=== rr_mux_pipe ===
Figure 1. Cell classes on the final placement (rr_mux_pipe).
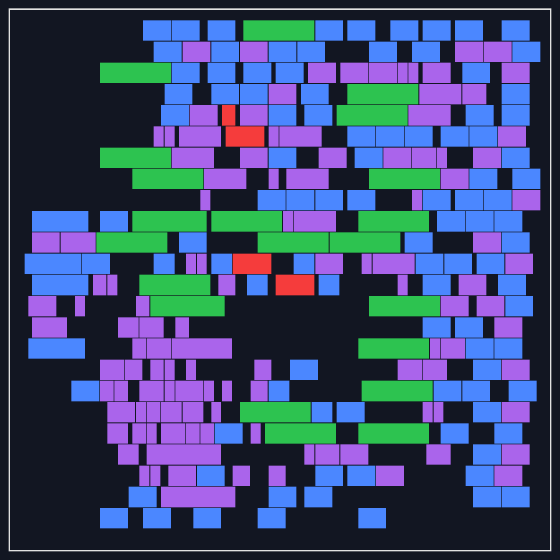

==> src/rtl/rr_mux_pipe.sv <==
// N-channel valid/ready mux with fixed or round-robin select.
// Single registered output word; full 1 word/cycle throughput.
module rr_mux_pipe #(
  parameter int WIDTH    = 16,
  parameter int CHANNELS = 4,
  parameter int SEL_W    = $clog2(CHANNELS)
) (
  input  logic                      clk,
  input  logic                      rst_n,
  input  logic                      mode,
  input  logic [SEL_W-1:0]          sel,
  input  logic [CHANNELS*WIDTH-1:0] in_data,
  input  logic [CHANNELS-1:0]       in_valid,
  output logic [CHANNELS-1:0]       in_ready,
  output logic [WIDTH-1:0]          out_data,
  output logic                      out_valid,
  output logic [SEL_W-1:0]          out_chan,
  input  logic                      out_ready
);

  logic [WIDTH-1:0]    data_q, data_d;
  logic [SEL_W-1:0]    chan_q, chan_d;
  logic [SEL_W-1:0]    last_q, last_d;
  logic                valid_q, valid_d;
  logic [CHANNELS-1:0] grant;
  logic [SEL_W-1:0]    gnt_idx;
  logic [SEL_W-1:0]    cand;
  logic                found;
  logic                load;
  logic                xfer;

  // Search starts one past the last winner so it is visited last.
  always_comb begin
    grant   = '0;
    gnt_idx = '0;
    cand    = '0;
    found   = 1'b0;
    if (mode) begin
      for (int k = 1; k <= CHANNELS; k++) begin
        cand = SEL_W'((int'(last_q) + k) % CHANNELS);
        if (!found && in_valid[cand]) begin
          found   = 1'b1;
          gnt_idx = cand;
        end
      end
    end else if (int'(sel) < CHANNELS) begin
      found   = in_valid[sel];
      gnt_idx = sel;
    end
    if (found) grant[gnt_idx] = 1'b1;
  end

  assign load     = rst_n && (!valid_q || out_ready);
  assign xfer     = found && load;
  assign in_ready = grant & {CHANNELS{load}};

  always_comb begin
    data_d  = data_q;
    chan_d  = chan_q;
    valid_d = valid_q;
    last_d  = last_q;
    if (xfer) begin
      data_d  = in_data[int'(gnt_idx)*WIDTH +: WIDTH];
      chan_d  = gnt_idx;
      valid_d = 1'b1;
      if (mode) last_d = gnt_idx;
    end else if (out_ready) begin
      valid_d = 1'b0;
    end
  end

  always_ff @(posedge clk or negedge rst_n) begin
    if (!rst_n) begin
      data_q  <= '0;
      chan_q  <= '0;
      valid_q <= 1'b0;
      last_q  <= SEL_W'(CHANNELS - 1);
    end else begin
      data_q  <= data_d;
      chan_q  <= chan_d;
      valid_q <= valid_d;
      last_q  <= last_d;
    end
  end

  assign out_data  = data_q;
  assign out_chan  = chan_q;
  assign out_valid = valid_q;

endmodule

==> config.mk <==
export PLATFORM = sky130hd
export DESIGN_NAME = rr_mux_pipe
export DESIGN_NICKNAME = d
export VERILOG_FILES = /design/src/rtl/rr_mux_pipe.sv
export SDC_FILE = /design/constraint.sdc
export NUM_CORES = 1
export LEC_CHECK = 0
export CAP_MARGIN = 20
export CORE_UTILIZATION = 35
export CTS_CLUSTER_SIZE = 16
export DETAILED_ROUTE_END_ITERATION = 16
export PLACE_DENSITY = 0.87
export SLEW_MARGIN = 20
export SYNTH_ARGS = -nofsm -noshare
export SYNTH_HDL_FRONTEND = slang
export SYNTH_SLANG_ARGS = --single-unit
==> constraint.sdc <==
create_clock -name clk -period 3.71 [get_ports clk]
set_clock_uncertainty 0.15 [all_clocks]
set_input_delay 0.371 -clock clk [delete_from_list [all_inputs] [get_ports clk]]
set_output_delay 0.371 -clock clk [all_outputs]
set_load 0.1 [all_outputs]
=== issue_sequencer ===
--- src/rtl/issue_sequencer.sv ---
// In-order issue controller: buffers decoded requests, tags each with a free
// instruction ID and dispatches to the target VFU once hazard-free and ready.
package issue_sequencer_pkg;
    localparam int NrVFU     = 4;
    localparam int InsnIDNum = 4;

    typedef logic [$clog2(InsnIDNum)-1:0] insn_id_t;

    typedef struct packed {
        insn_id_t   insn_id;
        logic [4:0] vd;
        logic [4:0] vs1;
        logic [4:0] vs2;
        logic [2:0] use_vs;
        logic [3:0] op;
    } issue_req_t;
endpackage

module issue_sequencer
    import issue_sequencer_pkg::*;
#(
    parameter int Depth   = 2,
    parameter int VfuIdxW = $clog2(NrVFU)
) (
    input  logic                             clk_i,
    input  logic                             rst_i,
    input  logic                             req_valid_i,
    output logic                             req_ready_o,
    input  issue_req_t                       req_i,
    input  logic [VfuIdxW-1:0]               req_vfu_i,
    output issue_req_t                       sb_req_o,
    input  logic                             sb_stall_i,
    output logic                             sb_issued_o,
    output logic [NrVFU-1:0]                 vfu_valid_o,
    input  logic [NrVFU-1:0]                 vfu_ready_i,
    output issue_req_t                       vfu_req_o,
    input  logic [NrVFU-1:0]                 insn_done_i,
    input  insn_id_t [NrVFU-1:0]             insn_done_id_i,
    output logic [$clog2(InsnIDNum):0]       inflight_o,
    output logic                             idle_o
);

    localparam int PtrW  = (Depth > 1) ? $clog2(Depth) : 1;
    localparam int CntW  = $clog2(Depth + 1);
    localparam int InflW = $clog2(InsnIDNum) + 1;

    issue_req_t          mem_req [Depth];
    logic [VfuIdxW-1:0]  mem_vfu [Depth];
    logic [PtrW-1:0]     wr_ptr_reg;
    logic [PtrW-1:0]     rd_ptr_reg;
    logic [CntW-1:0]     count_reg;
    logic [InsnIDNum-1:0] free_reg;
    logic [InsnIDNum-1:0] free_next;
    logic [InflW-1:0]    inflight_reg;
    logic [InflW-1:0]    free_cnt;

    logic                enq;
    logic                fire;
    logic                head_valid;
    logic                id_avail;
    logic                can_go;
    insn_id_t            alloc_id;
    issue_req_t          head_req;
    logic [VfuIdxW-1:0]  head_vfu;
    issue_req_t          sb_req;

    function automatic logic [PtrW-1:0] ptr_inc(input logic [PtrW-1:0] p);
        return (p == PtrW'(Depth - 1)) ? '0 : p + 1'b1;
    endfunction

    assign req_ready_o = count_reg < CntW'(Depth);
    assign enq         = req_valid_i && req_ready_o;
    assign head_valid  = count_reg != '0;
    assign head_req    = mem_req[rd_ptr_reg];
    assign head_vfu    = mem_vfu[rd_ptr_reg];

    always_ff @(posedge clk_i) begin
        if (enq) begin
            mem_req[wr_ptr_reg] <= req_i;
            mem_vfu[wr_ptr_reg] <= req_vfu_i;
        end
    end

    always_ff @(posedge clk_i) begin
        if (rst_i) begin
            wr_ptr_reg <= '0;
            rd_ptr_reg <= '0;
            count_reg  <= '0;
        end else begin
            if (enq) begin
                wr_ptr_reg <= ptr_inc(wr_ptr_reg);
            end
            if (fire) begin
                rd_ptr_reg <= ptr_inc(rd_ptr_reg);
            end
            if (enq && !fire) begin
                count_reg <= count_reg + 1'b1;
            end else if (!enq && fire) begin
                count_reg <= count_reg - 1'b1;
            end
        end
    end

    // Lowest free ID wins; only the registered bitmap is consulted so a
    // same-cycle release never feeds the allocator.
    always_comb begin
        alloc_id = '0;
        for (int i = InsnIDNum - 1; i >= 0; i--) begin
            if (free_reg[i]) begin
                alloc_id = insn_id_t'(i);
            end
        end
    end

    assign id_avail = |free_reg;

    always_comb begin
        sb_req         = head_req;
        sb_req.insn_id = alloc_id;
        if (!head_valid) begin
            sb_req.use_vs = '0;
        end
    end

    assign sb_req_o  = sb_req;
    assign vfu_req_o = sb_req;

    // Valid is independent of vfu_ready_i to keep the handshake loop-free.
    assign can_go = head_valid && !sb_stall_i && id_avail;

    for (genvar gi = 0; gi < NrVFU; gi++) begin : g_valid
        assign vfu_valid_o[gi] = can_go && (head_vfu == VfuIdxW'(gi));
    end

    assign fire        = |(vfu_valid_o & vfu_ready_i);
    assign sb_issued_o = fire;

    always_comb begin
        free_next = free_reg;
        if (fire) begin
            free_next[alloc_id] = 1'b0;
        end
        for (int k = 0; k < NrVFU; k++) begin
            if (insn_done_i[k]) begin
                free_next[insn_done_id_i[k]] = 1'b1;
            end
        end
    end

    always_comb begin
        free_cnt = '0;
        for (int i = 0; i < InsnIDNum; i++) begin
            free_cnt = free_cnt + InflW'(free_next[i]);
        end
    end

    always_ff @(posedge clk_i) begin
        if (rst_i) begin
            free_reg     <= '1;
            inflight_reg <= '0;
        end else begin
            free_reg     <= free_next;
            inflight_reg <= InflW'(InsnIDNum) - free_cnt;
        end
    end

    assign inflight_o = inflight_reg;
    assign idle_o     = !head_valid && (inflight_reg == '0);

    // Releasing an ID that is already free means a VFU reported a bogus completion.
    for (genvar gi = 0; gi < NrVFU; gi++) begin : g_rel_chk
        assert property (@(posedge clk_i) disable iff (rst_i)
            insn_done_i[gi] |-> !free_reg[insn_done_id_i[gi]]);
    end

endmodule

--- config.mk ---
export PLATFORM = sky130hd
export DESIGN_NAME = issue_sequencer
export DESIGN_NICKNAME = d
export VERILOG_FILES = /design/src/rtl/issue_sequencer.sv
export SDC_FILE = /design/constraint.sdc
export NUM_CORES = 1
export LEC_CHECK = 0
export ABC_AREA = 1
export CAP_MARGIN = 25
export CORE_ASPECT_RATIO = 1.1
export CORE_MARGIN = 5
export CORE_UTILIZATION = 40
export CTS_CLUSTER_DIAMETER = 120
export DETAILED_ROUTE_END_ITERATION = 12
export PLACE_DENSITY = 0.86
export SYNTH_ARGS = -nofsm -noshare
export SYNTH_HDL_FRONTEND = slang
export SYNTH_SLANG_ARGS = --single-unit
--- constraint.sdc ---
create_clock -name clk_i -period 2.55 [get_ports clk_i]
set_clock_uncertainty 0.15 [all_clocks]
set_input_delay 0.51 -clock clk_i [delete_from_list [all_inputs] [get_ports clk_i]]
set_output_delay 0.51 -clock clk_i [all_outputs]
set_load 0.02 [all_outputs]
=== dmem_bridge_flat ===
[config.mk]
export PLATFORM = sky130hd
export DESIGN_NAME = dmem_bridge_flat
export DESIGN_NICKNAME = d
export VERILOG_FILES = /design/src/rtl/dmem_bridge_pkg.sv /design/src/rtl/dmem_bridge_if.sv /design/src/rtl/dmem_bridge_timer.sv /design/src/rtl/dmem_bridge.sv /design/src/flat_wrapper.sv
export SDC_FILE = /design/constraint.sdc
export NUM_CORES = 1
export LEC_CHECK = 0
export CAP_MARGIN = 10
export CORE_ASPECT_RATIO = 0.8
export CORE_MARGIN = 2
export CORE_UTILIZATION = 41
export DETAILED_ROUTE_END_ITERATION = 8
export PLACE_DENSITY_LB_ADDON = 0.15
export SKIP_CTS_REPAIR_TIMING = 1
export SYNTH_ARGS = -nofsm -noshare
export SYNTH_HDL_FRONTEND = slang
export SYNTH_SLANG_ARGS = --single-unit
[constraint.sdc]
create_clock -name clk -period 2.4 [get_ports clk]
set_clock_uncertainty 0.2 [all_clocks]
set_input_delay 0.48 -clock clk [delete_from_list [all_inputs] [get_ports clk]]
set_output_delay 0.48 -clock clk [all_outputs]
set_load 0.1 [all_outputs]
[src/rtl/dmem_bridge_pkg.sv]
// -----------------------------------------------------------------------------
// dmem_bridge_pkg
// Shared definitions for the data-memory bridge: FSM state encodings, default
// parameter values and small address helpers.
// Optional feature macro used by the bridge: DMEM_BRIDGE_POSTED_WRITE_EN.
// -----------------------------------------------------------------------------
package dmem_bridge_pkg;

    typedef enum logic [1:0] {
        ST_IDLE = 2'd0,
        ST_REQ  = 2'd1,
        ST_DONE = 2'd2
    } state_e;

    localparam int          TIMEOUT_DEFAULT  = 16;
    // Timeout counter width; TIMEOUT_CYCLES is limited to 1..255.
    localparam int          TMR_W            = 8;
    localparam logic [31:0] ERR_DATA_DEFAULT = 32'hDEAD_BEEF;

    // Byte address -> word-aligned bus address.
    function automatic logic [31:0] word_align(input logic [31:0] addr);
        return {addr[31:2], 2'b00};
    endfunction

    function automatic logic is_misaligned(input logic [31:0] addr);
        return addr[1:0] != 2'b00;
    endfunction

endpackage

[src/rtl/dmem_bridge_if.sv]
// -----------------------------------------------------------------------------
// dmem_bridge interfaces
//   dmem_core_if : single-cycle core data-memory port.
//       master = CPU core (drives core_ren/core_wen/core_addr/core_wdata)
//       slave  = bridge   (drives core_rdata/core_stall)
//   dmem_bus_if  : multi-cycle request/acknowledge data bus.
//       master = bridge   (drives bus_req/bus_we/bus_addr/bus_wdata)
//       slave  = memory   (drives bus_rdata/bus_ack)
// -----------------------------------------------------------------------------
interface dmem_core_if;
    logic        core_ren;
    logic        core_wen;
    logic [31:0] core_addr;
    logic [31:0] core_wdata;
    logic [31:0] core_rdata;
    logic        core_stall;

    modport master (
        output core_ren, core_wen, core_addr, core_wdata,
        input  core_rdata, core_stall
    );

    modport slave (
        input  core_ren, core_wen, core_addr, core_wdata,
        output core_rdata, core_stall
    );
endinterface

interface dmem_bus_if;
    logic        bus_req;
    logic        bus_we;
    logic [31:0] bus_addr;
    logic [31:0] bus_wdata;
    logic [31:0] bus_rdata;
    logic        bus_ack;

    modport master (
        output bus_req, bus_we, bus_addr, bus_wdata,
        input  bus_rdata, bus_ack
    );

    modport slave (
        input  bus_req, bus_we, bus_addr, bus_wdata,
        output bus_rdata, bus_ack
    );
endinterface

[src/rtl/dmem_bridge_timer.sv]
// -----------------------------------------------------------------------------
// dmem_bridge_timer
// Loadable down-counter used as the bus timeout. Load with N-1 when a bus
// request is launched; with en_i asserted it counts down once per cycle and
// expired_o is high while the count is zero (i.e. in the Nth enabled cycle).
// Ports:
//   clk, rst     : clock, asynchronous active-low reset
//   load_i       : load load_val_i (lower priority than clr_i)
//   load_val_i   : reload value
//   en_i         : count enable
//   clr_i        : synchronous clear to zero
//   expired_o    : count is zero
// -----------------------------------------------------------------------------
module dmem_bridge_timer #(
    parameter int W = 8
) (
    input  logic         clk,
    input  logic         rst,
    input  logic         load_i,
    input  logic [W-1:0] load_val_i,
    input  logic         en_i,
    input  logic         clr_i,
    output logic         expired_o
);

    logic [W-1:0] cnt_q, cnt_d;

    always_comb begin
        cnt_d = cnt_q;
        if (clr_i) begin
            cnt_d = '0;
        end else if (load_i) begin
            cnt_d = load_val_i;
        end else if (en_i && (cnt_q != '0)) begin
            cnt_d = cnt_q - W'(1);
        end
    end

    always_ff @(posedge clk or negedge rst) begin
        if (!rst) begin
            cnt_q <= '0;
        end else begin
            cnt_q <= cnt_d;
        end
    end

    assign expired_o = (cnt_q == '0);

endmodule

[src/rtl/dmem_bridge.sv]
// -----------------------------------------------------------------------------
// dmem_bridge
// Converts each single-cycle core data-memory access into one request/ack bus
// transaction, stalling the pipeline until it completes. A bus timeout and a
// sticky error flag keep a hung or absent slave from deadlocking the core.
//
// Parameters:
//   TIMEOUT_CYCLES : REQ cycles without bus_ack before abort (1..255)
//   ERR_DATA       : read data returned on a timed-out read
// Ports:
//   clk      : clock
//   rst      : asynchronous active-low reset
//   core     : dmem_core_if.slave (ren/wen/addr/wdata in, rdata/stall out)
//   bus      : dmem_bus_if.master (req/we/addr/wdata out, rdata/ack in)
//   err_flag : sticky error (timeout or misaligned access)
//   err_clr  : synchronous clear for err_flag (a same-cycle set wins)
//
// Optional feature: define DMEM_BRIDGE_POSTED_WRITE_EN to post writes. A write
// then does not stall in IDLE and its transaction returns from REQ straight to
// IDLE; any core request arriving while the FSM is busy stalls until IDLE.
// -----------------------------------------------------------------------------
module dmem_bridge
    import dmem_bridge_pkg::*;
#(
    parameter int          TIMEOUT_CYCLES = TIMEOUT_DEFAULT,
    parameter logic [31:0] ERR_DATA       = ERR_DATA_DEFAULT
) (
    input  logic        clk,
    input  logic        rst,
    dmem_core_if.slave  core,
    dmem_bus_if.master  bus,
    output logic        err_flag,
    input  logic        err_clr
);

    localparam logic [TMR_W-1:0] TMR_LOAD = TMR_W'(TIMEOUT_CYCLES - 1);

    state_e      state_q, state_d;

    logic        bus_req_q,    bus_req_d;
    logic        bus_we_q,     bus_we_d;
    logic [31:0] bus_addr_q,   bus_addr_d;
    logic [31:0] bus_wdata_q,  bus_wdata_d;
    logic [31:0] core_rdata_q, core_rdata_d;
    logic        err_q,        err_d;

    logic        req_any;
    logic        launch;
    logic        ack_hit;
    logic        timeout_hit;
    logic        tmr_expired;
    logic        core_stall;

    assign req_any     = core.core_ren | core.core_wen;
    assign launch      = (state_q == ST_IDLE) & req_any;
    assign ack_hit     = (state_q == ST_REQ) & bus.bus_ack;
    // An ack in the expiry cycle takes precedence: normal completion.
    assign timeout_hit = (state_q == ST_REQ) & ~bus.bus_ack & tmr_expired;

    dmem_bridge_timer #(
        .W (TMR_W)
    ) u_timer (
        .clk        (clk),
        .rst        (rst),
        .load_i     (launch),
        .load_val_i (TMR_LOAD),
        .en_i       (state_q == ST_REQ),
        .clr_i      (ack_hit | timeout_hit),
        .expired_o  (tmr_expired)
    );

    // FSM state register
    always_ff @(posedge clk or negedge rst) begin
        if (!rst) begin
            state_q <= ST_IDLE;
        end else begin
            state_q <= state_d;
        end
    end

    // FSM next state
    always_comb begin
        state_d = state_q;
        case (state_q)
            ST_IDLE: begin
                if (req_any) begin
                    state_d = ST_REQ;
                end
            end
            ST_REQ: begin
                if (ack_hit || timeout_hit) begin
`ifdef DMEM_BRIDGE_POSTED_WRITE_EN
                    // Posted writes were already consumed by the core.
                    state_d = bus_we_q ? ST_IDLE : ST_DONE;
`else
                    state_d = ST_DONE;
`endif
                end
            end
            ST_DONE: state_d = ST_IDLE;
            default: state_d = ST_IDLE;
        endcase
    end

    // FSM outputs
    always_comb begin
        core_stall = 1'b0;
        case (state_q)
            ST_IDLE: begin
`ifdef DMEM_BRIDGE_POSTED_WRITE_EN
                // Simultaneous ren/wen counts as a write, so it is posted too.
                core_stall = core.core_ren & ~core.core_wen;
`else
                core_stall = req_any;
`endif
            end
            ST_REQ: begin
`ifdef DMEM_BRIDGE_POSTED_WRITE_EN
                // Draining a posted write only blocks a new access.
                core_stall = req_any;
`else
                core_stall = 1'b1;
`endif
            end
            ST_DONE: core_stall = 1'b0;
            default: core_stall = 1'b0;
        endcase
    end

    // Bus fields, read-data return and error flag
    always_comb begin
        bus_req_d    = bus_req_q;
        bus_we_d     = bus_we_q;
        bus_addr_d   = bus_addr_q;
        bus_wdata_d  = bus_wdata_q;
        core_rdata_d = core_rdata_q;

        if (launch) begin
            bus_req_d   = 1'b1;
            bus_we_d    = core.core_wen;
            bus_addr_d  = word_align(core.core_addr);
            bus_wdata_d = core.core_wdata;
        end

        if (ack_hit) begin
            bus_req_d = 1'b0;
            if (!bus_we_q) begin
                core_rdata_d = bus.bus_rdata;
            end
        end else if (timeout_hit) begin
            bus_req_d = 1'b0;
            if (!bus_we_q) begin
                core_rdata_d = ERR_DATA;
            end
        end

        if ((launch && is_misaligned(core.core_addr)) || timeout_hit) begin
            err_d = 1'b1;
        end else if (err_clr) begin
            err_d = 1'b0;
        end else begin
            err_d = err_q;
        end
    end

    always_ff @(posedge clk or negedge rst) begin
        if (!rst) begin
            bus_req_q    <= 1'b0;
            bus_we_q     <= 1'b0;
            bus_addr_q   <= '0;
            bus_wdata_q  <= '0;
            core_rdata_q <= '0;
            err_q        <= 1'b0;
        end else begin
            bus_req_q    <= bus_req_d;
            bus_we_q     <= bus_we_d;
            bus_addr_q   <= bus_addr_d;
            bus_wdata_q  <= bus_wdata_d;
            core_rdata_q <= core_rdata_d;
            err_q        <= err_d;
        end
    end

    assign bus.bus_req     = bus_req_q;
    assign bus.bus_we      = bus_we_q;
    assign bus.bus_addr    = bus_addr_q;
    assign bus.bus_wdata   = bus_wdata_q;
    assign core.core_rdata = core_rdata_q;
    assign core.core_stall = core_stall;
    assign err_flag        = err_q;

endmodule

[src/flat_wrapper.sv]
// flat-port wrapper written by rule: the top's interface ports become plain ports
module dmem_bridge_flat import dmem_bridge_pkg::*;
#(
    parameter int          TIMEOUT_CYCLES = TIMEOUT_DEFAULT,
    parameter logic [31:0] ERR_DATA       = ERR_DATA_DEFAULT
)
  (clk, rst, err_flag, err_clr, core_core_ren, core_core_wen, core_core_addr, core_core_wdata, core_core_rdata, core_core_stall, bus_bus_req, bus_bus_we, bus_bus_addr, bus_bus_wdata, bus_bus_rdata, bus_bus_ack);
  dmem_core_if core_i ();
  dmem_bus_if bus_i ();
  input  logic clk;
  input  logic rst;
  output logic err_flag;
  input  logic err_clr;
  input wire logic [$bits(core_i.core_ren)-1:0] core_core_ren;
  input wire logic [$bits(core_i.core_wen)-1:0] core_core_wen;
  input wire logic [$bits(core_i.core_addr)-1:0] core_core_addr;
  input wire logic [$bits(core_i.core_wdata)-1:0] core_core_wdata;
  output wire logic [$bits(core_i.core_rdata)-1:0] core_core_rdata;
  output wire logic [$bits(core_i.core_stall)-1:0] core_core_stall;
  output wire logic [$bits(bus_i.bus_req)-1:0] bus_bus_req;
  output wire logic [$bits(bus_i.bus_we)-1:0] bus_bus_we;
  output wire logic [$bits(bus_i.bus_addr)-1:0] bus_bus_addr;
  output wire logic [$bits(bus_i.bus_wdata)-1:0] bus_bus_wdata;
  input wire logic [$bits(bus_i.bus_rdata)-1:0] bus_bus_rdata;
  input wire logic [$bits(bus_i.bus_ack)-1:0] bus_bus_ack;
  assign core_i.core_ren = core_core_ren;
  assign core_i.core_wen = core_core_wen;
  assign core_i.core_addr = core_core_addr;
  assign core_i.core_wdata = core_core_wdata;
  assign core_core_rdata = core_i.core_rdata;
  assign core_core_stall = core_i.core_stall;
  assign bus_bus_req = bus_i.bus_req;
  assign bus_bus_we = bus_i.bus_we;
  assign bus_bus_addr = bus_i.bus_addr;
  assign bus_bus_wdata = bus_i.bus_wdata;
  assign bus_i.bus_rdata = bus_bus_rdata;
  assign bus_i.bus_ack = bus_bus_ack;
  dmem_bridge #(.TIMEOUT_CYCLES(TIMEOUT_CYCLES), .ERR_DATA(ERR_DATA)) u_core (.clk(clk), .rst(rst), .core(core_i), .bus(bus_i), .err_flag(err_flag), .err_clr(err_clr));
endmodule
=== mem_wb_stage ===
===== config.mk =====
export PLATFORM = sky130hd
export DESIGN_NAME = mem_wb_stage
export DESIGN_NICKNAME = d
export VERILOG_FILES = /design/src/rtl/mem_wb_stage.sv
export SDC_FILE = /design/constraint.sdc
export NUM_CORES = 1
export LEC_CHECK = 0
export ABC_AREA = 0
export CORE_MARGIN = 8
export CORE_UTILIZATION = 33
export CTS_CLUSTER_DIAMETER = 60
export CTS_CLUSTER_SIZE = 40
export DETAILED_ROUTE_END_ITERATION = 8
export PLACE_DENSITY_LB_ADDON = 0.05
export SKIP_LAST_GASP = 1
export SLEW_MARGIN = 10
export SYNTH_ARGS = -nofsm -noshare
export SYNTH_HDL_FRONTEND = slang
export SYNTH_SLANG_ARGS = --single-unit

===== constraint.sdc =====
create_clock -name clk_i -period 1.6 [get_ports clk_i]
set_clock_uncertainty 0.15 [all_clocks]
set_input_delay 0.16 -clock clk_i [delete_from_list [all_inputs] [get_ports clk_i]]
set_output_delay 0.16 -clock clk_i [all_outputs]
set_load 0.01 [all_outputs]

===== src/rtl/mem_wb_stage.sv =====
// MEM stage and MEM/WB pipeline register: data-memory access over a req/ack
// handshake with timeout, branch/jump redirect, and writeback register.
module mem_wb_stage #(
  parameter int TIMEOUT = 255,
  parameter int CNT_W   = 8
) (
  input  logic        clk_i,
  input  logic        rst_i,
  input  logic [4:0]  decoder_i,
  input  logic [31:0] PC_plus4_i,
  input  logic        zero_i,
  input  logic [31:0] FURslt_i,
  input  logic [31:0] ReadData2_i,
  input  logic [4:0]  instruction_i,
  input  logic [31:0] jump_addr_i,
  input  logic        jump_i,
  output logic        stall_o,
  output logic        flush_o,
  output logic [31:0] redirect_pc_o,
  output logic        dmem_req_o,
  output logic        dmem_we_o,
  output logic [31:0] dmem_addr_o,
  output logic [31:0] dmem_wdata_o,
  input  logic [31:0] dmem_rdata_i,
  input  logic        dmem_ack_i,
  output logic        RegWrite_o,
  output logic        MemtoReg_o,
  output logic [31:0] MemData_o,
  output logic [31:0] ALUrslt_o,
  output logic [4:0]  WriteReg_o,
  output logic [31:0] WBdata_o,
  output logic        err_o
);

  typedef enum logic {IDLE, ACCESS} state_t;

  state_t           state;
  logic [CNT_W-1:0] cnt;
  logic             memop;
  logic             timeout_hit;
  logic             done;
  logic             redirect_req;

  // done: the instruction in MEM retires at the coming edge
  always_comb begin
    memop        = decoder_i[1] | decoder_i[0];
    timeout_hit  = (state == ACCESS) && !dmem_ack_i && (cnt == CNT_W'(TIMEOUT - 1));
    done         = (state == IDLE) ? !memop : (dmem_ack_i || timeout_hit);
    redirect_req = jump_i | (decoder_i[2] & zero_i);
    stall_o      = !rst_i && !done;
    // a redirect on a memop is deferred until the access retires
    flush_o       = !rst_i && done && redirect_req;
    redirect_pc_o = flush_o ? (jump_i ? jump_addr_i : PC_plus4_i) : 32'd0;
  end

  assign WBdata_o = MemtoReg_o ? MemData_o : ALUrslt_o;

  always_ff @(posedge clk_i) begin
    if (rst_i) begin
      state        <= IDLE;
      cnt          <= '0;
      dmem_req_o   <= 1'b0;
      dmem_we_o    <= 1'b0;
      dmem_addr_o  <= 32'd0;
      dmem_wdata_o <= 32'd0;
      RegWrite_o   <= 1'b0;
      MemtoReg_o   <= 1'b0;
      MemData_o    <= 32'd0;
      ALUrslt_o    <= 32'd0;
      WriteReg_o   <= 5'd0;
      err_o        <= 1'b0;
    end else begin
      if (done) begin
        RegWrite_o <= decoder_i[4];
        MemtoReg_o <= decoder_i[3];
        ALUrslt_o  <= FURslt_i;
        WriteReg_o <= instruction_i;
        MemData_o  <= (state == ACCESS && dmem_ack_i && !dmem_we_o) ? dmem_rdata_i : 32'd0;
      end else begin
        RegWrite_o <= 1'b0;
        MemtoReg_o <= 1'b0;
        ALUrslt_o  <= 32'd0;
        WriteReg_o <= 5'd0;
        MemData_o  <= 32'd0;
      end

      if (state == IDLE) begin
        if (memop) begin
          dmem_req_o   <= 1'b1;
          dmem_we_o    <= decoder_i[0];
          dmem_addr_o  <= FURslt_i;
          dmem_wdata_o <= ReadData2_i;
          cnt          <= '0;
          state        <= ACCESS;
        end
      end else begin
        cnt <= cnt + 1'b1;
        if (dmem_ack_i || timeout_hit) begin
          dmem_req_o <= 1'b0;
          state      <= IDLE;
          if (timeout_hit) err_o <= 1'b1;
        end
      end
    end
  end

endmodule


Figure 2. Wiring by layer (issue_sequencer).
Scale bar: 20 um.
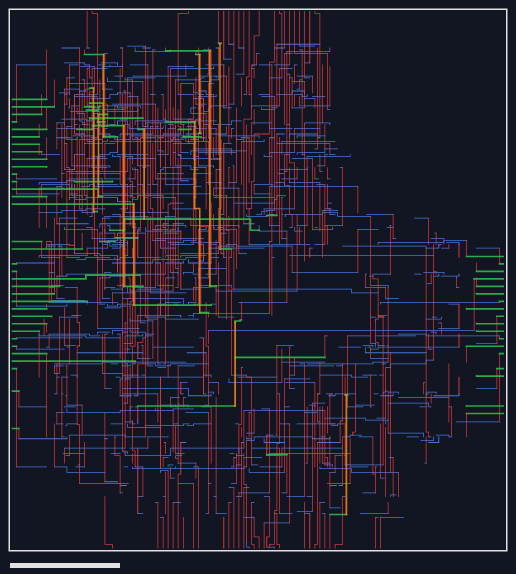
legend:
  metal 3:
    color: green
    wire_length: 471 um
  metal 2:
    color: red
    wire_length: 4180 um
  metal 1:
    color: blue
    wire_length: 2700 um
  metal 4:
    color: orange
    wire_length: 283 um
WL/cell: 15.4 um
Post-Route WL: 7640 um

==> impl_metrics.env, issue_sequencer <==
# yosys + openroad results
export IMPL_status="completed"
export IMPL_io_pins=104
export IMPL_ctsHoldBuffers=0
export IMPL_clock_latency_late_pin_ns=0.33
export IMPL_cts_resized_gates=34
export IMPL_die_w_um=90.2
export IMPL_n_antenna_cell=0
export IMPL_warning_count=29
export IMPL_synth_area_per_cell_um2=10.0
export IMPL_track_usage_pct=16.6
export IMPL_drc_errors=0
export IMPL_die_area_um2=8860
export IMPL_finalSetupTns_ns=0
export IMPL_fill_cells=532
export IMPL_wl_met3_um=470
export IMPL_r2r_cells=15
export IMPL_ys_seq_share_pct=59.4
export IMPL_drive_gt1_share_pct=28.8
export IMPL_ys_cells=283
export IMPL_cp_data_arrival_time_ns=2.66
export IMPL_hold_depth=2
export IMPL_cts_htree_levels=3
export IMPL_async_flop_share_pct=0
export IMPL_taps=85
==> issue_sequencer: Yosys cell counts (2+ instances only) <==
cell | instances | area [um2]
nand2_4 | 3 | 33.8
nand2_2 | 8 | 50.1
nand3_2 | 4 | 40.0
nor2_1 | 16 | 60.1
a221oi_1 | 2 | 17.5
o22ai_1 | 2 | 12.5
o21ai_1 | 3 | 15.0
edfxtp_1 | 48 | 1440
ha_1 | 3 | 37.5
nand3_1 | 8 | 40.0
inv_1 | 27 | 101
dfxtp_1 | 12 | 240
o21ai_0 | 2 | 10.0
inv_2 | 2 | 7.51
clkbuf_1 | 5 | 18.8
inv_4 | 2 | 12.5
nor3_1 | 6 | 30.0
nor2_4 | 3 | 33.8
buf_4 | 24 | 180
a21oi_1 | 7 | 35.0
nand2_1 | 88 | 330
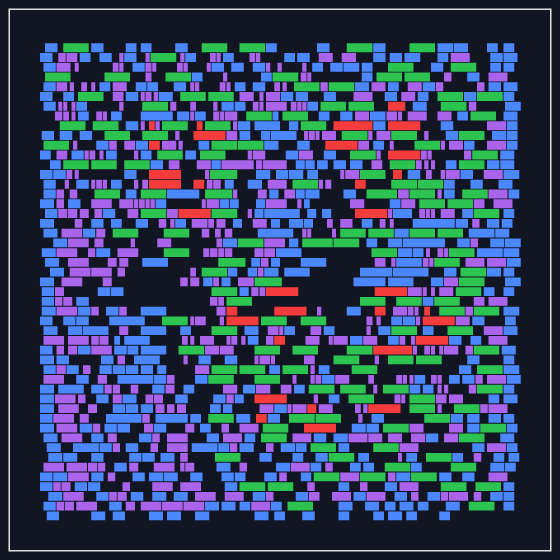
Figure 3: mem_wb_stage, cell classes on the final placement.
legend:
  flops:
    color: green
    cells: 147
  combinational and other logic:
    color: purple
    cells: 448
  clock drivers and dummy loads:
    color: red
    cells: 32
  other buffers and delay cells:
    color: blue
    cells: 456

Figure 4. Clock wires, drivers and flops (mem_wb_stage).
Scale bar: 50 um.
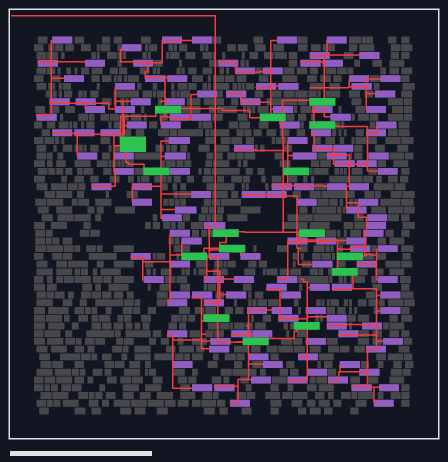
legend:
  clock wires:
    color: red
    length: 1820 um
  flip-flops:
    color: purple
    count: 147
  clock drivers:
    color: green
    count: 17
routed clock nets: 18
clock latency at the later pin of the worst-skew pair: 0.41 ns

==> impl_metrics.env, mem_wb_stage <==
# yosys + openroad results
export IMPL_register_area_um2=2960
export IMPL_globalplace_congestion=0.834
export IMPL_status="finished with violations"
export IMPL_worstPathRequired_ns=1.29
export IMPL_via_count=6263
export IMPL_warning_count=30
export IMPL_top_cells_by_area="dfxtp_1, a21oi_1, nand2_1"
export IMPL_cts_tree="yes"
export IMPL_coreArea_um2=17900
export IMPL_critPathSlowestCell="or4_4"
export IMPL_path_depth=8
export IMPL_cts_buffer_depth=2
export IMPL_synth_nets=829
export IMPL_reg2reg_setup_slack_ns=-0.51
export IMPL_setup_viol=105
export IMPL_whs_ns=0.0818
export IMPL_cts_setup_buffers=22
export IMPL_num_multi_input_gates=447
export IMPL_compound_area_share_pct=21.4
export IMPL_violations="negative setup slack"
export IMPL_cts_clk_slew_worst_paths_ns=0.06
export IMPL_dr_wl_met2_um=13900
export IMPL_setup_slack_ns=-0.803
[mem_wb_stage: synth_stat cells, types with 3 or more instances]
library cell	n
a21boi_2	37
clkbuf_1	36
nor3_1	3
a22oi_1	32
buf_2	8
nand2_1	132
a21oi_1	101
and2_1	33
or3_1	4
o211ai_1	3
buf_6	8
nand3_1	4
mux2_2	32
buf_1	5
a21oi_2	4
nor2b_1	34
nor2_1	7
dfxtp_1	147
[mem_wb_stage: per-layer routing]
metal / track usage (%) / vias up
met5: 0 / -
met4: 7.42 / 0
met3: 9.02 / 28
met2: 40.9 / 280
met1: 23.1 / 2898
li1: - / 3057
[mem_wb_stage: sequential cells by signal (all words and copies together) (netlist names), 5 cells and up]
signal,flops
dmem_addr_o,32
MemData_o,32
cnt,8
dmem_wdata_o,32
ALUrslt_o,32
WriteReg_o,5
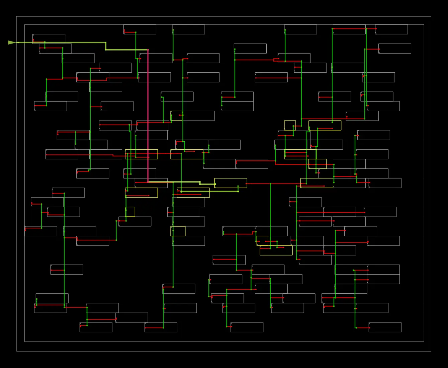
Figure 5: dmem_bridge_flat, clock wiring as the flow saved it.
total CTS buffers: 9
clock buf count: 10
clock latency at the later pin of the worst-skew pair: 0.33 ns

Figure 6. Cell classes on the final placement (dmem_bridge_flat).
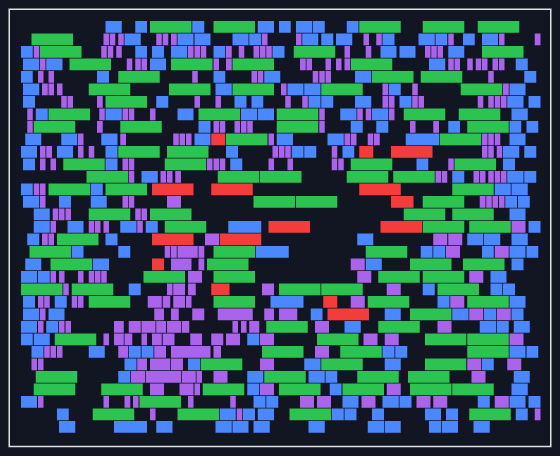
legend:
  other buffers and delay cells:
    color: blue
    cells: 212
  flops:
    color: green
    cells: 107
  clock drivers and dummy loads:
    color: red
    cells: 15
  combinational and other logic:
    color: purple
    cells: 283
cell area after layout: 6480 um2
Rows: 33
final core utilization: 63.8%
flop share of the area: 41.3%

==> impl_metrics.env, dmem_bridge_flat <==
# yosys + openroad results
export IMPL_grt_busiest_layer="met2"
export IMPL_end_kind="primary output"
export IMPL_yosysWarningCount=0
export IMPL_r2r_end="u_core.core.core_rdata[5]$_DFFE_PN0P_"
export IMPL_compound_area_share_pct=9.30
export IMPL_worst_setup_path_start_kind="input pin"
export IMPL_period_used_pct=89.9
export IMPL_maxCapViolations=0
export IMPL_routed_via_density=4.68
export IMPL_yosysUniqueCellTypes=42
export IMPL_worstPathRequired_ns=1.72
export IMPL_cts_tree="yes"
export IMPL_mostFrequentLayoutCells="nand2_1, dfrtp_1, buf_4"
export IMPL_status="completed"
export IMPL_wl_met3_um=835
export IMPL_drt_antenna_violating_nets=0
export IMPL_cts_buffer_depth=2
export IMPL_grt_use_met1_pct=25.2
export IMPL_drv_slew=0
export IMPL_hp_class="reg2reg"
export IMPL_critPathSlowestCell="clkdlybuf4s50_1"
export IMPL_drt_total_wl_um=10900
export IMPL_cp_top_family="buffers and inverters"
export IMPL_cts_num_sinks=107
export IMPL_ff_type="dfrtp_1"
export IMPL_warning_count=27
export IMPL_use_met2_pct=32.5
export IMPL_n_antenna_cell=0
-- dmem_bridge_flat: stage by stage --
stage          std cells  setup WS, ns  setup TNS, ns  hold WS (ns)
2_1_floorplan        412         0.203              0       -0.0156
3_3_place_gp         741       -0.0376         -0.866         0.260
3_5_place_dp         741        -0.101          -2.24         0.263
4_1_cts              756         0.225              0       -0.0872
5_1_grt              757        0.0728              0         0.303
6_report             757         0.243              0         0.278
-- dmem_bridge_flat: tightest hold or removal path, cell delays in order (launching register included) --
cell     delay [ns]
dfrtp_1        0.35
nand2_1        0.05
nand2_1        0.05
-- dmem_bridge_flat: logic make-up (layout without fill, tap and decap cells) --
kind of cell               after synthesis  in the layout
AOI/OAI and AO/OA                       45             45
xor gates and xnor gates                 3              3
adders and majority gates                2              2
buffers and inverters                   27            232
DFF                                    107            107
other                                    1              2
and+or+nand+nor                        226            226
Figure 7. Wiring by layer (rr_mux_pipe).
Scale bar: 20 um.
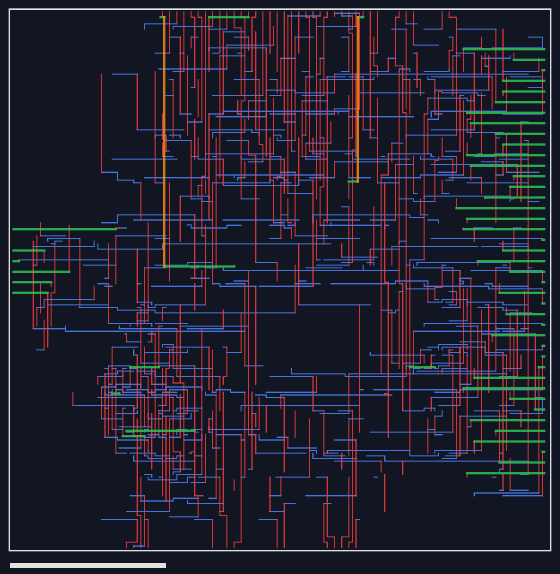
legend:
  metal 2:
    color: red
    wire_length: 2400 um
  metal 4:
    color: orange
    wire_length: 53.0 um
  metal 3:
    color: green
    wire_length: 301 um
  metal 1:
    color: blue
    wire_length: 1840 um

Figure 8. Power grid (rr_mux_pipe).
Scale bar: 20 um. Pins as bars on the die edge.
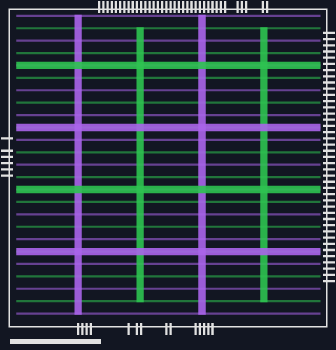
legend:
  VDD:
    color: green
  VSS:
    color: purple
met5 straps: 4
met4 straps: 4
rows: 24
core area: 4350 um2
DIE HEIGHT: 69.3 um

## Picture notes: Figure 1
legend:
  combinational and other logic:
    color: purple
    cells: 116
  flops:
    color: green
    cells: 21
  clock drivers and dummy loads:
    color: red
    cells: 4
  other buffers and delay cells:
    color: blue
    cells: 103

==> impl_metrics.env, rr_mux_pipe <==
# yosys + openroad results
export IMPL_status="completed"
export IMPL_synth_chip_area_um2=1580
export IMPL_ctsHoldBuffers=0
export IMPL_buffers=103
export IMPL_n_antenna_cell=0
export IMPL_cts_resized_gates=0
export IMPL_via_count=1563
export IMPL_fin_util_pct=60.8
export IMPL_clock_buffers=3
export IMPL_final_cells=296
export IMPL_nNonClkInverters=3
export IMPL_crit_path_start="in_valid[2]"
export IMPL_synth_area_per_cell_um2=10.6
export IMPL_finalSetupTns_ns=0
export IMPL_path_depth=8
export IMPL_fill_cells=367
export IMPL_cts_root_buf="clkbuf_8"
export IMPL_r2r_end="out_data[9]$_DFFE_PN0P_"
export IMPL_drive_gt1_share_pct=13.9
export IMPL_area_delta_synth_final_pct=67.2
export IMPL_nonClkBufAreaFrac_pct=39.8
export IMPL_rsz0062_at_grt="no"
export IMPL_lay_top_count="clkdlybuf4s50_1"
export IMPL_wl_met3_um=301
export IMPL_cts_htree_levels=1
export IMPL_r2r_cells=7
export IMPL_reg2reg_setup_slack_ns=1.07
rr_mux_pipe: metal layers:
| metal | GRT usage [%] | vias up |
|---|---|---|
| met1 | 23.7 | 742 |
| met4 | 5.90 | 0 |
| met3 | 3.78 | 4 |
| met5 | 0 | - |
| met2 | 34.4 | 63 |
| li1 | - | 754 |
rr_mux_pipe: worst register-to-register path: stages (launching register included):
cell and delay, ns:
dfstp_2 0.65, mux4_1 0.58, nor2_1 0.09, o21ai_1 0.07
nand4_1 0.33, or2_1 0.19, buf_4 0.26, o221ai_1 0.18
rr_mux_pipe: synth_stat cells (all sizes together):
master and n:
xnor2 1, nor2 6, nor2b 1, a31o 1, buf 13, mux4 2, nor4bb 1, o221ai 16
a211oi 1, nand4 1, mux2i 33, o21ai 9, nand2b 2, nor3 3, dfrtp 19, o311ai 1
and3b 1, inv 3, o31ai 1, dfstp 2, a31oi 2, a22o 1, or2 2, nand2 22
nor3b 5, a21oi 1
rr_mux_pipe: cells by family after synthesis:
family,after synthesis
multiplexers,35
AND-OR/OR-AND,33
AND/OR/NAND/NOR,44
XOR/XNOR,1
flip-flops,21
buffers and inverters,16

=== bus_timer ===
Figure 9. Cell classes on the final placement (bus_timer).
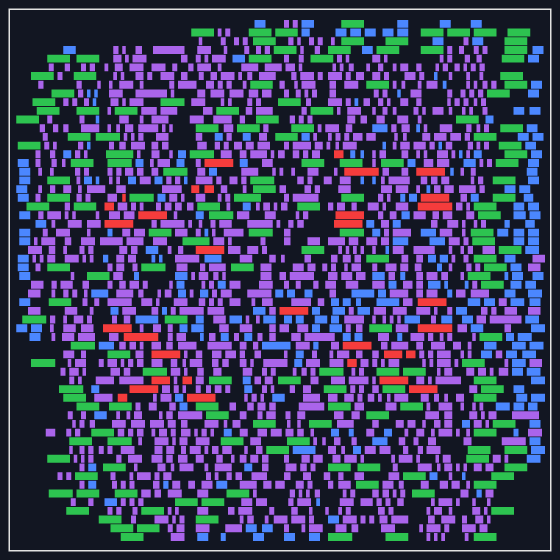

`src/rtl/bus_timer.sv`:
```
// Memory-mapped 64-bit machine timer with compare interrupt on a simple req/ready bus.
// Optional TIMER_PRESCALE_EN adds a 16-bit tick prescaler; without it mtime ticks every enabled cycle.
`ifndef XLEN
`define XLEN 32
`endif
`ifndef SLAVE_WIDTH
`define SLAVE_WIDTH 4
`endif

module bus_timer #(
    parameter int SLAVE_ID = 1
) (
    input  logic                            clk,
    input  logic                            rst,
    input  logic [`XLEN-1:0]                bus_dat_i,
    output logic [`XLEN-1:0]                bus_dat_o,
    input  logic [`XLEN-`SLAVE_WIDTH-1:0]   bus_addr,
    input  logic [`SLAVE_WIDTH-1:0]         bus_num,
    input  logic                            bus_req,
    input  logic                            bus_wen,
    input  logic [2:0]                      bus_mode,
    output logic                            bus_ready,
    output logic                            intr
);
    localparam int AW = `XLEN - `SLAVE_WIDTH;
    localparam logic [`SLAVE_WIDTH-1:0] ID = SLAVE_ID[`SLAVE_WIDTH-1:0];

    // state | meaning
    // IDLE  | waiting for a request addressed to this slave
    // ACK   | bus_ready and read data presented for one cycle
    typedef enum logic {IDLE, ACK} state_t;
    state_t state, state_nx;
    logic   acc;

    logic [63:0] mtime, cmp, mtime_inc, mtime_nx;
    logic [1:0]  ctrl;
    logic        tick;
    logic [15:0] prescale_rd;

    logic [2:0]  off;
    logic [1:0]  size;
    logic        mapped, aligned, ok, wr;
    logic        wr_mlo, wr_mhi, wr_clo, wr_chi, wr_ctl;
    logic [3:0]  be;
    logic [31:0] wmask, wlane, reg_rd, lane, rd_val;

    function automatic logic [31:0] merge(input logic [31:0] old, input logic [31:0] nw,
                                          input logic [31:0] m);
        return (old & ~m) | (nw & m);
    endfunction

    always_comb begin
        state_nx = state;
        acc      = 1'b0;
        case (state)
            IDLE: if (bus_req && bus_num == ID) begin
                state_nx = ACK;
                acc      = 1'b1;
            end
            ACK:  state_nx = IDLE;
            default: state_nx = IDLE;
        endcase
    end

    always_comb begin
        off     = bus_addr[4:2];
        size    = bus_mode[1:0];
        mapped  = (bus_addr[AW-1:5] == '0) && (off <= 3'd5);
        case (size)
            2'b00:   aligned = 1'b1;
            2'b01:   aligned = !bus_addr[0];
            2'b10:   aligned = (bus_addr[1:0] == 2'b00);
            default: aligned = 1'b0;
        endcase
        ok = mapped && aligned;

        case (size)
            2'b00:   be = 4'b0001 << bus_addr[1:0];
            2'b01:   be = bus_addr[1] ? 4'b1100 : 4'b0011;
            default: be = 4'b1111;
        endcase
        for (int i = 0; i < 4; i++) wmask[i*8 +: 8] = {8{be[i]}};
        case (size)
            2'b00:   wlane = {4{bus_dat_i[7:0]}};
            2'b01:   wlane = {2{bus_dat_i[15:0]}};
            default: wlane = bus_dat_i;
        endcase

        wr     = acc && bus_wen && ok;
        wr_mlo = wr && off == 3'd0;
        wr_mhi = wr && off == 3'd1;
        wr_clo = wr && off == 3'd2;
        wr_chi = wr && off == 3'd3;
        wr_ctl = wr && off == 3'd4;

        case (off)
            3'd0:    reg_rd = mtime[31:0];
            3'd1:    reg_rd = mtime[63:32];
            3'd2:    reg_rd = cmp[31:0];
            3'd3:    reg_rd = cmp[63:32];
            3'd4:    reg_rd = {30'd0, ctrl};
            3'd5:    reg_rd = {16'd0, prescale_rd};
            default: reg_rd = 32'd0;
        endcase
        lane = reg_rd >> {bus_addr[1:0], 3'b000};
        case (size)
            2'b00:   rd_val = {{24{!bus_mode[2] & lane[7]}}, lane[7:0]};
            2'b01:   rd_val = {{16{!bus_mode[2] & lane[15]}}, lane[15:0]};
            2'b10:   rd_val = reg_rd;
            default: rd_val = 32'd0;
        endcase
        if (!ok) rd_val = 32'd0;
    end

`ifdef TIMER_PRESCALE_EN
    logic [15:0] prescale, pcnt;
    logic        wr_ps;
    assign wr_ps       = wr && off == 3'd5;
    assign tick        = ctrl[0] && (pcnt == prescale);
    assign prescale_rd = prescale;

    always_ff @(posedge clk) begin
        if (rst) begin
            prescale <= 16'd0;
            pcnt     <= 16'd0;
        end else begin
            if (wr_ps) begin
                prescale <= {be[1] ? wlane[15:8] : prescale[15:8],
                             be[0] ? wlane[7:0]  : prescale[7:0]};
                pcnt     <= 16'd0;
            end else if (ctrl[0]) begin
                pcnt <= tick ? 16'd0 : pcnt + 16'd1;
            end
        end
    end
`else
    assign tick        = ctrl[0];
    assign prescale_rd = 16'd0;
`endif

    // A written half takes the bus value; the other half still sees the tick.
    always_comb begin
        mtime_inc = mtime + 64'd1;
        mtime_nx  = tick ? mtime_inc : mtime;
        if (wr_mlo) mtime_nx[31:0]  = merge(mtime[31:0], wlane, wmask);
        if (wr_mhi) mtime_nx[63:32] = merge(mtime[63:32], wlane, wmask);
    end

    always_ff @(posedge clk) begin
        if (rst) begin
            state     <= IDLE;
            bus_ready <= 1'b0;
            bus_dat_o <= '0;
            intr      <= 1'b0;
            mtime     <= 64'd0;
            cmp       <= '1;
            ctrl      <= 2'b00;
        end else begin
            state     <= state_nx;
            bus_ready <= acc;
            bus_dat_o <= (acc && !bus_wen) ? rd_val : '0;
            mtime     <= mtime_nx;
            if (wr_clo) cmp[31:0]  <= merge(cmp[31:0], wlane, wmask);
            if (wr_chi) cmp[63:32] <= merge(cmp[63:32], wlane, wmask);
            if (wr_ctl && be[0]) ctrl <= wlane[1:0];
            intr      <= ctrl[1] && (mtime >= cmp);
        end
    end
endmodule

```
`config.mk`:
```
export PLATFORM = sky130hd
export DESIGN_NAME = bus_timer
export DESIGN_NICKNAME = d
export VERILOG_FILES = /design/src/rtl/bus_timer.sv
export SDC_FILE = /design/constraint.sdc
export NUM_CORES = 1
export LEC_CHECK = 0
export CAP_MARGIN = 20
export CELL_PAD_IN_SITES_DETAIL_PLACEMENT = 1
export CELL_PAD_IN_SITES_GLOBAL_PLACEMENT = 1
export CORE_UTILIZATION = 40
export CTS_CLUSTER_SIZE = 12
export DETAILED_ROUTE_END_ITERATION = 8
export GPL_TIMING_DRIVEN = 0
export MAX_ROUTING_LAYER = met4
export PLACE_DENSITY = 0.78
export SLEW_MARGIN = 10
export SYNTH_ARGS = -nofsm -noshare
export SYNTH_HDL_FRONTEND = slang
export SYNTH_SLANG_ARGS = --single-unit
```
`constraint.sdc`:
```
create_clock -name clk -period 2.6 [get_ports clk]
set_input_delay 0.52 -clock clk [delete_from_list [all_inputs] [get_ports clk]]
set_output_delay 0.52 -clock clk [all_outputs]
set_load 0.01 [all_outputs]
```
=== mem_port_arbiter_flat ===
$ cat src/rtl/mem_port_arbiter_if.sv
// Bundle of requester handshake, response and memory-port signals shared
// between the arbiter (slave) and the requesters/memory side (master).
interface mem_port_arbiter_if #(
    parameter int NREQ = 3
);
    logic [NREQ-1:0]      req_valid;
    logic [NREQ-1:0]      req_we;
    logic [32*NREQ-1:0]   req_addr;
    logic [32*NREQ-1:0]   req_wdata;
    logic [NREQ-1:0]      req_ready;
    logic [NREQ-1:0]      rsp_valid;
    logic [32*NREQ-1:0]   rsp_rdata;
    logic [NREQ-1:0]      rsp_err;
    logic [31:0]          mem_addr1;
    logic [31:0]          mem_addr2;
    logic [7:0]           mem_data1_in  [0:3];
    logic [7:0]           mem_data2_in  [0:3];
    logic [7:0]           mem_data1_out [0:3];
    logic [7:0]           mem_data2_out [0:3];
    logic                 mem_we;

    modport master (
        output req_valid, req_we, req_addr, req_wdata,
        input  req_ready, rsp_valid, rsp_rdata, rsp_err,
        input  mem_addr1, mem_addr2, mem_data1_in, mem_data2_in, mem_we,
        output mem_data1_out, mem_data2_out
    );

    modport slave (
        input  req_valid, req_we, req_addr, req_wdata,
        output req_ready, rsp_valid, rsp_rdata, rsp_err,
        output mem_addr1, mem_addr2, mem_data1_in, mem_data2_in, mem_we,
        input  mem_data1_out, mem_data2_out
    );
endinterface

$ cat src/rtl/mem_port_arbiter.sv
// Round-robin arbiter sharing a dual-port byte memory (common write enable)
// among NREQ requesters; up to two compatible grants per cycle.
module mem_port_arbiter #(
    parameter int NREQ      = 3,
    parameter int MEM_BYTES = 256
) (
    input  logic              clk,
    input  logic              rst_b,
    mem_port_arbiter_if.slave bus
);
    localparam int PW = (NREQ > 1) ? $clog2(NREQ) : 1;

    logic [PW-1:0]        ptr_q, ptr_d;
    logic [NREQ-1:0]      rsp_valid_q, rsp_valid_d;
    logic [NREQ-1:0]      rsp_err_q, rsp_err_d;
    logic [32*NREQ-1:0]   rsp_rdata_q, rsp_rdata_d;

    logic [NREQ-1:0]      in_range;
    logic [NREQ-1:0]      we_eff;
    logic [29:0]          wa_eff [NREQ];

    logic                 found_a, found_b;
    logic [PW-1:0]        idx_a, idx_b;
    logic [NREQ-1:0]      grant;
    logic                 mem_we_c;
    logic [31:0]          addr1_c, addr2_c;
    logic [7:0]           d1_c [0:3];
    logic [7:0]           d2_c [0:3];
    logic [31:0]          word1, word2;

    // Out-of-range requests become reads of word 0 so they can never write.
    always_comb begin
        for (int i = 0; i < NREQ; i++) begin
            in_range[i] = bus.req_addr[32*i +: 32] < 32'(MEM_BYTES);
            we_eff[i]   = bus.req_we[i] & in_range[i];
            wa_eff[i]   = in_range[i] ? bus.req_addr[32*i+2 +: 30] : '0;
        end
    end

    // Scan from ptr: first valid is A, first later valid compatible with A is B.
    always_comb begin
        int j;
        j       = 0;
        found_a = 1'b0;
        found_b = 1'b0;
        idx_a   = '0;
        idx_b   = '0;
        for (int k = 0; k < NREQ; k++) begin
            j = (int'(ptr_q) + k) % NREQ;
            if (bus.req_valid[j]) begin
                if (!found_a) begin
                    found_a = 1'b1;
                    idx_a   = PW'(j);
                end else if (!found_b &&
                             ((!we_eff[idx_a] && !we_eff[j]) || (wa_eff[idx_a] != wa_eff[j]))) begin
                    found_b = 1'b1;
                    idx_b   = PW'(j);
                end
            end
        end
    end

    // Grant vector (held off in reset) and pointer advance past the last grant.
    always_comb begin
        grant = '0;
        if (rst_b) begin
            if (found_a) grant[idx_a] = 1'b1;
            if (found_b) grant[idx_b] = 1'b1;
        end
        ptr_d = ptr_q;
        if (found_b)
            ptr_d = (int'(idx_b) == NREQ-1) ? '0 : idx_b + PW'(1);
        else if (found_a)
            ptr_d = (int'(idx_a) == NREQ-1) ? '0 : idx_a + PW'(1);
    end

    // Memory port drive; non-writing ports feed back their own read data so the
    // shared write enable rewrites unchanged bytes. Port 2 mirrors port 1 when idle.
    always_comb begin
        mem_we_c = rst_b && ((found_a && we_eff[idx_a]) || (found_b && we_eff[idx_b]));
        addr1_c  = found_a ? {wa_eff[idx_a], 2'b00} : '0;
        addr2_c  = found_b ? {wa_eff[idx_b], 2'b00} : addr1_c;
        for (int k = 0; k < 4; k++) begin
            d1_c[k] = (found_a && we_eff[idx_a]) ? bus.req_wdata[32*int'(idx_a) + 8*k +: 8]
                                                 : bus.mem_data1_out[k];
            if (found_b)
                d2_c[k] = we_eff[idx_b] ? bus.req_wdata[32*int'(idx_b) + 8*k +: 8]
                                        : bus.mem_data2_out[k];
            else
                d2_c[k] = d1_c[k];
        end
    end

    // Response capture: pre-write read word from the granted port, zero otherwise.
    always_comb begin
        word1 = {bus.mem_data1_out[3], bus.mem_data1_out[2], bus.mem_data1_out[1], bus.mem_data1_out[0]};
        word2 = {bus.mem_data2_out[3], bus.mem_data2_out[2], bus.mem_data2_out[1], bus.mem_data2_out[0]};
        for (int i = 0; i < NREQ; i++) begin
            rsp_valid_d[i]        = grant[i];
            rsp_err_d[i]          = grant[i] & ~in_range[i];
            rsp_rdata_d[32*i +: 32] = '0;
            if (grant[i] && in_range[i] && !bus.req_we[i])
                rsp_rdata_d[32*i +: 32] = (found_a && int'(idx_a) == i) ? word1 : word2;
        end
    end

    // Pointer and response registers.
    always_ff @(posedge clk or negedge rst_b) begin
        if (!rst_b) begin
            ptr_q       <= '0;
            rsp_valid_q <= '0;
            rsp_err_q   <= '0;
            rsp_rdata_q <= '0;
        end else begin
            ptr_q       <= ptr_d;
            rsp_valid_q <= rsp_valid_d;
            rsp_err_q   <= rsp_err_d;
            rsp_rdata_q <= rsp_rdata_d;
        end
    end

    // Output mapping.
    always_comb begin
        bus.req_ready = grant;
        bus.rsp_valid = rsp_valid_q;
        bus.rsp_err   = rsp_err_q;
        bus.rsp_rdata = rsp_rdata_q;
        bus.mem_we    = mem_we_c;
        bus.mem_addr1 = addr1_c;
        bus.mem_addr2 = addr2_c;
        for (int k = 0; k < 4; k++) begin
            bus.mem_data1_in[k] = d1_c[k];
            bus.mem_data2_in[k] = d2_c[k];
        end
    end
endmodule

$ cat src/flat_wrapper.sv
// flat-port wrapper written by rule: the top's interface ports become plain ports
module mem_port_arbiter_flat 
#(
    parameter int NREQ      = 3,
    parameter int MEM_BYTES = 256
)
  (clk, rst_b, bus_req_valid, bus_req_we, bus_req_addr, bus_req_wdata, bus_req_ready, bus_rsp_valid, bus_rsp_rdata, bus_rsp_err, bus_mem_addr1, bus_mem_addr2, bus_mem_data1_in, bus_mem_data2_in, bus_mem_we, bus_mem_data1_out, bus_mem_data2_out);
  mem_port_arbiter_if #(.NREQ(NREQ)) bus_i ();
  input  logic clk;
  input  logic rst_b;
  input wire logic [$bits(bus_i.req_valid)-1:0] bus_req_valid;
  input wire logic [$bits(bus_i.req_we)-1:0] bus_req_we;
  input wire logic [$bits(bus_i.req_addr)-1:0] bus_req_addr;
  input wire logic [$bits(bus_i.req_wdata)-1:0] bus_req_wdata;
  output wire logic [$bits(bus_i.req_ready)-1:0] bus_req_ready;
  output wire logic [$bits(bus_i.rsp_valid)-1:0] bus_rsp_valid;
  output wire logic [$bits(bus_i.rsp_rdata)-1:0] bus_rsp_rdata;
  output wire logic [$bits(bus_i.rsp_err)-1:0] bus_rsp_err;
  output wire logic [$bits(bus_i.mem_addr1)-1:0] bus_mem_addr1;
  output wire logic [$bits(bus_i.mem_addr2)-1:0] bus_mem_addr2;
  output wire logic [$bits(bus_i.mem_data1_in)-1:0] bus_mem_data1_in;
  output wire logic [$bits(bus_i.mem_data2_in)-1:0] bus_mem_data2_in;
  output wire logic [$bits(bus_i.mem_we)-1:0] bus_mem_we;
  input wire logic [$bits(bus_i.mem_data1_out)-1:0] bus_mem_data1_out;
  input wire logic [$bits(bus_i.mem_data2_out)-1:0] bus_mem_data2_out;
  assign bus_i.req_valid = bus_req_valid;
  assign bus_i.req_we = bus_req_we;
  assign bus_i.req_addr = bus_req_addr;
  assign bus_i.req_wdata = bus_req_wdata;
  assign bus_req_ready = bus_i.req_ready;
  assign bus_rsp_valid = bus_i.rsp_valid;
  assign bus_rsp_rdata = bus_i.rsp_rdata;
  assign bus_rsp_err = bus_i.rsp_err;
  assign bus_mem_addr1 = bus_i.mem_addr1;
  assign bus_mem_addr2 = bus_i.mem_addr2;
  assign bus_mem_data1_in = {>>{bus_i.mem_data1_in}};
  assign bus_mem_data2_in = {>>{bus_i.mem_data2_in}};
  assign bus_mem_we = bus_i.mem_we;
  assign bus_i.mem_data1_out = {>>{bus_mem_data1_out}};
  assign bus_i.mem_data2_out = {>>{bus_mem_data2_out}};
  mem_port_arbiter #(.NREQ(NREQ), .MEM_BYTES(MEM_BYTES)) u_core (.clk(clk), .rst_b(rst_b), .bus(bus_i));
endmodule
$ cat config.mk
export PLATFORM = sky130hd
export DESIGN_NAME = mem_port_arbiter_flat
export DESIGN_NICKNAME = d
export VERILOG_FILES = /design/src/rtl/mem_port_arbiter_if.sv /design/src/rtl/mem_port_arbiter.sv /design/src/flat_wrapper.sv
export SDC_FILE = /design/constraint.sdc
export NUM_CORES = 1
export LEC_CHECK = 0
export ABC_AREA = 1
export CAP_MARGIN = 30
export CELL_PAD_IN_SITES_DETAIL_PLACEMENT = 1
export CELL_PAD_IN_SITES_GLOBAL_PLACEMENT = 1
export CORE_AREA = 2 2 191 193
export DETAILED_ROUTE_END_ITERATION = 8
export DIE_AREA = 0 0 193 195
export PLACE_DENSITY_LB_ADDON = 0.1
export SYNTH_ARGS = -nofsm -noshare
export SYNTH_HDL_FRONTEND = slang
export SYNTH_SLANG_ARGS = --single-unit
$ cat constraint.sdc
create_clock -name clk -period 4.9 [get_ports clk]
set_clock_uncertainty 0.15 [all_clocks]
set_input_delay 0.49 -clock clk [delete_from_list [all_inputs] [get_ports clk]]
set_output_delay 0.49 -clock clk [all_outputs]
set_load 0.05 [all_outputs]
=== load_store_unit ===
**src/rtl/lsu_pkg.sv**
```systemverilog
// Load/store unit shared types and constants.
// funct3 encodings, FSM states, address/lane widths.
package lsu_pkg;

  localparam logic [2:0] F3_B  = 3'b000;
  localparam logic [2:0] F3_H  = 3'b001;
  localparam logic [2:0] F3_W  = 3'b010;
  localparam logic [2:0] F3_BU = 3'b100;
  localparam logic [2:0] F3_HU = 3'b101;

  localparam int EA_W = 32;
  localparam int BE_W = 4;

  typedef enum logic [2:0] {
    IDLE,
    REQ,
    WB_SETUP,
    WB,
    FIN
  } lsu_state_t;

endpackage

```
**src/rtl/lsu_align.sv**
```systemverilog
// Byte-lane steering: store lanes/enables, load extraction,
// and illegal/misaligned detection.
module lsu_align
  import lsu_pkg::*;
(
  input  logic            is_store,
  input  logic [2:0]      funct3,
  input  logic [1:0]      lo,
  input  logic [EA_W-1:0] sdata,
  input  logic [EA_W-1:0] rdata,
  output logic [BE_W-1:0] be,
  output logic [EA_W-1:0] wdata,
  output logic [EA_W-1:0] ldata,
  output logic            bad
);

  logic [7:0]  b;
  logic [15:0] h;
  logic        ill;
  logic        mis;

  always_comb begin
    b     = 8'(rdata >> {lo, 3'b000});
    h     = 16'(rdata >> {lo[1], 4'b0000});
    be    = '0;
    wdata = sdata;
    ldata = rdata;
    ill   = 1'b0;
    mis   = 1'b0;
    case (funct3)
      F3_B: begin
        be    = 4'b0001 << lo;
        wdata = {4{sdata[7:0]}};
        ldata = {{24{b[7]}}, b};
      end
      F3_H: begin
        be    = 4'b0011 << lo;
        wdata = {2{sdata[15:0]}};
        ldata = {{16{h[15]}}, h};
        mis   = lo[0];
      end
      F3_W: begin
        be  = 4'b1111;
        mis = |lo;
      end
      // unsigned variants exist only for loads
      F3_BU: begin
        be    = 4'b0001 << lo;
        ldata = {24'b0, b};
        ill   = is_store;
      end
      F3_HU: begin
        be    = 4'b0011 << lo;
        ldata = {16'b0, h};
        mis   = lo[0];
        ill   = is_store;
      end
      default: ill = 1'b1;
    endcase
    bad = ill | mis;
  end

endmodule

```
**src/rtl/load_store_unit.sv**
```systemverilog
// Multi-cycle load/store unit: one aligned access over a
// req/ack bus, load write-back with a setup cycle.
module load_store_unit
  import lsu_pkg::*;
#(
  parameter int WIDTH   = 32,
  parameter int AW      = 5,
  parameter int TIMEOUT = 255
) (
  input  logic             clk,
  input  logic             rst,
  input  logic             start,
  input  logic             is_store,
  input  logic [2:0]       funct3,
  input  logic [WIDTH-1:0] base,
  input  logic [WIDTH-1:0] offset,
  input  logic [WIDTH-1:0] store_data,
  input  logic [AW-1:0]    rd,
  output logic             busy,
  output logic             done,
  output logic             fault,
  output logic             mem_req,
  output logic             mem_we,
  output logic [WIDTH-1:0] mem_addr,
  output logic [WIDTH-1:0] mem_wdata,
  output logic [3:0]       mem_be,
  input  logic             mem_ack,
  input  logic [WIDTH-1:0] mem_rdata,
  output logic             rf_we,
  output logic [AW-1:0]    rf_addr,
  output logic [WIDTH-1:0] rf_data
);

  localparam int CW = (TIMEOUT > 1) ? $clog2(TIMEOUT) : 1;
  localparam logic [CW-1:0] TMAX =
    CW'((TIMEOUT > 0) ? TIMEOUT - 1 : 0);

  lsu_state_t state, state_d;
  logic [CW-1:0] cnt, cnt_d;

  logic          st_q;
  logic [2:0]    f3_q;
  logic [1:0]    lo_q;
  logic [AW-1:0] rd_q;

  logic [WIDTH-1:0] ea;
  logic             idle;
  logic             a_st;
  logic [2:0]       a_f3;
  logic [1:0]       a_lo;
  logic [3:0]       a_be;
  logic [WIDTH-1:0] a_wdata;
  logic [WIDTH-1:0] a_ldata;
  logic             a_bad;

  logic accept;
  logic latch_rf;
  logic req_d;
  logic fault_d;

  assign ea   = base + offset;
  assign idle = (state == IDLE);
  // IDLE decodes the incoming op, REQ the latched one
  assign a_st = idle ? is_store : st_q;
  assign a_f3 = idle ? funct3 : f3_q;
  assign a_lo = idle ? ea[1:0] : lo_q;

  lsu_align u_align (
    .is_store (a_st),
    .funct3   (a_f3),
    .lo       (a_lo),
    .sdata    (store_data),
    .rdata    (mem_rdata),
    .be       (a_be),
    .wdata    (a_wdata),
    .ldata    (a_ldata),
    .bad      (a_bad)
  );

  always_comb begin
    state_d  = state;
    cnt_d    = cnt;
    accept   = 1'b0;
    latch_rf = 1'b0;
    req_d    = 1'b0;
    fault_d  = 1'b0;
    unique case (state)
      IDLE: begin
        if (start) begin
          accept = 1'b1;
          cnt_d  = '0;
          if (a_bad) begin
            state_d = FIN;
            fault_d = 1'b1;
          end else begin
            state_d = REQ;
            req_d   = 1'b1;
          end
        end
      end
      REQ: begin
        if (mem_ack) begin
          if (st_q) begin
            state_d = FIN;
          end else begin
            state_d  = WB_SETUP;
            latch_rf = 1'b1;
          end
        end else if (TIMEOUT != 0 && cnt == TMAX) begin
          state_d = FIN;
          fault_d = 1'b1;
        end else begin
          req_d = 1'b1;
          if (TIMEOUT != 0) cnt_d = cnt + CW'(1);
        end
      end
      WB_SETUP: state_d = WB;
      WB:       state_d = IDLE;
      FIN:      state_d = IDLE;
      default:  state_d = IDLE;
    endcase
  end

  always_ff @(posedge clk or posedge rst) begin
    if (rst) begin
      state     <= IDLE;
      cnt       <= '0;
      st_q      <= 1'b0;
      f3_q      <= '0;
      lo_q      <= '0;
      rd_q      <= '0;
      busy      <= 1'b0;
      done      <= 1'b0;
      fault     <= 1'b0;
      mem_req   <= 1'b0;
      mem_we    <= 1'b0;
      mem_addr  <= '0;
      mem_wdata <= '0;
      mem_be    <= '0;
      rf_we     <= 1'b0;
      rf_addr   <= '0;
      rf_data   <= '0;
    end else begin
      state   <= state_d;
      cnt     <= cnt_d;
      busy    <= (state_d != IDLE);
      done    <= (state_d == FIN) || (state_d == WB);
      fault   <= fault_d;
      mem_req <= req_d;
      mem_we  <= req_d & a_st;
      rf_we   <= (state == WB_SETUP) && (rf_addr != '0);
      if (accept) begin
        st_q      <= is_store;
        f3_q      <= funct3;
        lo_q      <= ea[1:0];
        rd_q      <= rd;
        mem_addr  <= {ea[WIDTH-1:2], 2'b00};
        mem_wdata <= a_wdata;
        mem_be    <= a_be;
      end
      if (latch_rf) begin
        rf_data <= a_ldata;
        rf_addr <= rd_q;
      end
    end
  end

endmodule

```
**config.mk**
```make
export PLATFORM = sky130hd
export DESIGN_NAME = load_store_unit
export DESIGN_NICKNAME = d
export VERILOG_FILES = /design/src/rtl/lsu_pkg.sv /design/src/rtl/lsu_align.sv /design/src/rtl/load_store_unit.sv
export SDC_FILE = /design/constraint.sdc
export NUM_CORES = 1
export LEC_CHECK = 0
export ABC_AREA = 1
export CAP_MARGIN = 15
export CORE_MARGIN = 3
export CORE_UTILIZATION = 53
export DETAILED_ROUTE_END_ITERATION = 12
export PLACE_DENSITY = 0.87
export SLEW_MARGIN = 5
export SYNTH_ARGS = -nofsm -noshare
export SYNTH_HDL_FRONTEND = slang
export SYNTH_SLANG_ARGS = --single-unit
```
**constraint.sdc**
```tcl
create_clock -name clk -period 7.1 [get_ports clk]
set_input_delay 1.42 -clock clk [delete_from_list [all_inputs] [get_ports clk]]
set_output_delay 1.42 -clock clk [all_outputs]
set_load 0.02 [all_outputs]
```
Figure 10. Power grid (load_store_unit).
Scale bar: 50 um. Pins as bars on the die edge.
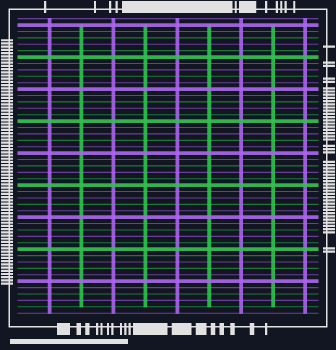
legend:
  VDD:
    color: green
  VSS:
    color: purple
met1 rails: 47
met4 straps: 9
signal pins: 252
met5 straps: 9

Figure 11. Cell classes on the final placement (load_store_unit).
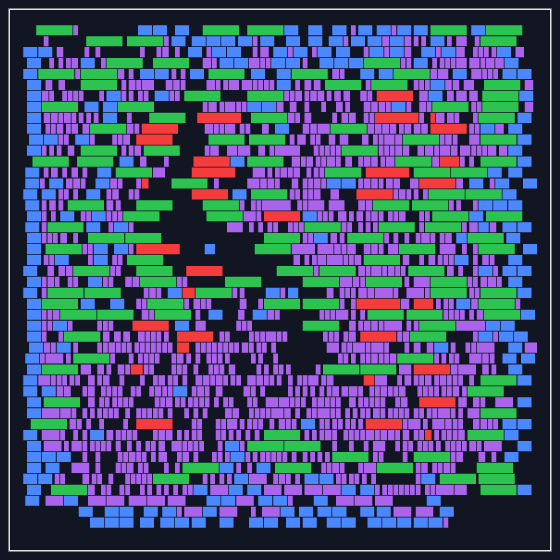
legend:
  clock drivers and dummy loads:
    color: red
    cells: 32
  flops:
    color: green
    cells: 131
  combinational and other logic:
    color: purple
    cells: 1131
  other buffers and delay cells:
    color: blue
    cells: 253

==> impl_metrics.env, load_store_unit <==
# yosys + openroad results
export IMPL_clock_buffers=20
export IMPL_dominant_cells="multi-input combinational cells"
export IMPL_status="completed"
export IMPL_critPathSlowestCell="nand2_1"
export IMPL_nonClkBufAreaFrac_pct=21.0
export IMPL_cts_num_sinks=131
export IMPL_p_per_area_nw_per_um2=418
export IMPL_cts_htree_levels=4
export IMPL_logic_family="simple AND/OR/NAND/NOR gates"
export IMPL_top_regs="mem_wdata: 32 flops, rf_data: 32 flops, mem_addr: 30 flops"
export IMPL_warning_count=27
export IMPL_finClkSkew_ns=0.00916
export IMPL_ys_seq_elements=131
export IMPL_end_kind="register"
export IMPL_setup_slack_ns=3.03
[load_store_unit: worst register-to-register path: cells and delay by family, from the launching register on]
kind | cells | cell delay [ns]
AOI/OAI and AO/OA | 3 | 0.93
buffers and inverters | 2 | 0.56
DFF | 1 | 0.41
and+or+nand+nor | 4 | 0.98
[load_store_unit: placed cells by master, fill, tap and decap left out, types with 3 or more instances in the layout]
master	n
nand2_2	7
xor2_1	6
o21bai_1	3
nand2_1	506
clkbuf_16	17
o21ai_0	73
nand3_1	85
nor3_1	11
xnor2_1	13
o21ai_1	9
nand4_1	10
a21oi_1	37
buf_4	4
or2_2	20
nor2_1	68
inv_6	3
dfrtp_1	131
nand2_4	4
nand3b_1	21
ha_1	33
bufinv_16	6
a2bb2oi_1	4
inv_1	200
nor2_4	3
clkdlybuf4s50_1	249
[load_store_unit: through the flow]
step / instances / util [%]
3_3_place_gp: 1731 / 70.8
5_1_grt: 1763 / 75.1
3_5_place_dp: 1731 / 70.8
6_report: 1763 / 75.1
4_1_cts: 1763 / 75.1
2_1_floorplan: 1299 / -
[load_store_unit: power by group]
group | switching [mW] | internal, mW
logic | 1.65 | 1.05
registers | 0.208 | 1.10
clock network | 0.343 | 0.679
total | 2.20 | 2.83
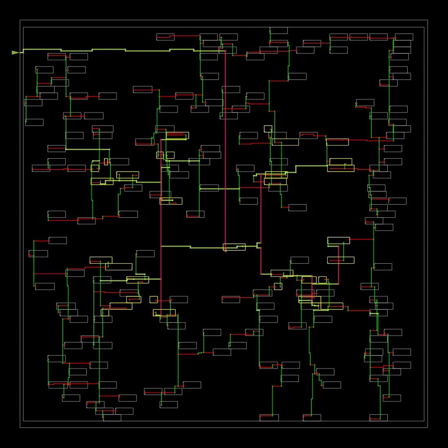
Figure 12: bus_timer, clock wiring as the flow saved it.
number of clock sinks: 164
clk_skew: 0.0134 ns
total CTS buffers: 17
FF+latch count: 164
clock buf count: 18

Figure 13. Clock wires, drivers and flops (bus_timer).
Scale bar: 50 um.
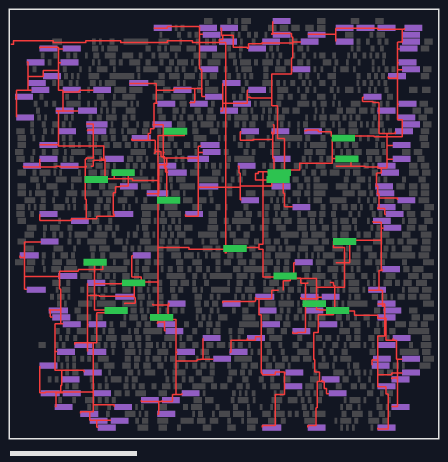
legend:
  clock wires:
    color: red
    length: 2600 um
  clock drivers:
    color: green
    count: 17
  flip-flops:
    color: purple
    count: 164
flops lie: all over the die

About Figure 9:
legend:
  other buffers and delay cells:
    color: blue
    cells: 251
  clock drivers and dummy loads:
    color: red
    cells: 32
  combinational and other logic:
    color: purple
    cells: 1129
  flops:
    color: green
    cells: 164
flop share of the area: 22.7%
cell area after layout: 14700 um2
Rows: 60
core area: 27100 um2
final core utilization: 54.1%

==> impl_metrics.env, bus_timer <==
# yosys + openroad results
export IMPL_place_ws_ns=-2.39
export IMPL_via_count=12912
export IMPL_drt_initial_drc_count=1372
export IMPL_setup_slack_ns=-0.0501
export IMPL_hold_depth=2
export IMPL_drc_errors=0
export IMPL_setup_viol=5
export IMPL_finalSetupTns_ns=-0.120
export IMPL_globalplace_congestion=1.04
export IMPL_ys_cells=1375
export IMPL_synth_area_um2=11100
export IMPL_violations="negative setup slack"
export IMPL_buffers=251
export IMPL_hp_class="reg2reg"
export IMPL_synth_area_per_cell_um2=8.10
export IMPL_drive_gt1_share_pct=23.2
export IMPL_p_comb_share_pct=12.8
export IMPL_grt_pass1_vias=12475
export IMPL_worstPathRequired_ns=2.96
export IMPL_worstMarginPinSlew_ns=1.12
export IMPL_status="finished with violations"
export IMPL_ir_drop_mv=0.390
[bus_timer: layout by cell type, fill, tap and decap left out, types with 9 or more instances in the layout]
cell / count
nor2b_1: 9
dfxtp_2: 20
buf_4: 60
mux2_2: 20
nor3_1: 73
a22oi_1: 40
a21o_1: 11
dlymetal6s2s_1: 16
nor4_1: 9
nor2_1: 82
o21ai_0: 42
a21oi_1: 140
mux2i_1: 28
ha_1: 64
nand2_1: 121
inv_1: 76
a211oi_1: 17
and3_1: 14
nand3_1: 38
nor3_2: 13
clkbuf_2: 10
and2_1: 11
nand4_1: 41
clkdlybuf4s50_1: 80
buf_6: 23
a31oi_1: 13
o211ai_1: 23
clkbuf_1: 29
clkbuf_16: 18
nand2_2: 10
dfxtp_1: 141
and4_1: 12
[bus_timer: cell families (layout without fill, tap and decap cells)]
group	Yosys count	after routing	synth area share [%]
AND/OR/NAND/NOR	536	536	26.4
AND-OR/OR-AND	390	390	23.5
flip-flops	164	164	29.5
buffers and inverters	158	359	7.01
adder cells (fa/ha/maj)	65	65	7.30
multiplexers	57	57	5.88
XOR/XNOR	5	5	0.393
other	0	2	0
Figure 14. Clock wires, drivers and flops (mem_port_arbiter_flat).
Scale bar: 50 um.
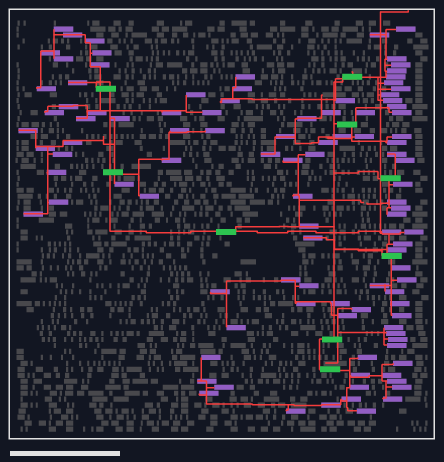
legend:
  clock wires:
    color: red
    length: 1900 um
  flip-flops:
    color: purple
    count: 104
  clock drivers:
    color: green
    count: 9
routed clock nets: 10
flops lie: all over the die

==> impl_metrics.env, mem_port_arbiter_flat <==
# yosys + openroad results
export IMPL_io_buffer_count=439
export IMPL_status="completed"
export IMPL_logic_area_um2=5570
export IMPL_period_used_pct=94.7
export IMPL_drt_initial_drc_count=474
export IMPL_cp_data_arrival_time_ns=4.00
export IMPL_clock_latency_late_pin_ns=0.38
export IMPL_critPathSlowestCell="dfrtp_1"
export IMPL_fmax_ghz=0.215
export IMPL_p_per_area_nw_per_um2=823
export IMPL_worst_setup_path_start_kind="register"
export IMPL_crit_path_start="u_core.ptr_q[0]$_DFFE_PN0P_"
export IMPL_nNetsFinal=2243
export IMPL_r2r_cells=25
export IMPL_maxCapViolations=0
export IMPL_finalPower_mw=12.7
export IMPL_antenna_found_initial=9
export IMPL_drt_met1_wl_um=21600
export IMPL_compound_area_share_pct=17.1
export IMPL_numCtsBuffers=9
export IMPL_maxPowerGroup="combinational cells"
export IMPL_setup_viol=0
export IMPL_cts_num_sinks=104
export IMPL_register_area_um2=2600
export IMPL_coreArea_um2=35400
export IMPL_slew_headroom_pct=53.8
export IMPL_yosysTopAreaCellShare_pct=28.5
export IMPL_synth_cellmix_adderShare_pct=0.274
export IMPL_ys_cells=1505
export IMPL_final_hold_violation_count=0
mem_port_arbiter_flat: cells in the final DEF (no fill, tap or decap), drive strengths merged, types with 14 or more instances in the layout:
master         count
inv              141
buf              185
nand2            510
nand4             14
a211oi            32
nor2             216
o21ai            128
clkdlybuf4s50    358
a21oi             52
nand3            108
conb              52
dfrtp            104
mem_port_arbiter_flat: sequential cells by signal (all words and copies together), names as in the netlist:
name                  flops
u_core.bus.rsp_rdata     96
u_core.ptr_q              2
u_core.bus.rsp_err        3
u_core.bus.rsp_valid      3
mem_port_arbiter_flat: per-stage QoR:
| stage | hold WS, ns | std cells |
|---|---|---|
| after global routing | 0.410 | 2451 |
| after detailed placement | 0.253 | 2419 |
| after global placement | 0.259 | 2419 |
| after floorplan | 0.0444 | 1556 |
| after CTS | 0.392 | 2437 |
| final | 0.396 | 2451 |
mem_port_arbiter_flat: timing repair:
item                                    CTS  global route
pin swaps                                 1             6
buffers inserted                          2             3
gates cloned                              0             2
hold endpoints to repair                 13             0
gates resized                             2            37
hold buffers                              1             0
endpoints found under the setup margin   38            41

=== colon_blinker ===
Figure 15. Power grid (colon_blinker).
Scale bar: 20 um. Pins as bars on the die edge.
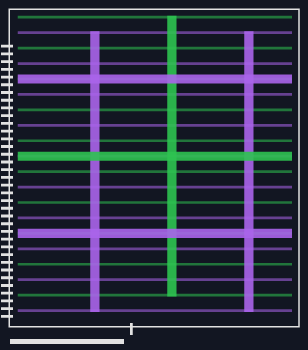
Figure 16. Cell classes on the final placement (colon_blinker).
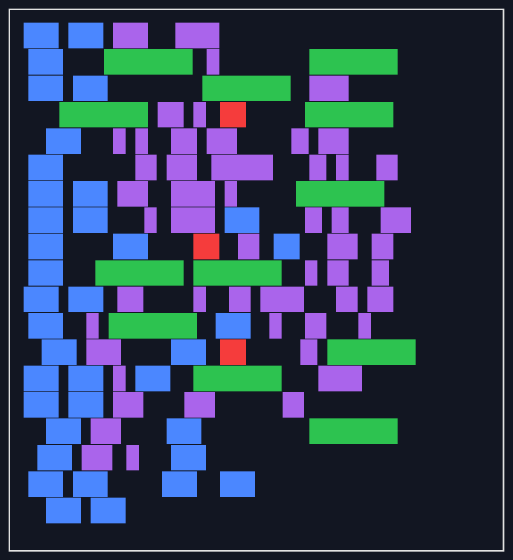
===== src/rtl/colon_blinker.sv =====
// ============================================================================
//  Module   : colon_blinker
//  Purpose  : Frame-synchronous blinking colon for the 96x64 OLED clock face.
//             Optional fade-through-dim phase enabled by COLON_FADE_EN.
//  Revision : 1.0
// ============================================================================
`default_nettype none

module colon_blinker #(
    parameter int          X           = 0,
    parameter int          Y           = 0,
    parameter int          X_W         = 7,
    parameter int          Y_W         = 6,
    parameter int          SCALE       = 1,
    parameter logic [15:0] FG          = 16'hFFFF,
    parameter logic [15:0] BG          = 16'h0000,
    parameter int          HALF_PERIOD = 30,
    parameter int          DIM_FRAMES  = 4
) (
    input  logic           clk,
    input  logic           rst_n,
    input  logic           pix_valid,
    input  logic [X_W-1:0] x,
    input  logic [Y_W-1:0] y,
    input  logic           frame_start,
    input  logic           blink_en,
    input  logic           sec_tick,
    output logic           out_valid,
    output logic           hit,
    output logic [15:0]    colour
);

    localparam int c_gw      = ((X_W > Y_W) ? X_W : Y_W) + 4;
    localparam int c_cnt_max = (HALF_PERIOD > DIM_FRAMES) ? HALF_PERIOD : DIM_FRAMES;
    localparam int c_cnt_w   = $clog2(c_cnt_max) + 1;

    localparam logic [c_gw-1:0] c_x_lo  = c_gw'(X + 5 * SCALE);
    localparam logic [c_gw-1:0] c_x_hi  = c_gw'(X + 7 * SCALE - 1);
    localparam logic [c_gw-1:0] c_yu_lo = c_gw'(Y + 4 * SCALE);
    localparam logic [c_gw-1:0] c_yu_hi = c_gw'(Y + 6 * SCALE - 1);
    localparam logic [c_gw-1:0] c_yl_lo = c_gw'(Y + 7 * SCALE);
    localparam logic [c_gw-1:0] c_yl_hi = c_gw'(Y + 9 * SCALE - 1);

    localparam logic [c_cnt_w-1:0] c_hp_last = c_cnt_w'(HALF_PERIOD - 1);
    localparam logic [c_cnt_w-1:0] c_one     = c_cnt_w'(1);

`ifdef COLON_FADE_EN
    localparam logic [c_cnt_w-1:0] c_dim_last = c_cnt_w'(DIM_FRAMES - 1);
    // Each RGB565 channel halved independently so no bit bleeds across fields.
    localparam logic [15:0] c_dim = {1'b0, FG[15:12], 1'b0, FG[10:6], 1'b0, FG[4:1]};

    typedef enum logic [1:0] {
        ST_SOLID = 2'd0,
        ST_ON    = 2'd1,
        ST_OFF   = 2'd2,
        ST_DIM   = 2'd3
    } state_t;
`else
    typedef enum logic [1:0] {
        ST_SOLID = 2'd0,
        ST_ON    = 2'd1,
        ST_OFF   = 2'd2
    } state_t;
`endif

    state_t               r_state, w_state_nxt;
    logic [c_cnt_w-1:0]   r_cnt, w_cnt_nxt;
    logic                 r_sync_pend, w_sync_nxt;
    logic                 w_sync;

    logic [c_gw-1:0]      w_xe, w_ye;
    logic                 w_in_x, w_in_up, w_in_lo, w_hit;
    logic [15:0]          w_colour;

    // Zero-extended compare so cells near the screen edge never alias via wrap.
    assign w_xe    = {{(c_gw - X_W){1'b0}}, x};
    assign w_ye    = {{(c_gw - Y_W){1'b0}}, y};
    assign w_in_x  = (w_xe >= c_x_lo)  && (w_xe <= c_x_hi);
    assign w_in_up = (w_ye >= c_yu_lo) && (w_ye <= c_yu_hi);
    assign w_in_lo = (w_ye >= c_yl_lo) && (w_ye <= c_yl_hi);
    assign w_hit   = pix_valid && w_in_x && (w_in_up || w_in_lo);

    assign w_sync  = r_sync_pend | sec_tick;

    always_comb begin
        w_state_nxt = r_state;
        w_cnt_nxt   = r_cnt;
        w_sync_nxt  = w_sync;
        if (frame_start) begin
            w_sync_nxt = 1'b0;
            if (!blink_en) begin
                w_state_nxt = ST_SOLID;
                w_cnt_nxt   = '0;
            end else if (w_sync) begin
                w_state_nxt = ST_ON;
                w_cnt_nxt   = '0;
            end else begin
                case (r_state)
                    ST_SOLID: begin
                        w_state_nxt = ST_ON;
                        w_cnt_nxt   = '0;
                    end
                    ST_ON: begin
                        if (r_cnt == c_hp_last) begin
`ifdef COLON_FADE_EN
                            w_state_nxt = ST_DIM;
`else
                            w_state_nxt = ST_OFF;
`endif
                            w_cnt_nxt   = '0;
                        end else begin
                            w_cnt_nxt   = r_cnt + c_one;
                        end
                    end
`ifdef COLON_FADE_EN
                    ST_DIM: begin
                        if (r_cnt == c_dim_last) begin
                            w_state_nxt = ST_OFF;
                            w_cnt_nxt   = '0;
                        end else begin
                            w_cnt_nxt   = r_cnt + c_one;
                        end
                    end
`endif
                    ST_OFF: begin
                        if (r_cnt == c_hp_last) begin
                            w_state_nxt = ST_ON;
                            w_cnt_nxt   = '0;
                        end else begin
                            w_cnt_nxt   = r_cnt + c_one;
                        end
                    end
                    default: begin
                        w_state_nxt = ST_SOLID;
                        w_cnt_nxt   = '0;
                    end
                endcase
            end
        end
    end

    always_comb begin
        w_colour = BG;
        if (w_hit) begin
            case (r_state)
                ST_SOLID, ST_ON: w_colour = FG;
`ifdef COLON_FADE_EN
                ST_DIM:          w_colour = c_dim;
`endif
                default:         w_colour = BG;
            endcase
        end
    end

    always_ff @(posedge clk or negedge rst_n) begin
        if (!rst_n) begin
            r_state     <= ST_SOLID;
            r_cnt       <= '0;
            r_sync_pend <= 1'b0;
        end else begin
            r_state     <= w_state_nxt;
            r_cnt       <= w_cnt_nxt;
            r_sync_pend <= w_sync_nxt;
        end
    end

    always_ff @(posedge clk or negedge rst_n) begin
        if (!rst_n) begin
            out_valid <= 1'b0;
            hit       <= 1'b0;
            colour    <= BG;
        end else begin
            out_valid <= pix_valid;
            hit       <= w_hit;
            colour    <= w_colour;
        end
    end

endmodule

`default_nettype wire


===== config.mk =====
export PLATFORM = sky130hd
export DESIGN_NAME = colon_blinker
export DESIGN_NICKNAME = d
export VERILOG_FILES = /design/src/rtl/colon_blinker.sv
export SDC_FILE = /design/constraint.sdc
export NUM_CORES = 1
export LEC_CHECK = 0
export ABC_AREA = 0
export CAP_MARGIN = 20
export CELL_PAD_IN_SITES_DETAIL_PLACEMENT = 1
export CELL_PAD_IN_SITES_GLOBAL_PLACEMENT = 1
export CORE_ASPECT_RATIO = 1.1
export CORE_MARGIN = 1
export CORE_UTILIZATION = 30
export DETAILED_ROUTE_END_ITERATION = 12
export GPL_ROUTABILITY_DRIVEN = 1
export PLACE_DENSITY = 0.8
export REMOVE_ABC_BUFFERS = 1
export SLEW_MARGIN = 20
export SYNTH_ARGS = -nofsm -noshare
export SYNTH_HDL_FRONTEND = slang
export SYNTH_SLANG_ARGS = --single-unit

===== constraint.sdc =====
create_clock -name clk -period 2.18 [get_ports clk]
set_input_delay 0.218 -clock clk [delete_from_list [all_inputs] [get_ports clk]]
set_output_delay 0.218 -clock clk [all_outputs]
set_load 0.01 [all_outputs]

==> impl_metrics.env <==
# yosys + openroad results
export IMPL_end_kind="primary output"
export IMPL_cts_setup_buffers=0
export IMPL_taps=31
export IMPL_num_multi_input_gates=47
export IMPL_whs_ns=0.313
export IMPL_initCoreUtil_pct=31.5
export IMPL_top_regs="r_cnt: 6 flops, r_state: 2 flops"
export IMPL_cts_tree="yes"
export IMPL_max_stage_delay_ns=0.62
export IMPL_grtUsageMet3_pct=6.28
export IMPL_fmax_ghz=0.589
export IMPL_n_antenna_cell=0
export IMPL_path_cells="clkdlybuf4s50_1"
export IMPL_nonClkBufAreaFrac_pct=33.5
export IMPL_worstMarginPinSlew_ns=0.560
export IMPL_drt_initial_drc_count=9
export IMPL_async_flop_share_pct=100
export IMPL_drt_antenna_violating_nets=0
export IMPL_synth_area_um2=786
export IMPL_cp_data_arrival_time_ns=1.48
export IMPL_nNetsFinal=130
export IMPL_status="completed"
export IMPL_grt_max_degree=17
About Figure 15:
legend:
  VSS:
    color: purple
  VDD:
    color: green
met4 straps: 3
rows: 19
signal pins: 37
Die Wd: 50.8 um
core area: 2500 um2
peak supply drop: 0.274 mV
DIE HEIGHT: 55.7 um

About Figure 16:
legend:
  flops:
    color: green
    cells: 12
  other buffers and delay cells:
    color: blue
    cells: 37
  clock drivers:
    color: red
    cells: 3
  combinational and other logic:
    color: purple
    cells: 52

## power breakdown
group          total, mW  internal (mW)  switching, mW
Combinational     0.0874         0.0494         0.0380
Sequential         0.235          0.229        0.00543
Clock              0.130         0.0638         0.0666
## logic make-up (layout without fill, tap and decap cells)
group                      after synthesis  count (layout)
adders and majority gates                5               5
AOI/OAI and AO/OA                       14              14
muxes                                    2               2
and+or+nand+nor                         22              22
buffers and inverters                   21              45
DFF                                     12              12
xor gates and xnor gates                 4               4
## how the worst max path moves through the flow
stage | startpoint | end | slack, ns | cells past startpoint
6_report | colour[14]$_DFF_PN0_ | colour[7] | 0.48 | 1
5_1_grt | colour[14]$_DFF_PN0_ | colour[13] | 0.39 | 1
4_1_cts | colour[14]$_DFF_PN0_ | colour[7] | 0.46 | 1
3_5_place_dp | sec_tick | r_state[0]$_DFFE_PN0P_ | 0.71 | 5
3_3_place_gp | pix_valid | colour[14]$_DFF_PN0_ | 0.71 | 5
2_1_floorplan | colour[14]$_DFF_PN0_ | colour[0] | 0.72 | 0


==> screenshots <==
Power grid.
Plate I
Scale bar: 50 um. Pins as bars on the die edge.
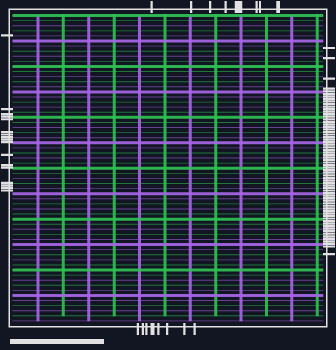
Plate II
Scale bar: 50 um. Pins as bars on the die edge.
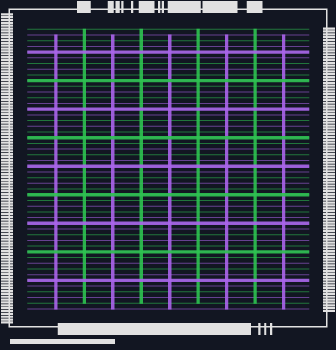
Plate III
Scale bar: 20 um. Pins as bars on the die edge.
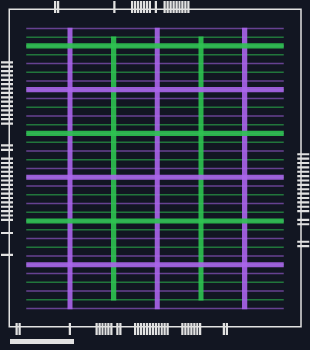
Plate IV
Scale bar: 50 um. Pins as bars on the die edge.
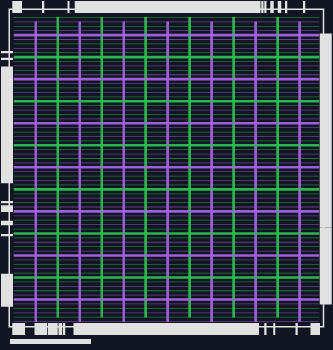
Plate V
Scale bar: 20 um. Pins as bars on the die edge.
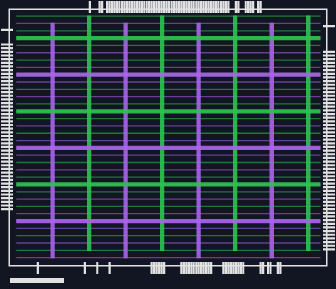
Of these, smallest die: Plate III
For dmem_bridge_flat, see Plate V.
For bus_timer, see Plate I.
For mem_wb_stage, see Plate II.
For issue_sequencer, see Plate III.
For mem_port_arbiter_flat, see Plate IV.


## Gallery

Wiring by layer.
picture 1
Scale bar: 20 um.
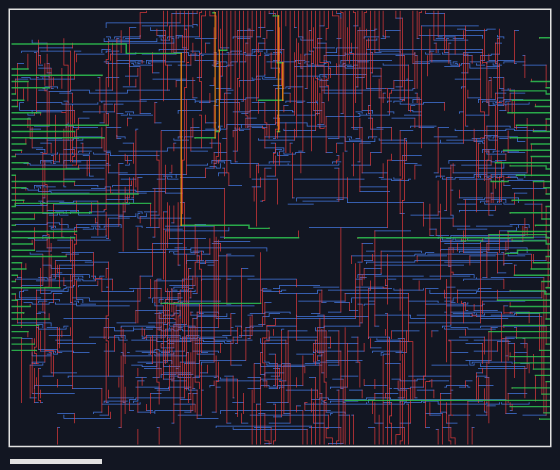
picture 2
Scale bar: 20 um.
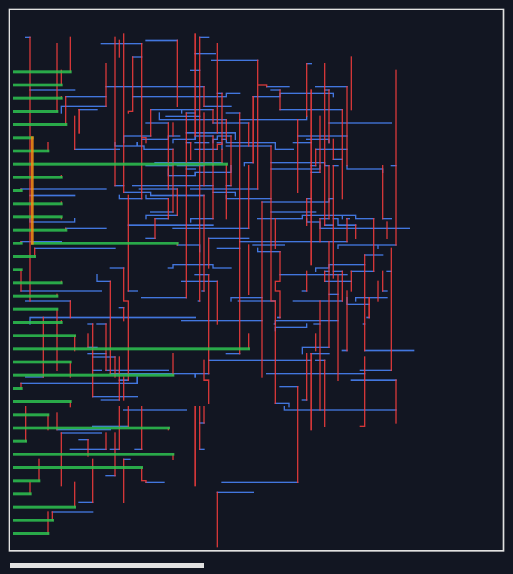
picture 3
Scale bar: 50 um.
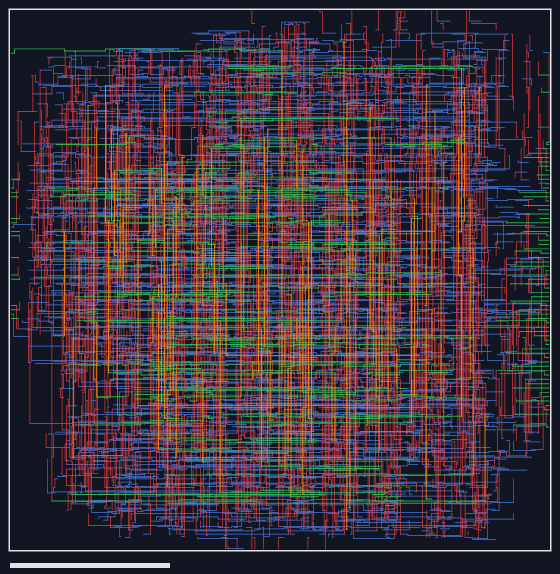
picture 4
Scale bar: 50 um.
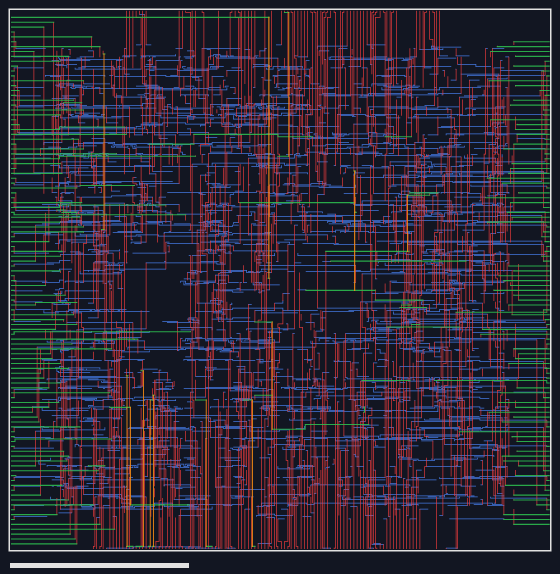
picture 5
Scale bar: 50 um.
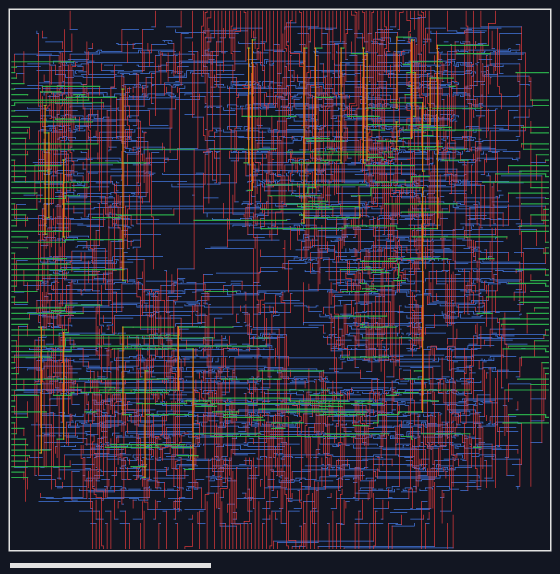
picture 6
Scale bar: 50 um.
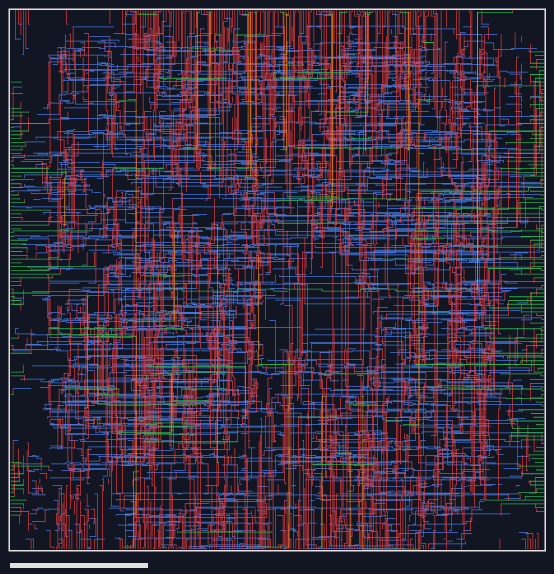
picture 4 -> mem_wb_stage
picture 3 -> bus_timer
picture 2 -> colon_blinker
picture 6 -> mem_port_arbiter_flat
picture 5 -> load_store_unit
picture 1 -> dmem_bridge_flat
- largest die: picture 6
- smallest die: picture 2

Key to picture 2:
legend:
  metal 4:
    color: orange
    wire_length: 10.9 um
  metal 2:
    color: red
    wire_length: 812 um
  metal 1:
    color: blue
    wire_length: 673 um
  metal 3:
    color: green
    wire_length: 236 um

Power is estimated from default activity; no workload was simulated.
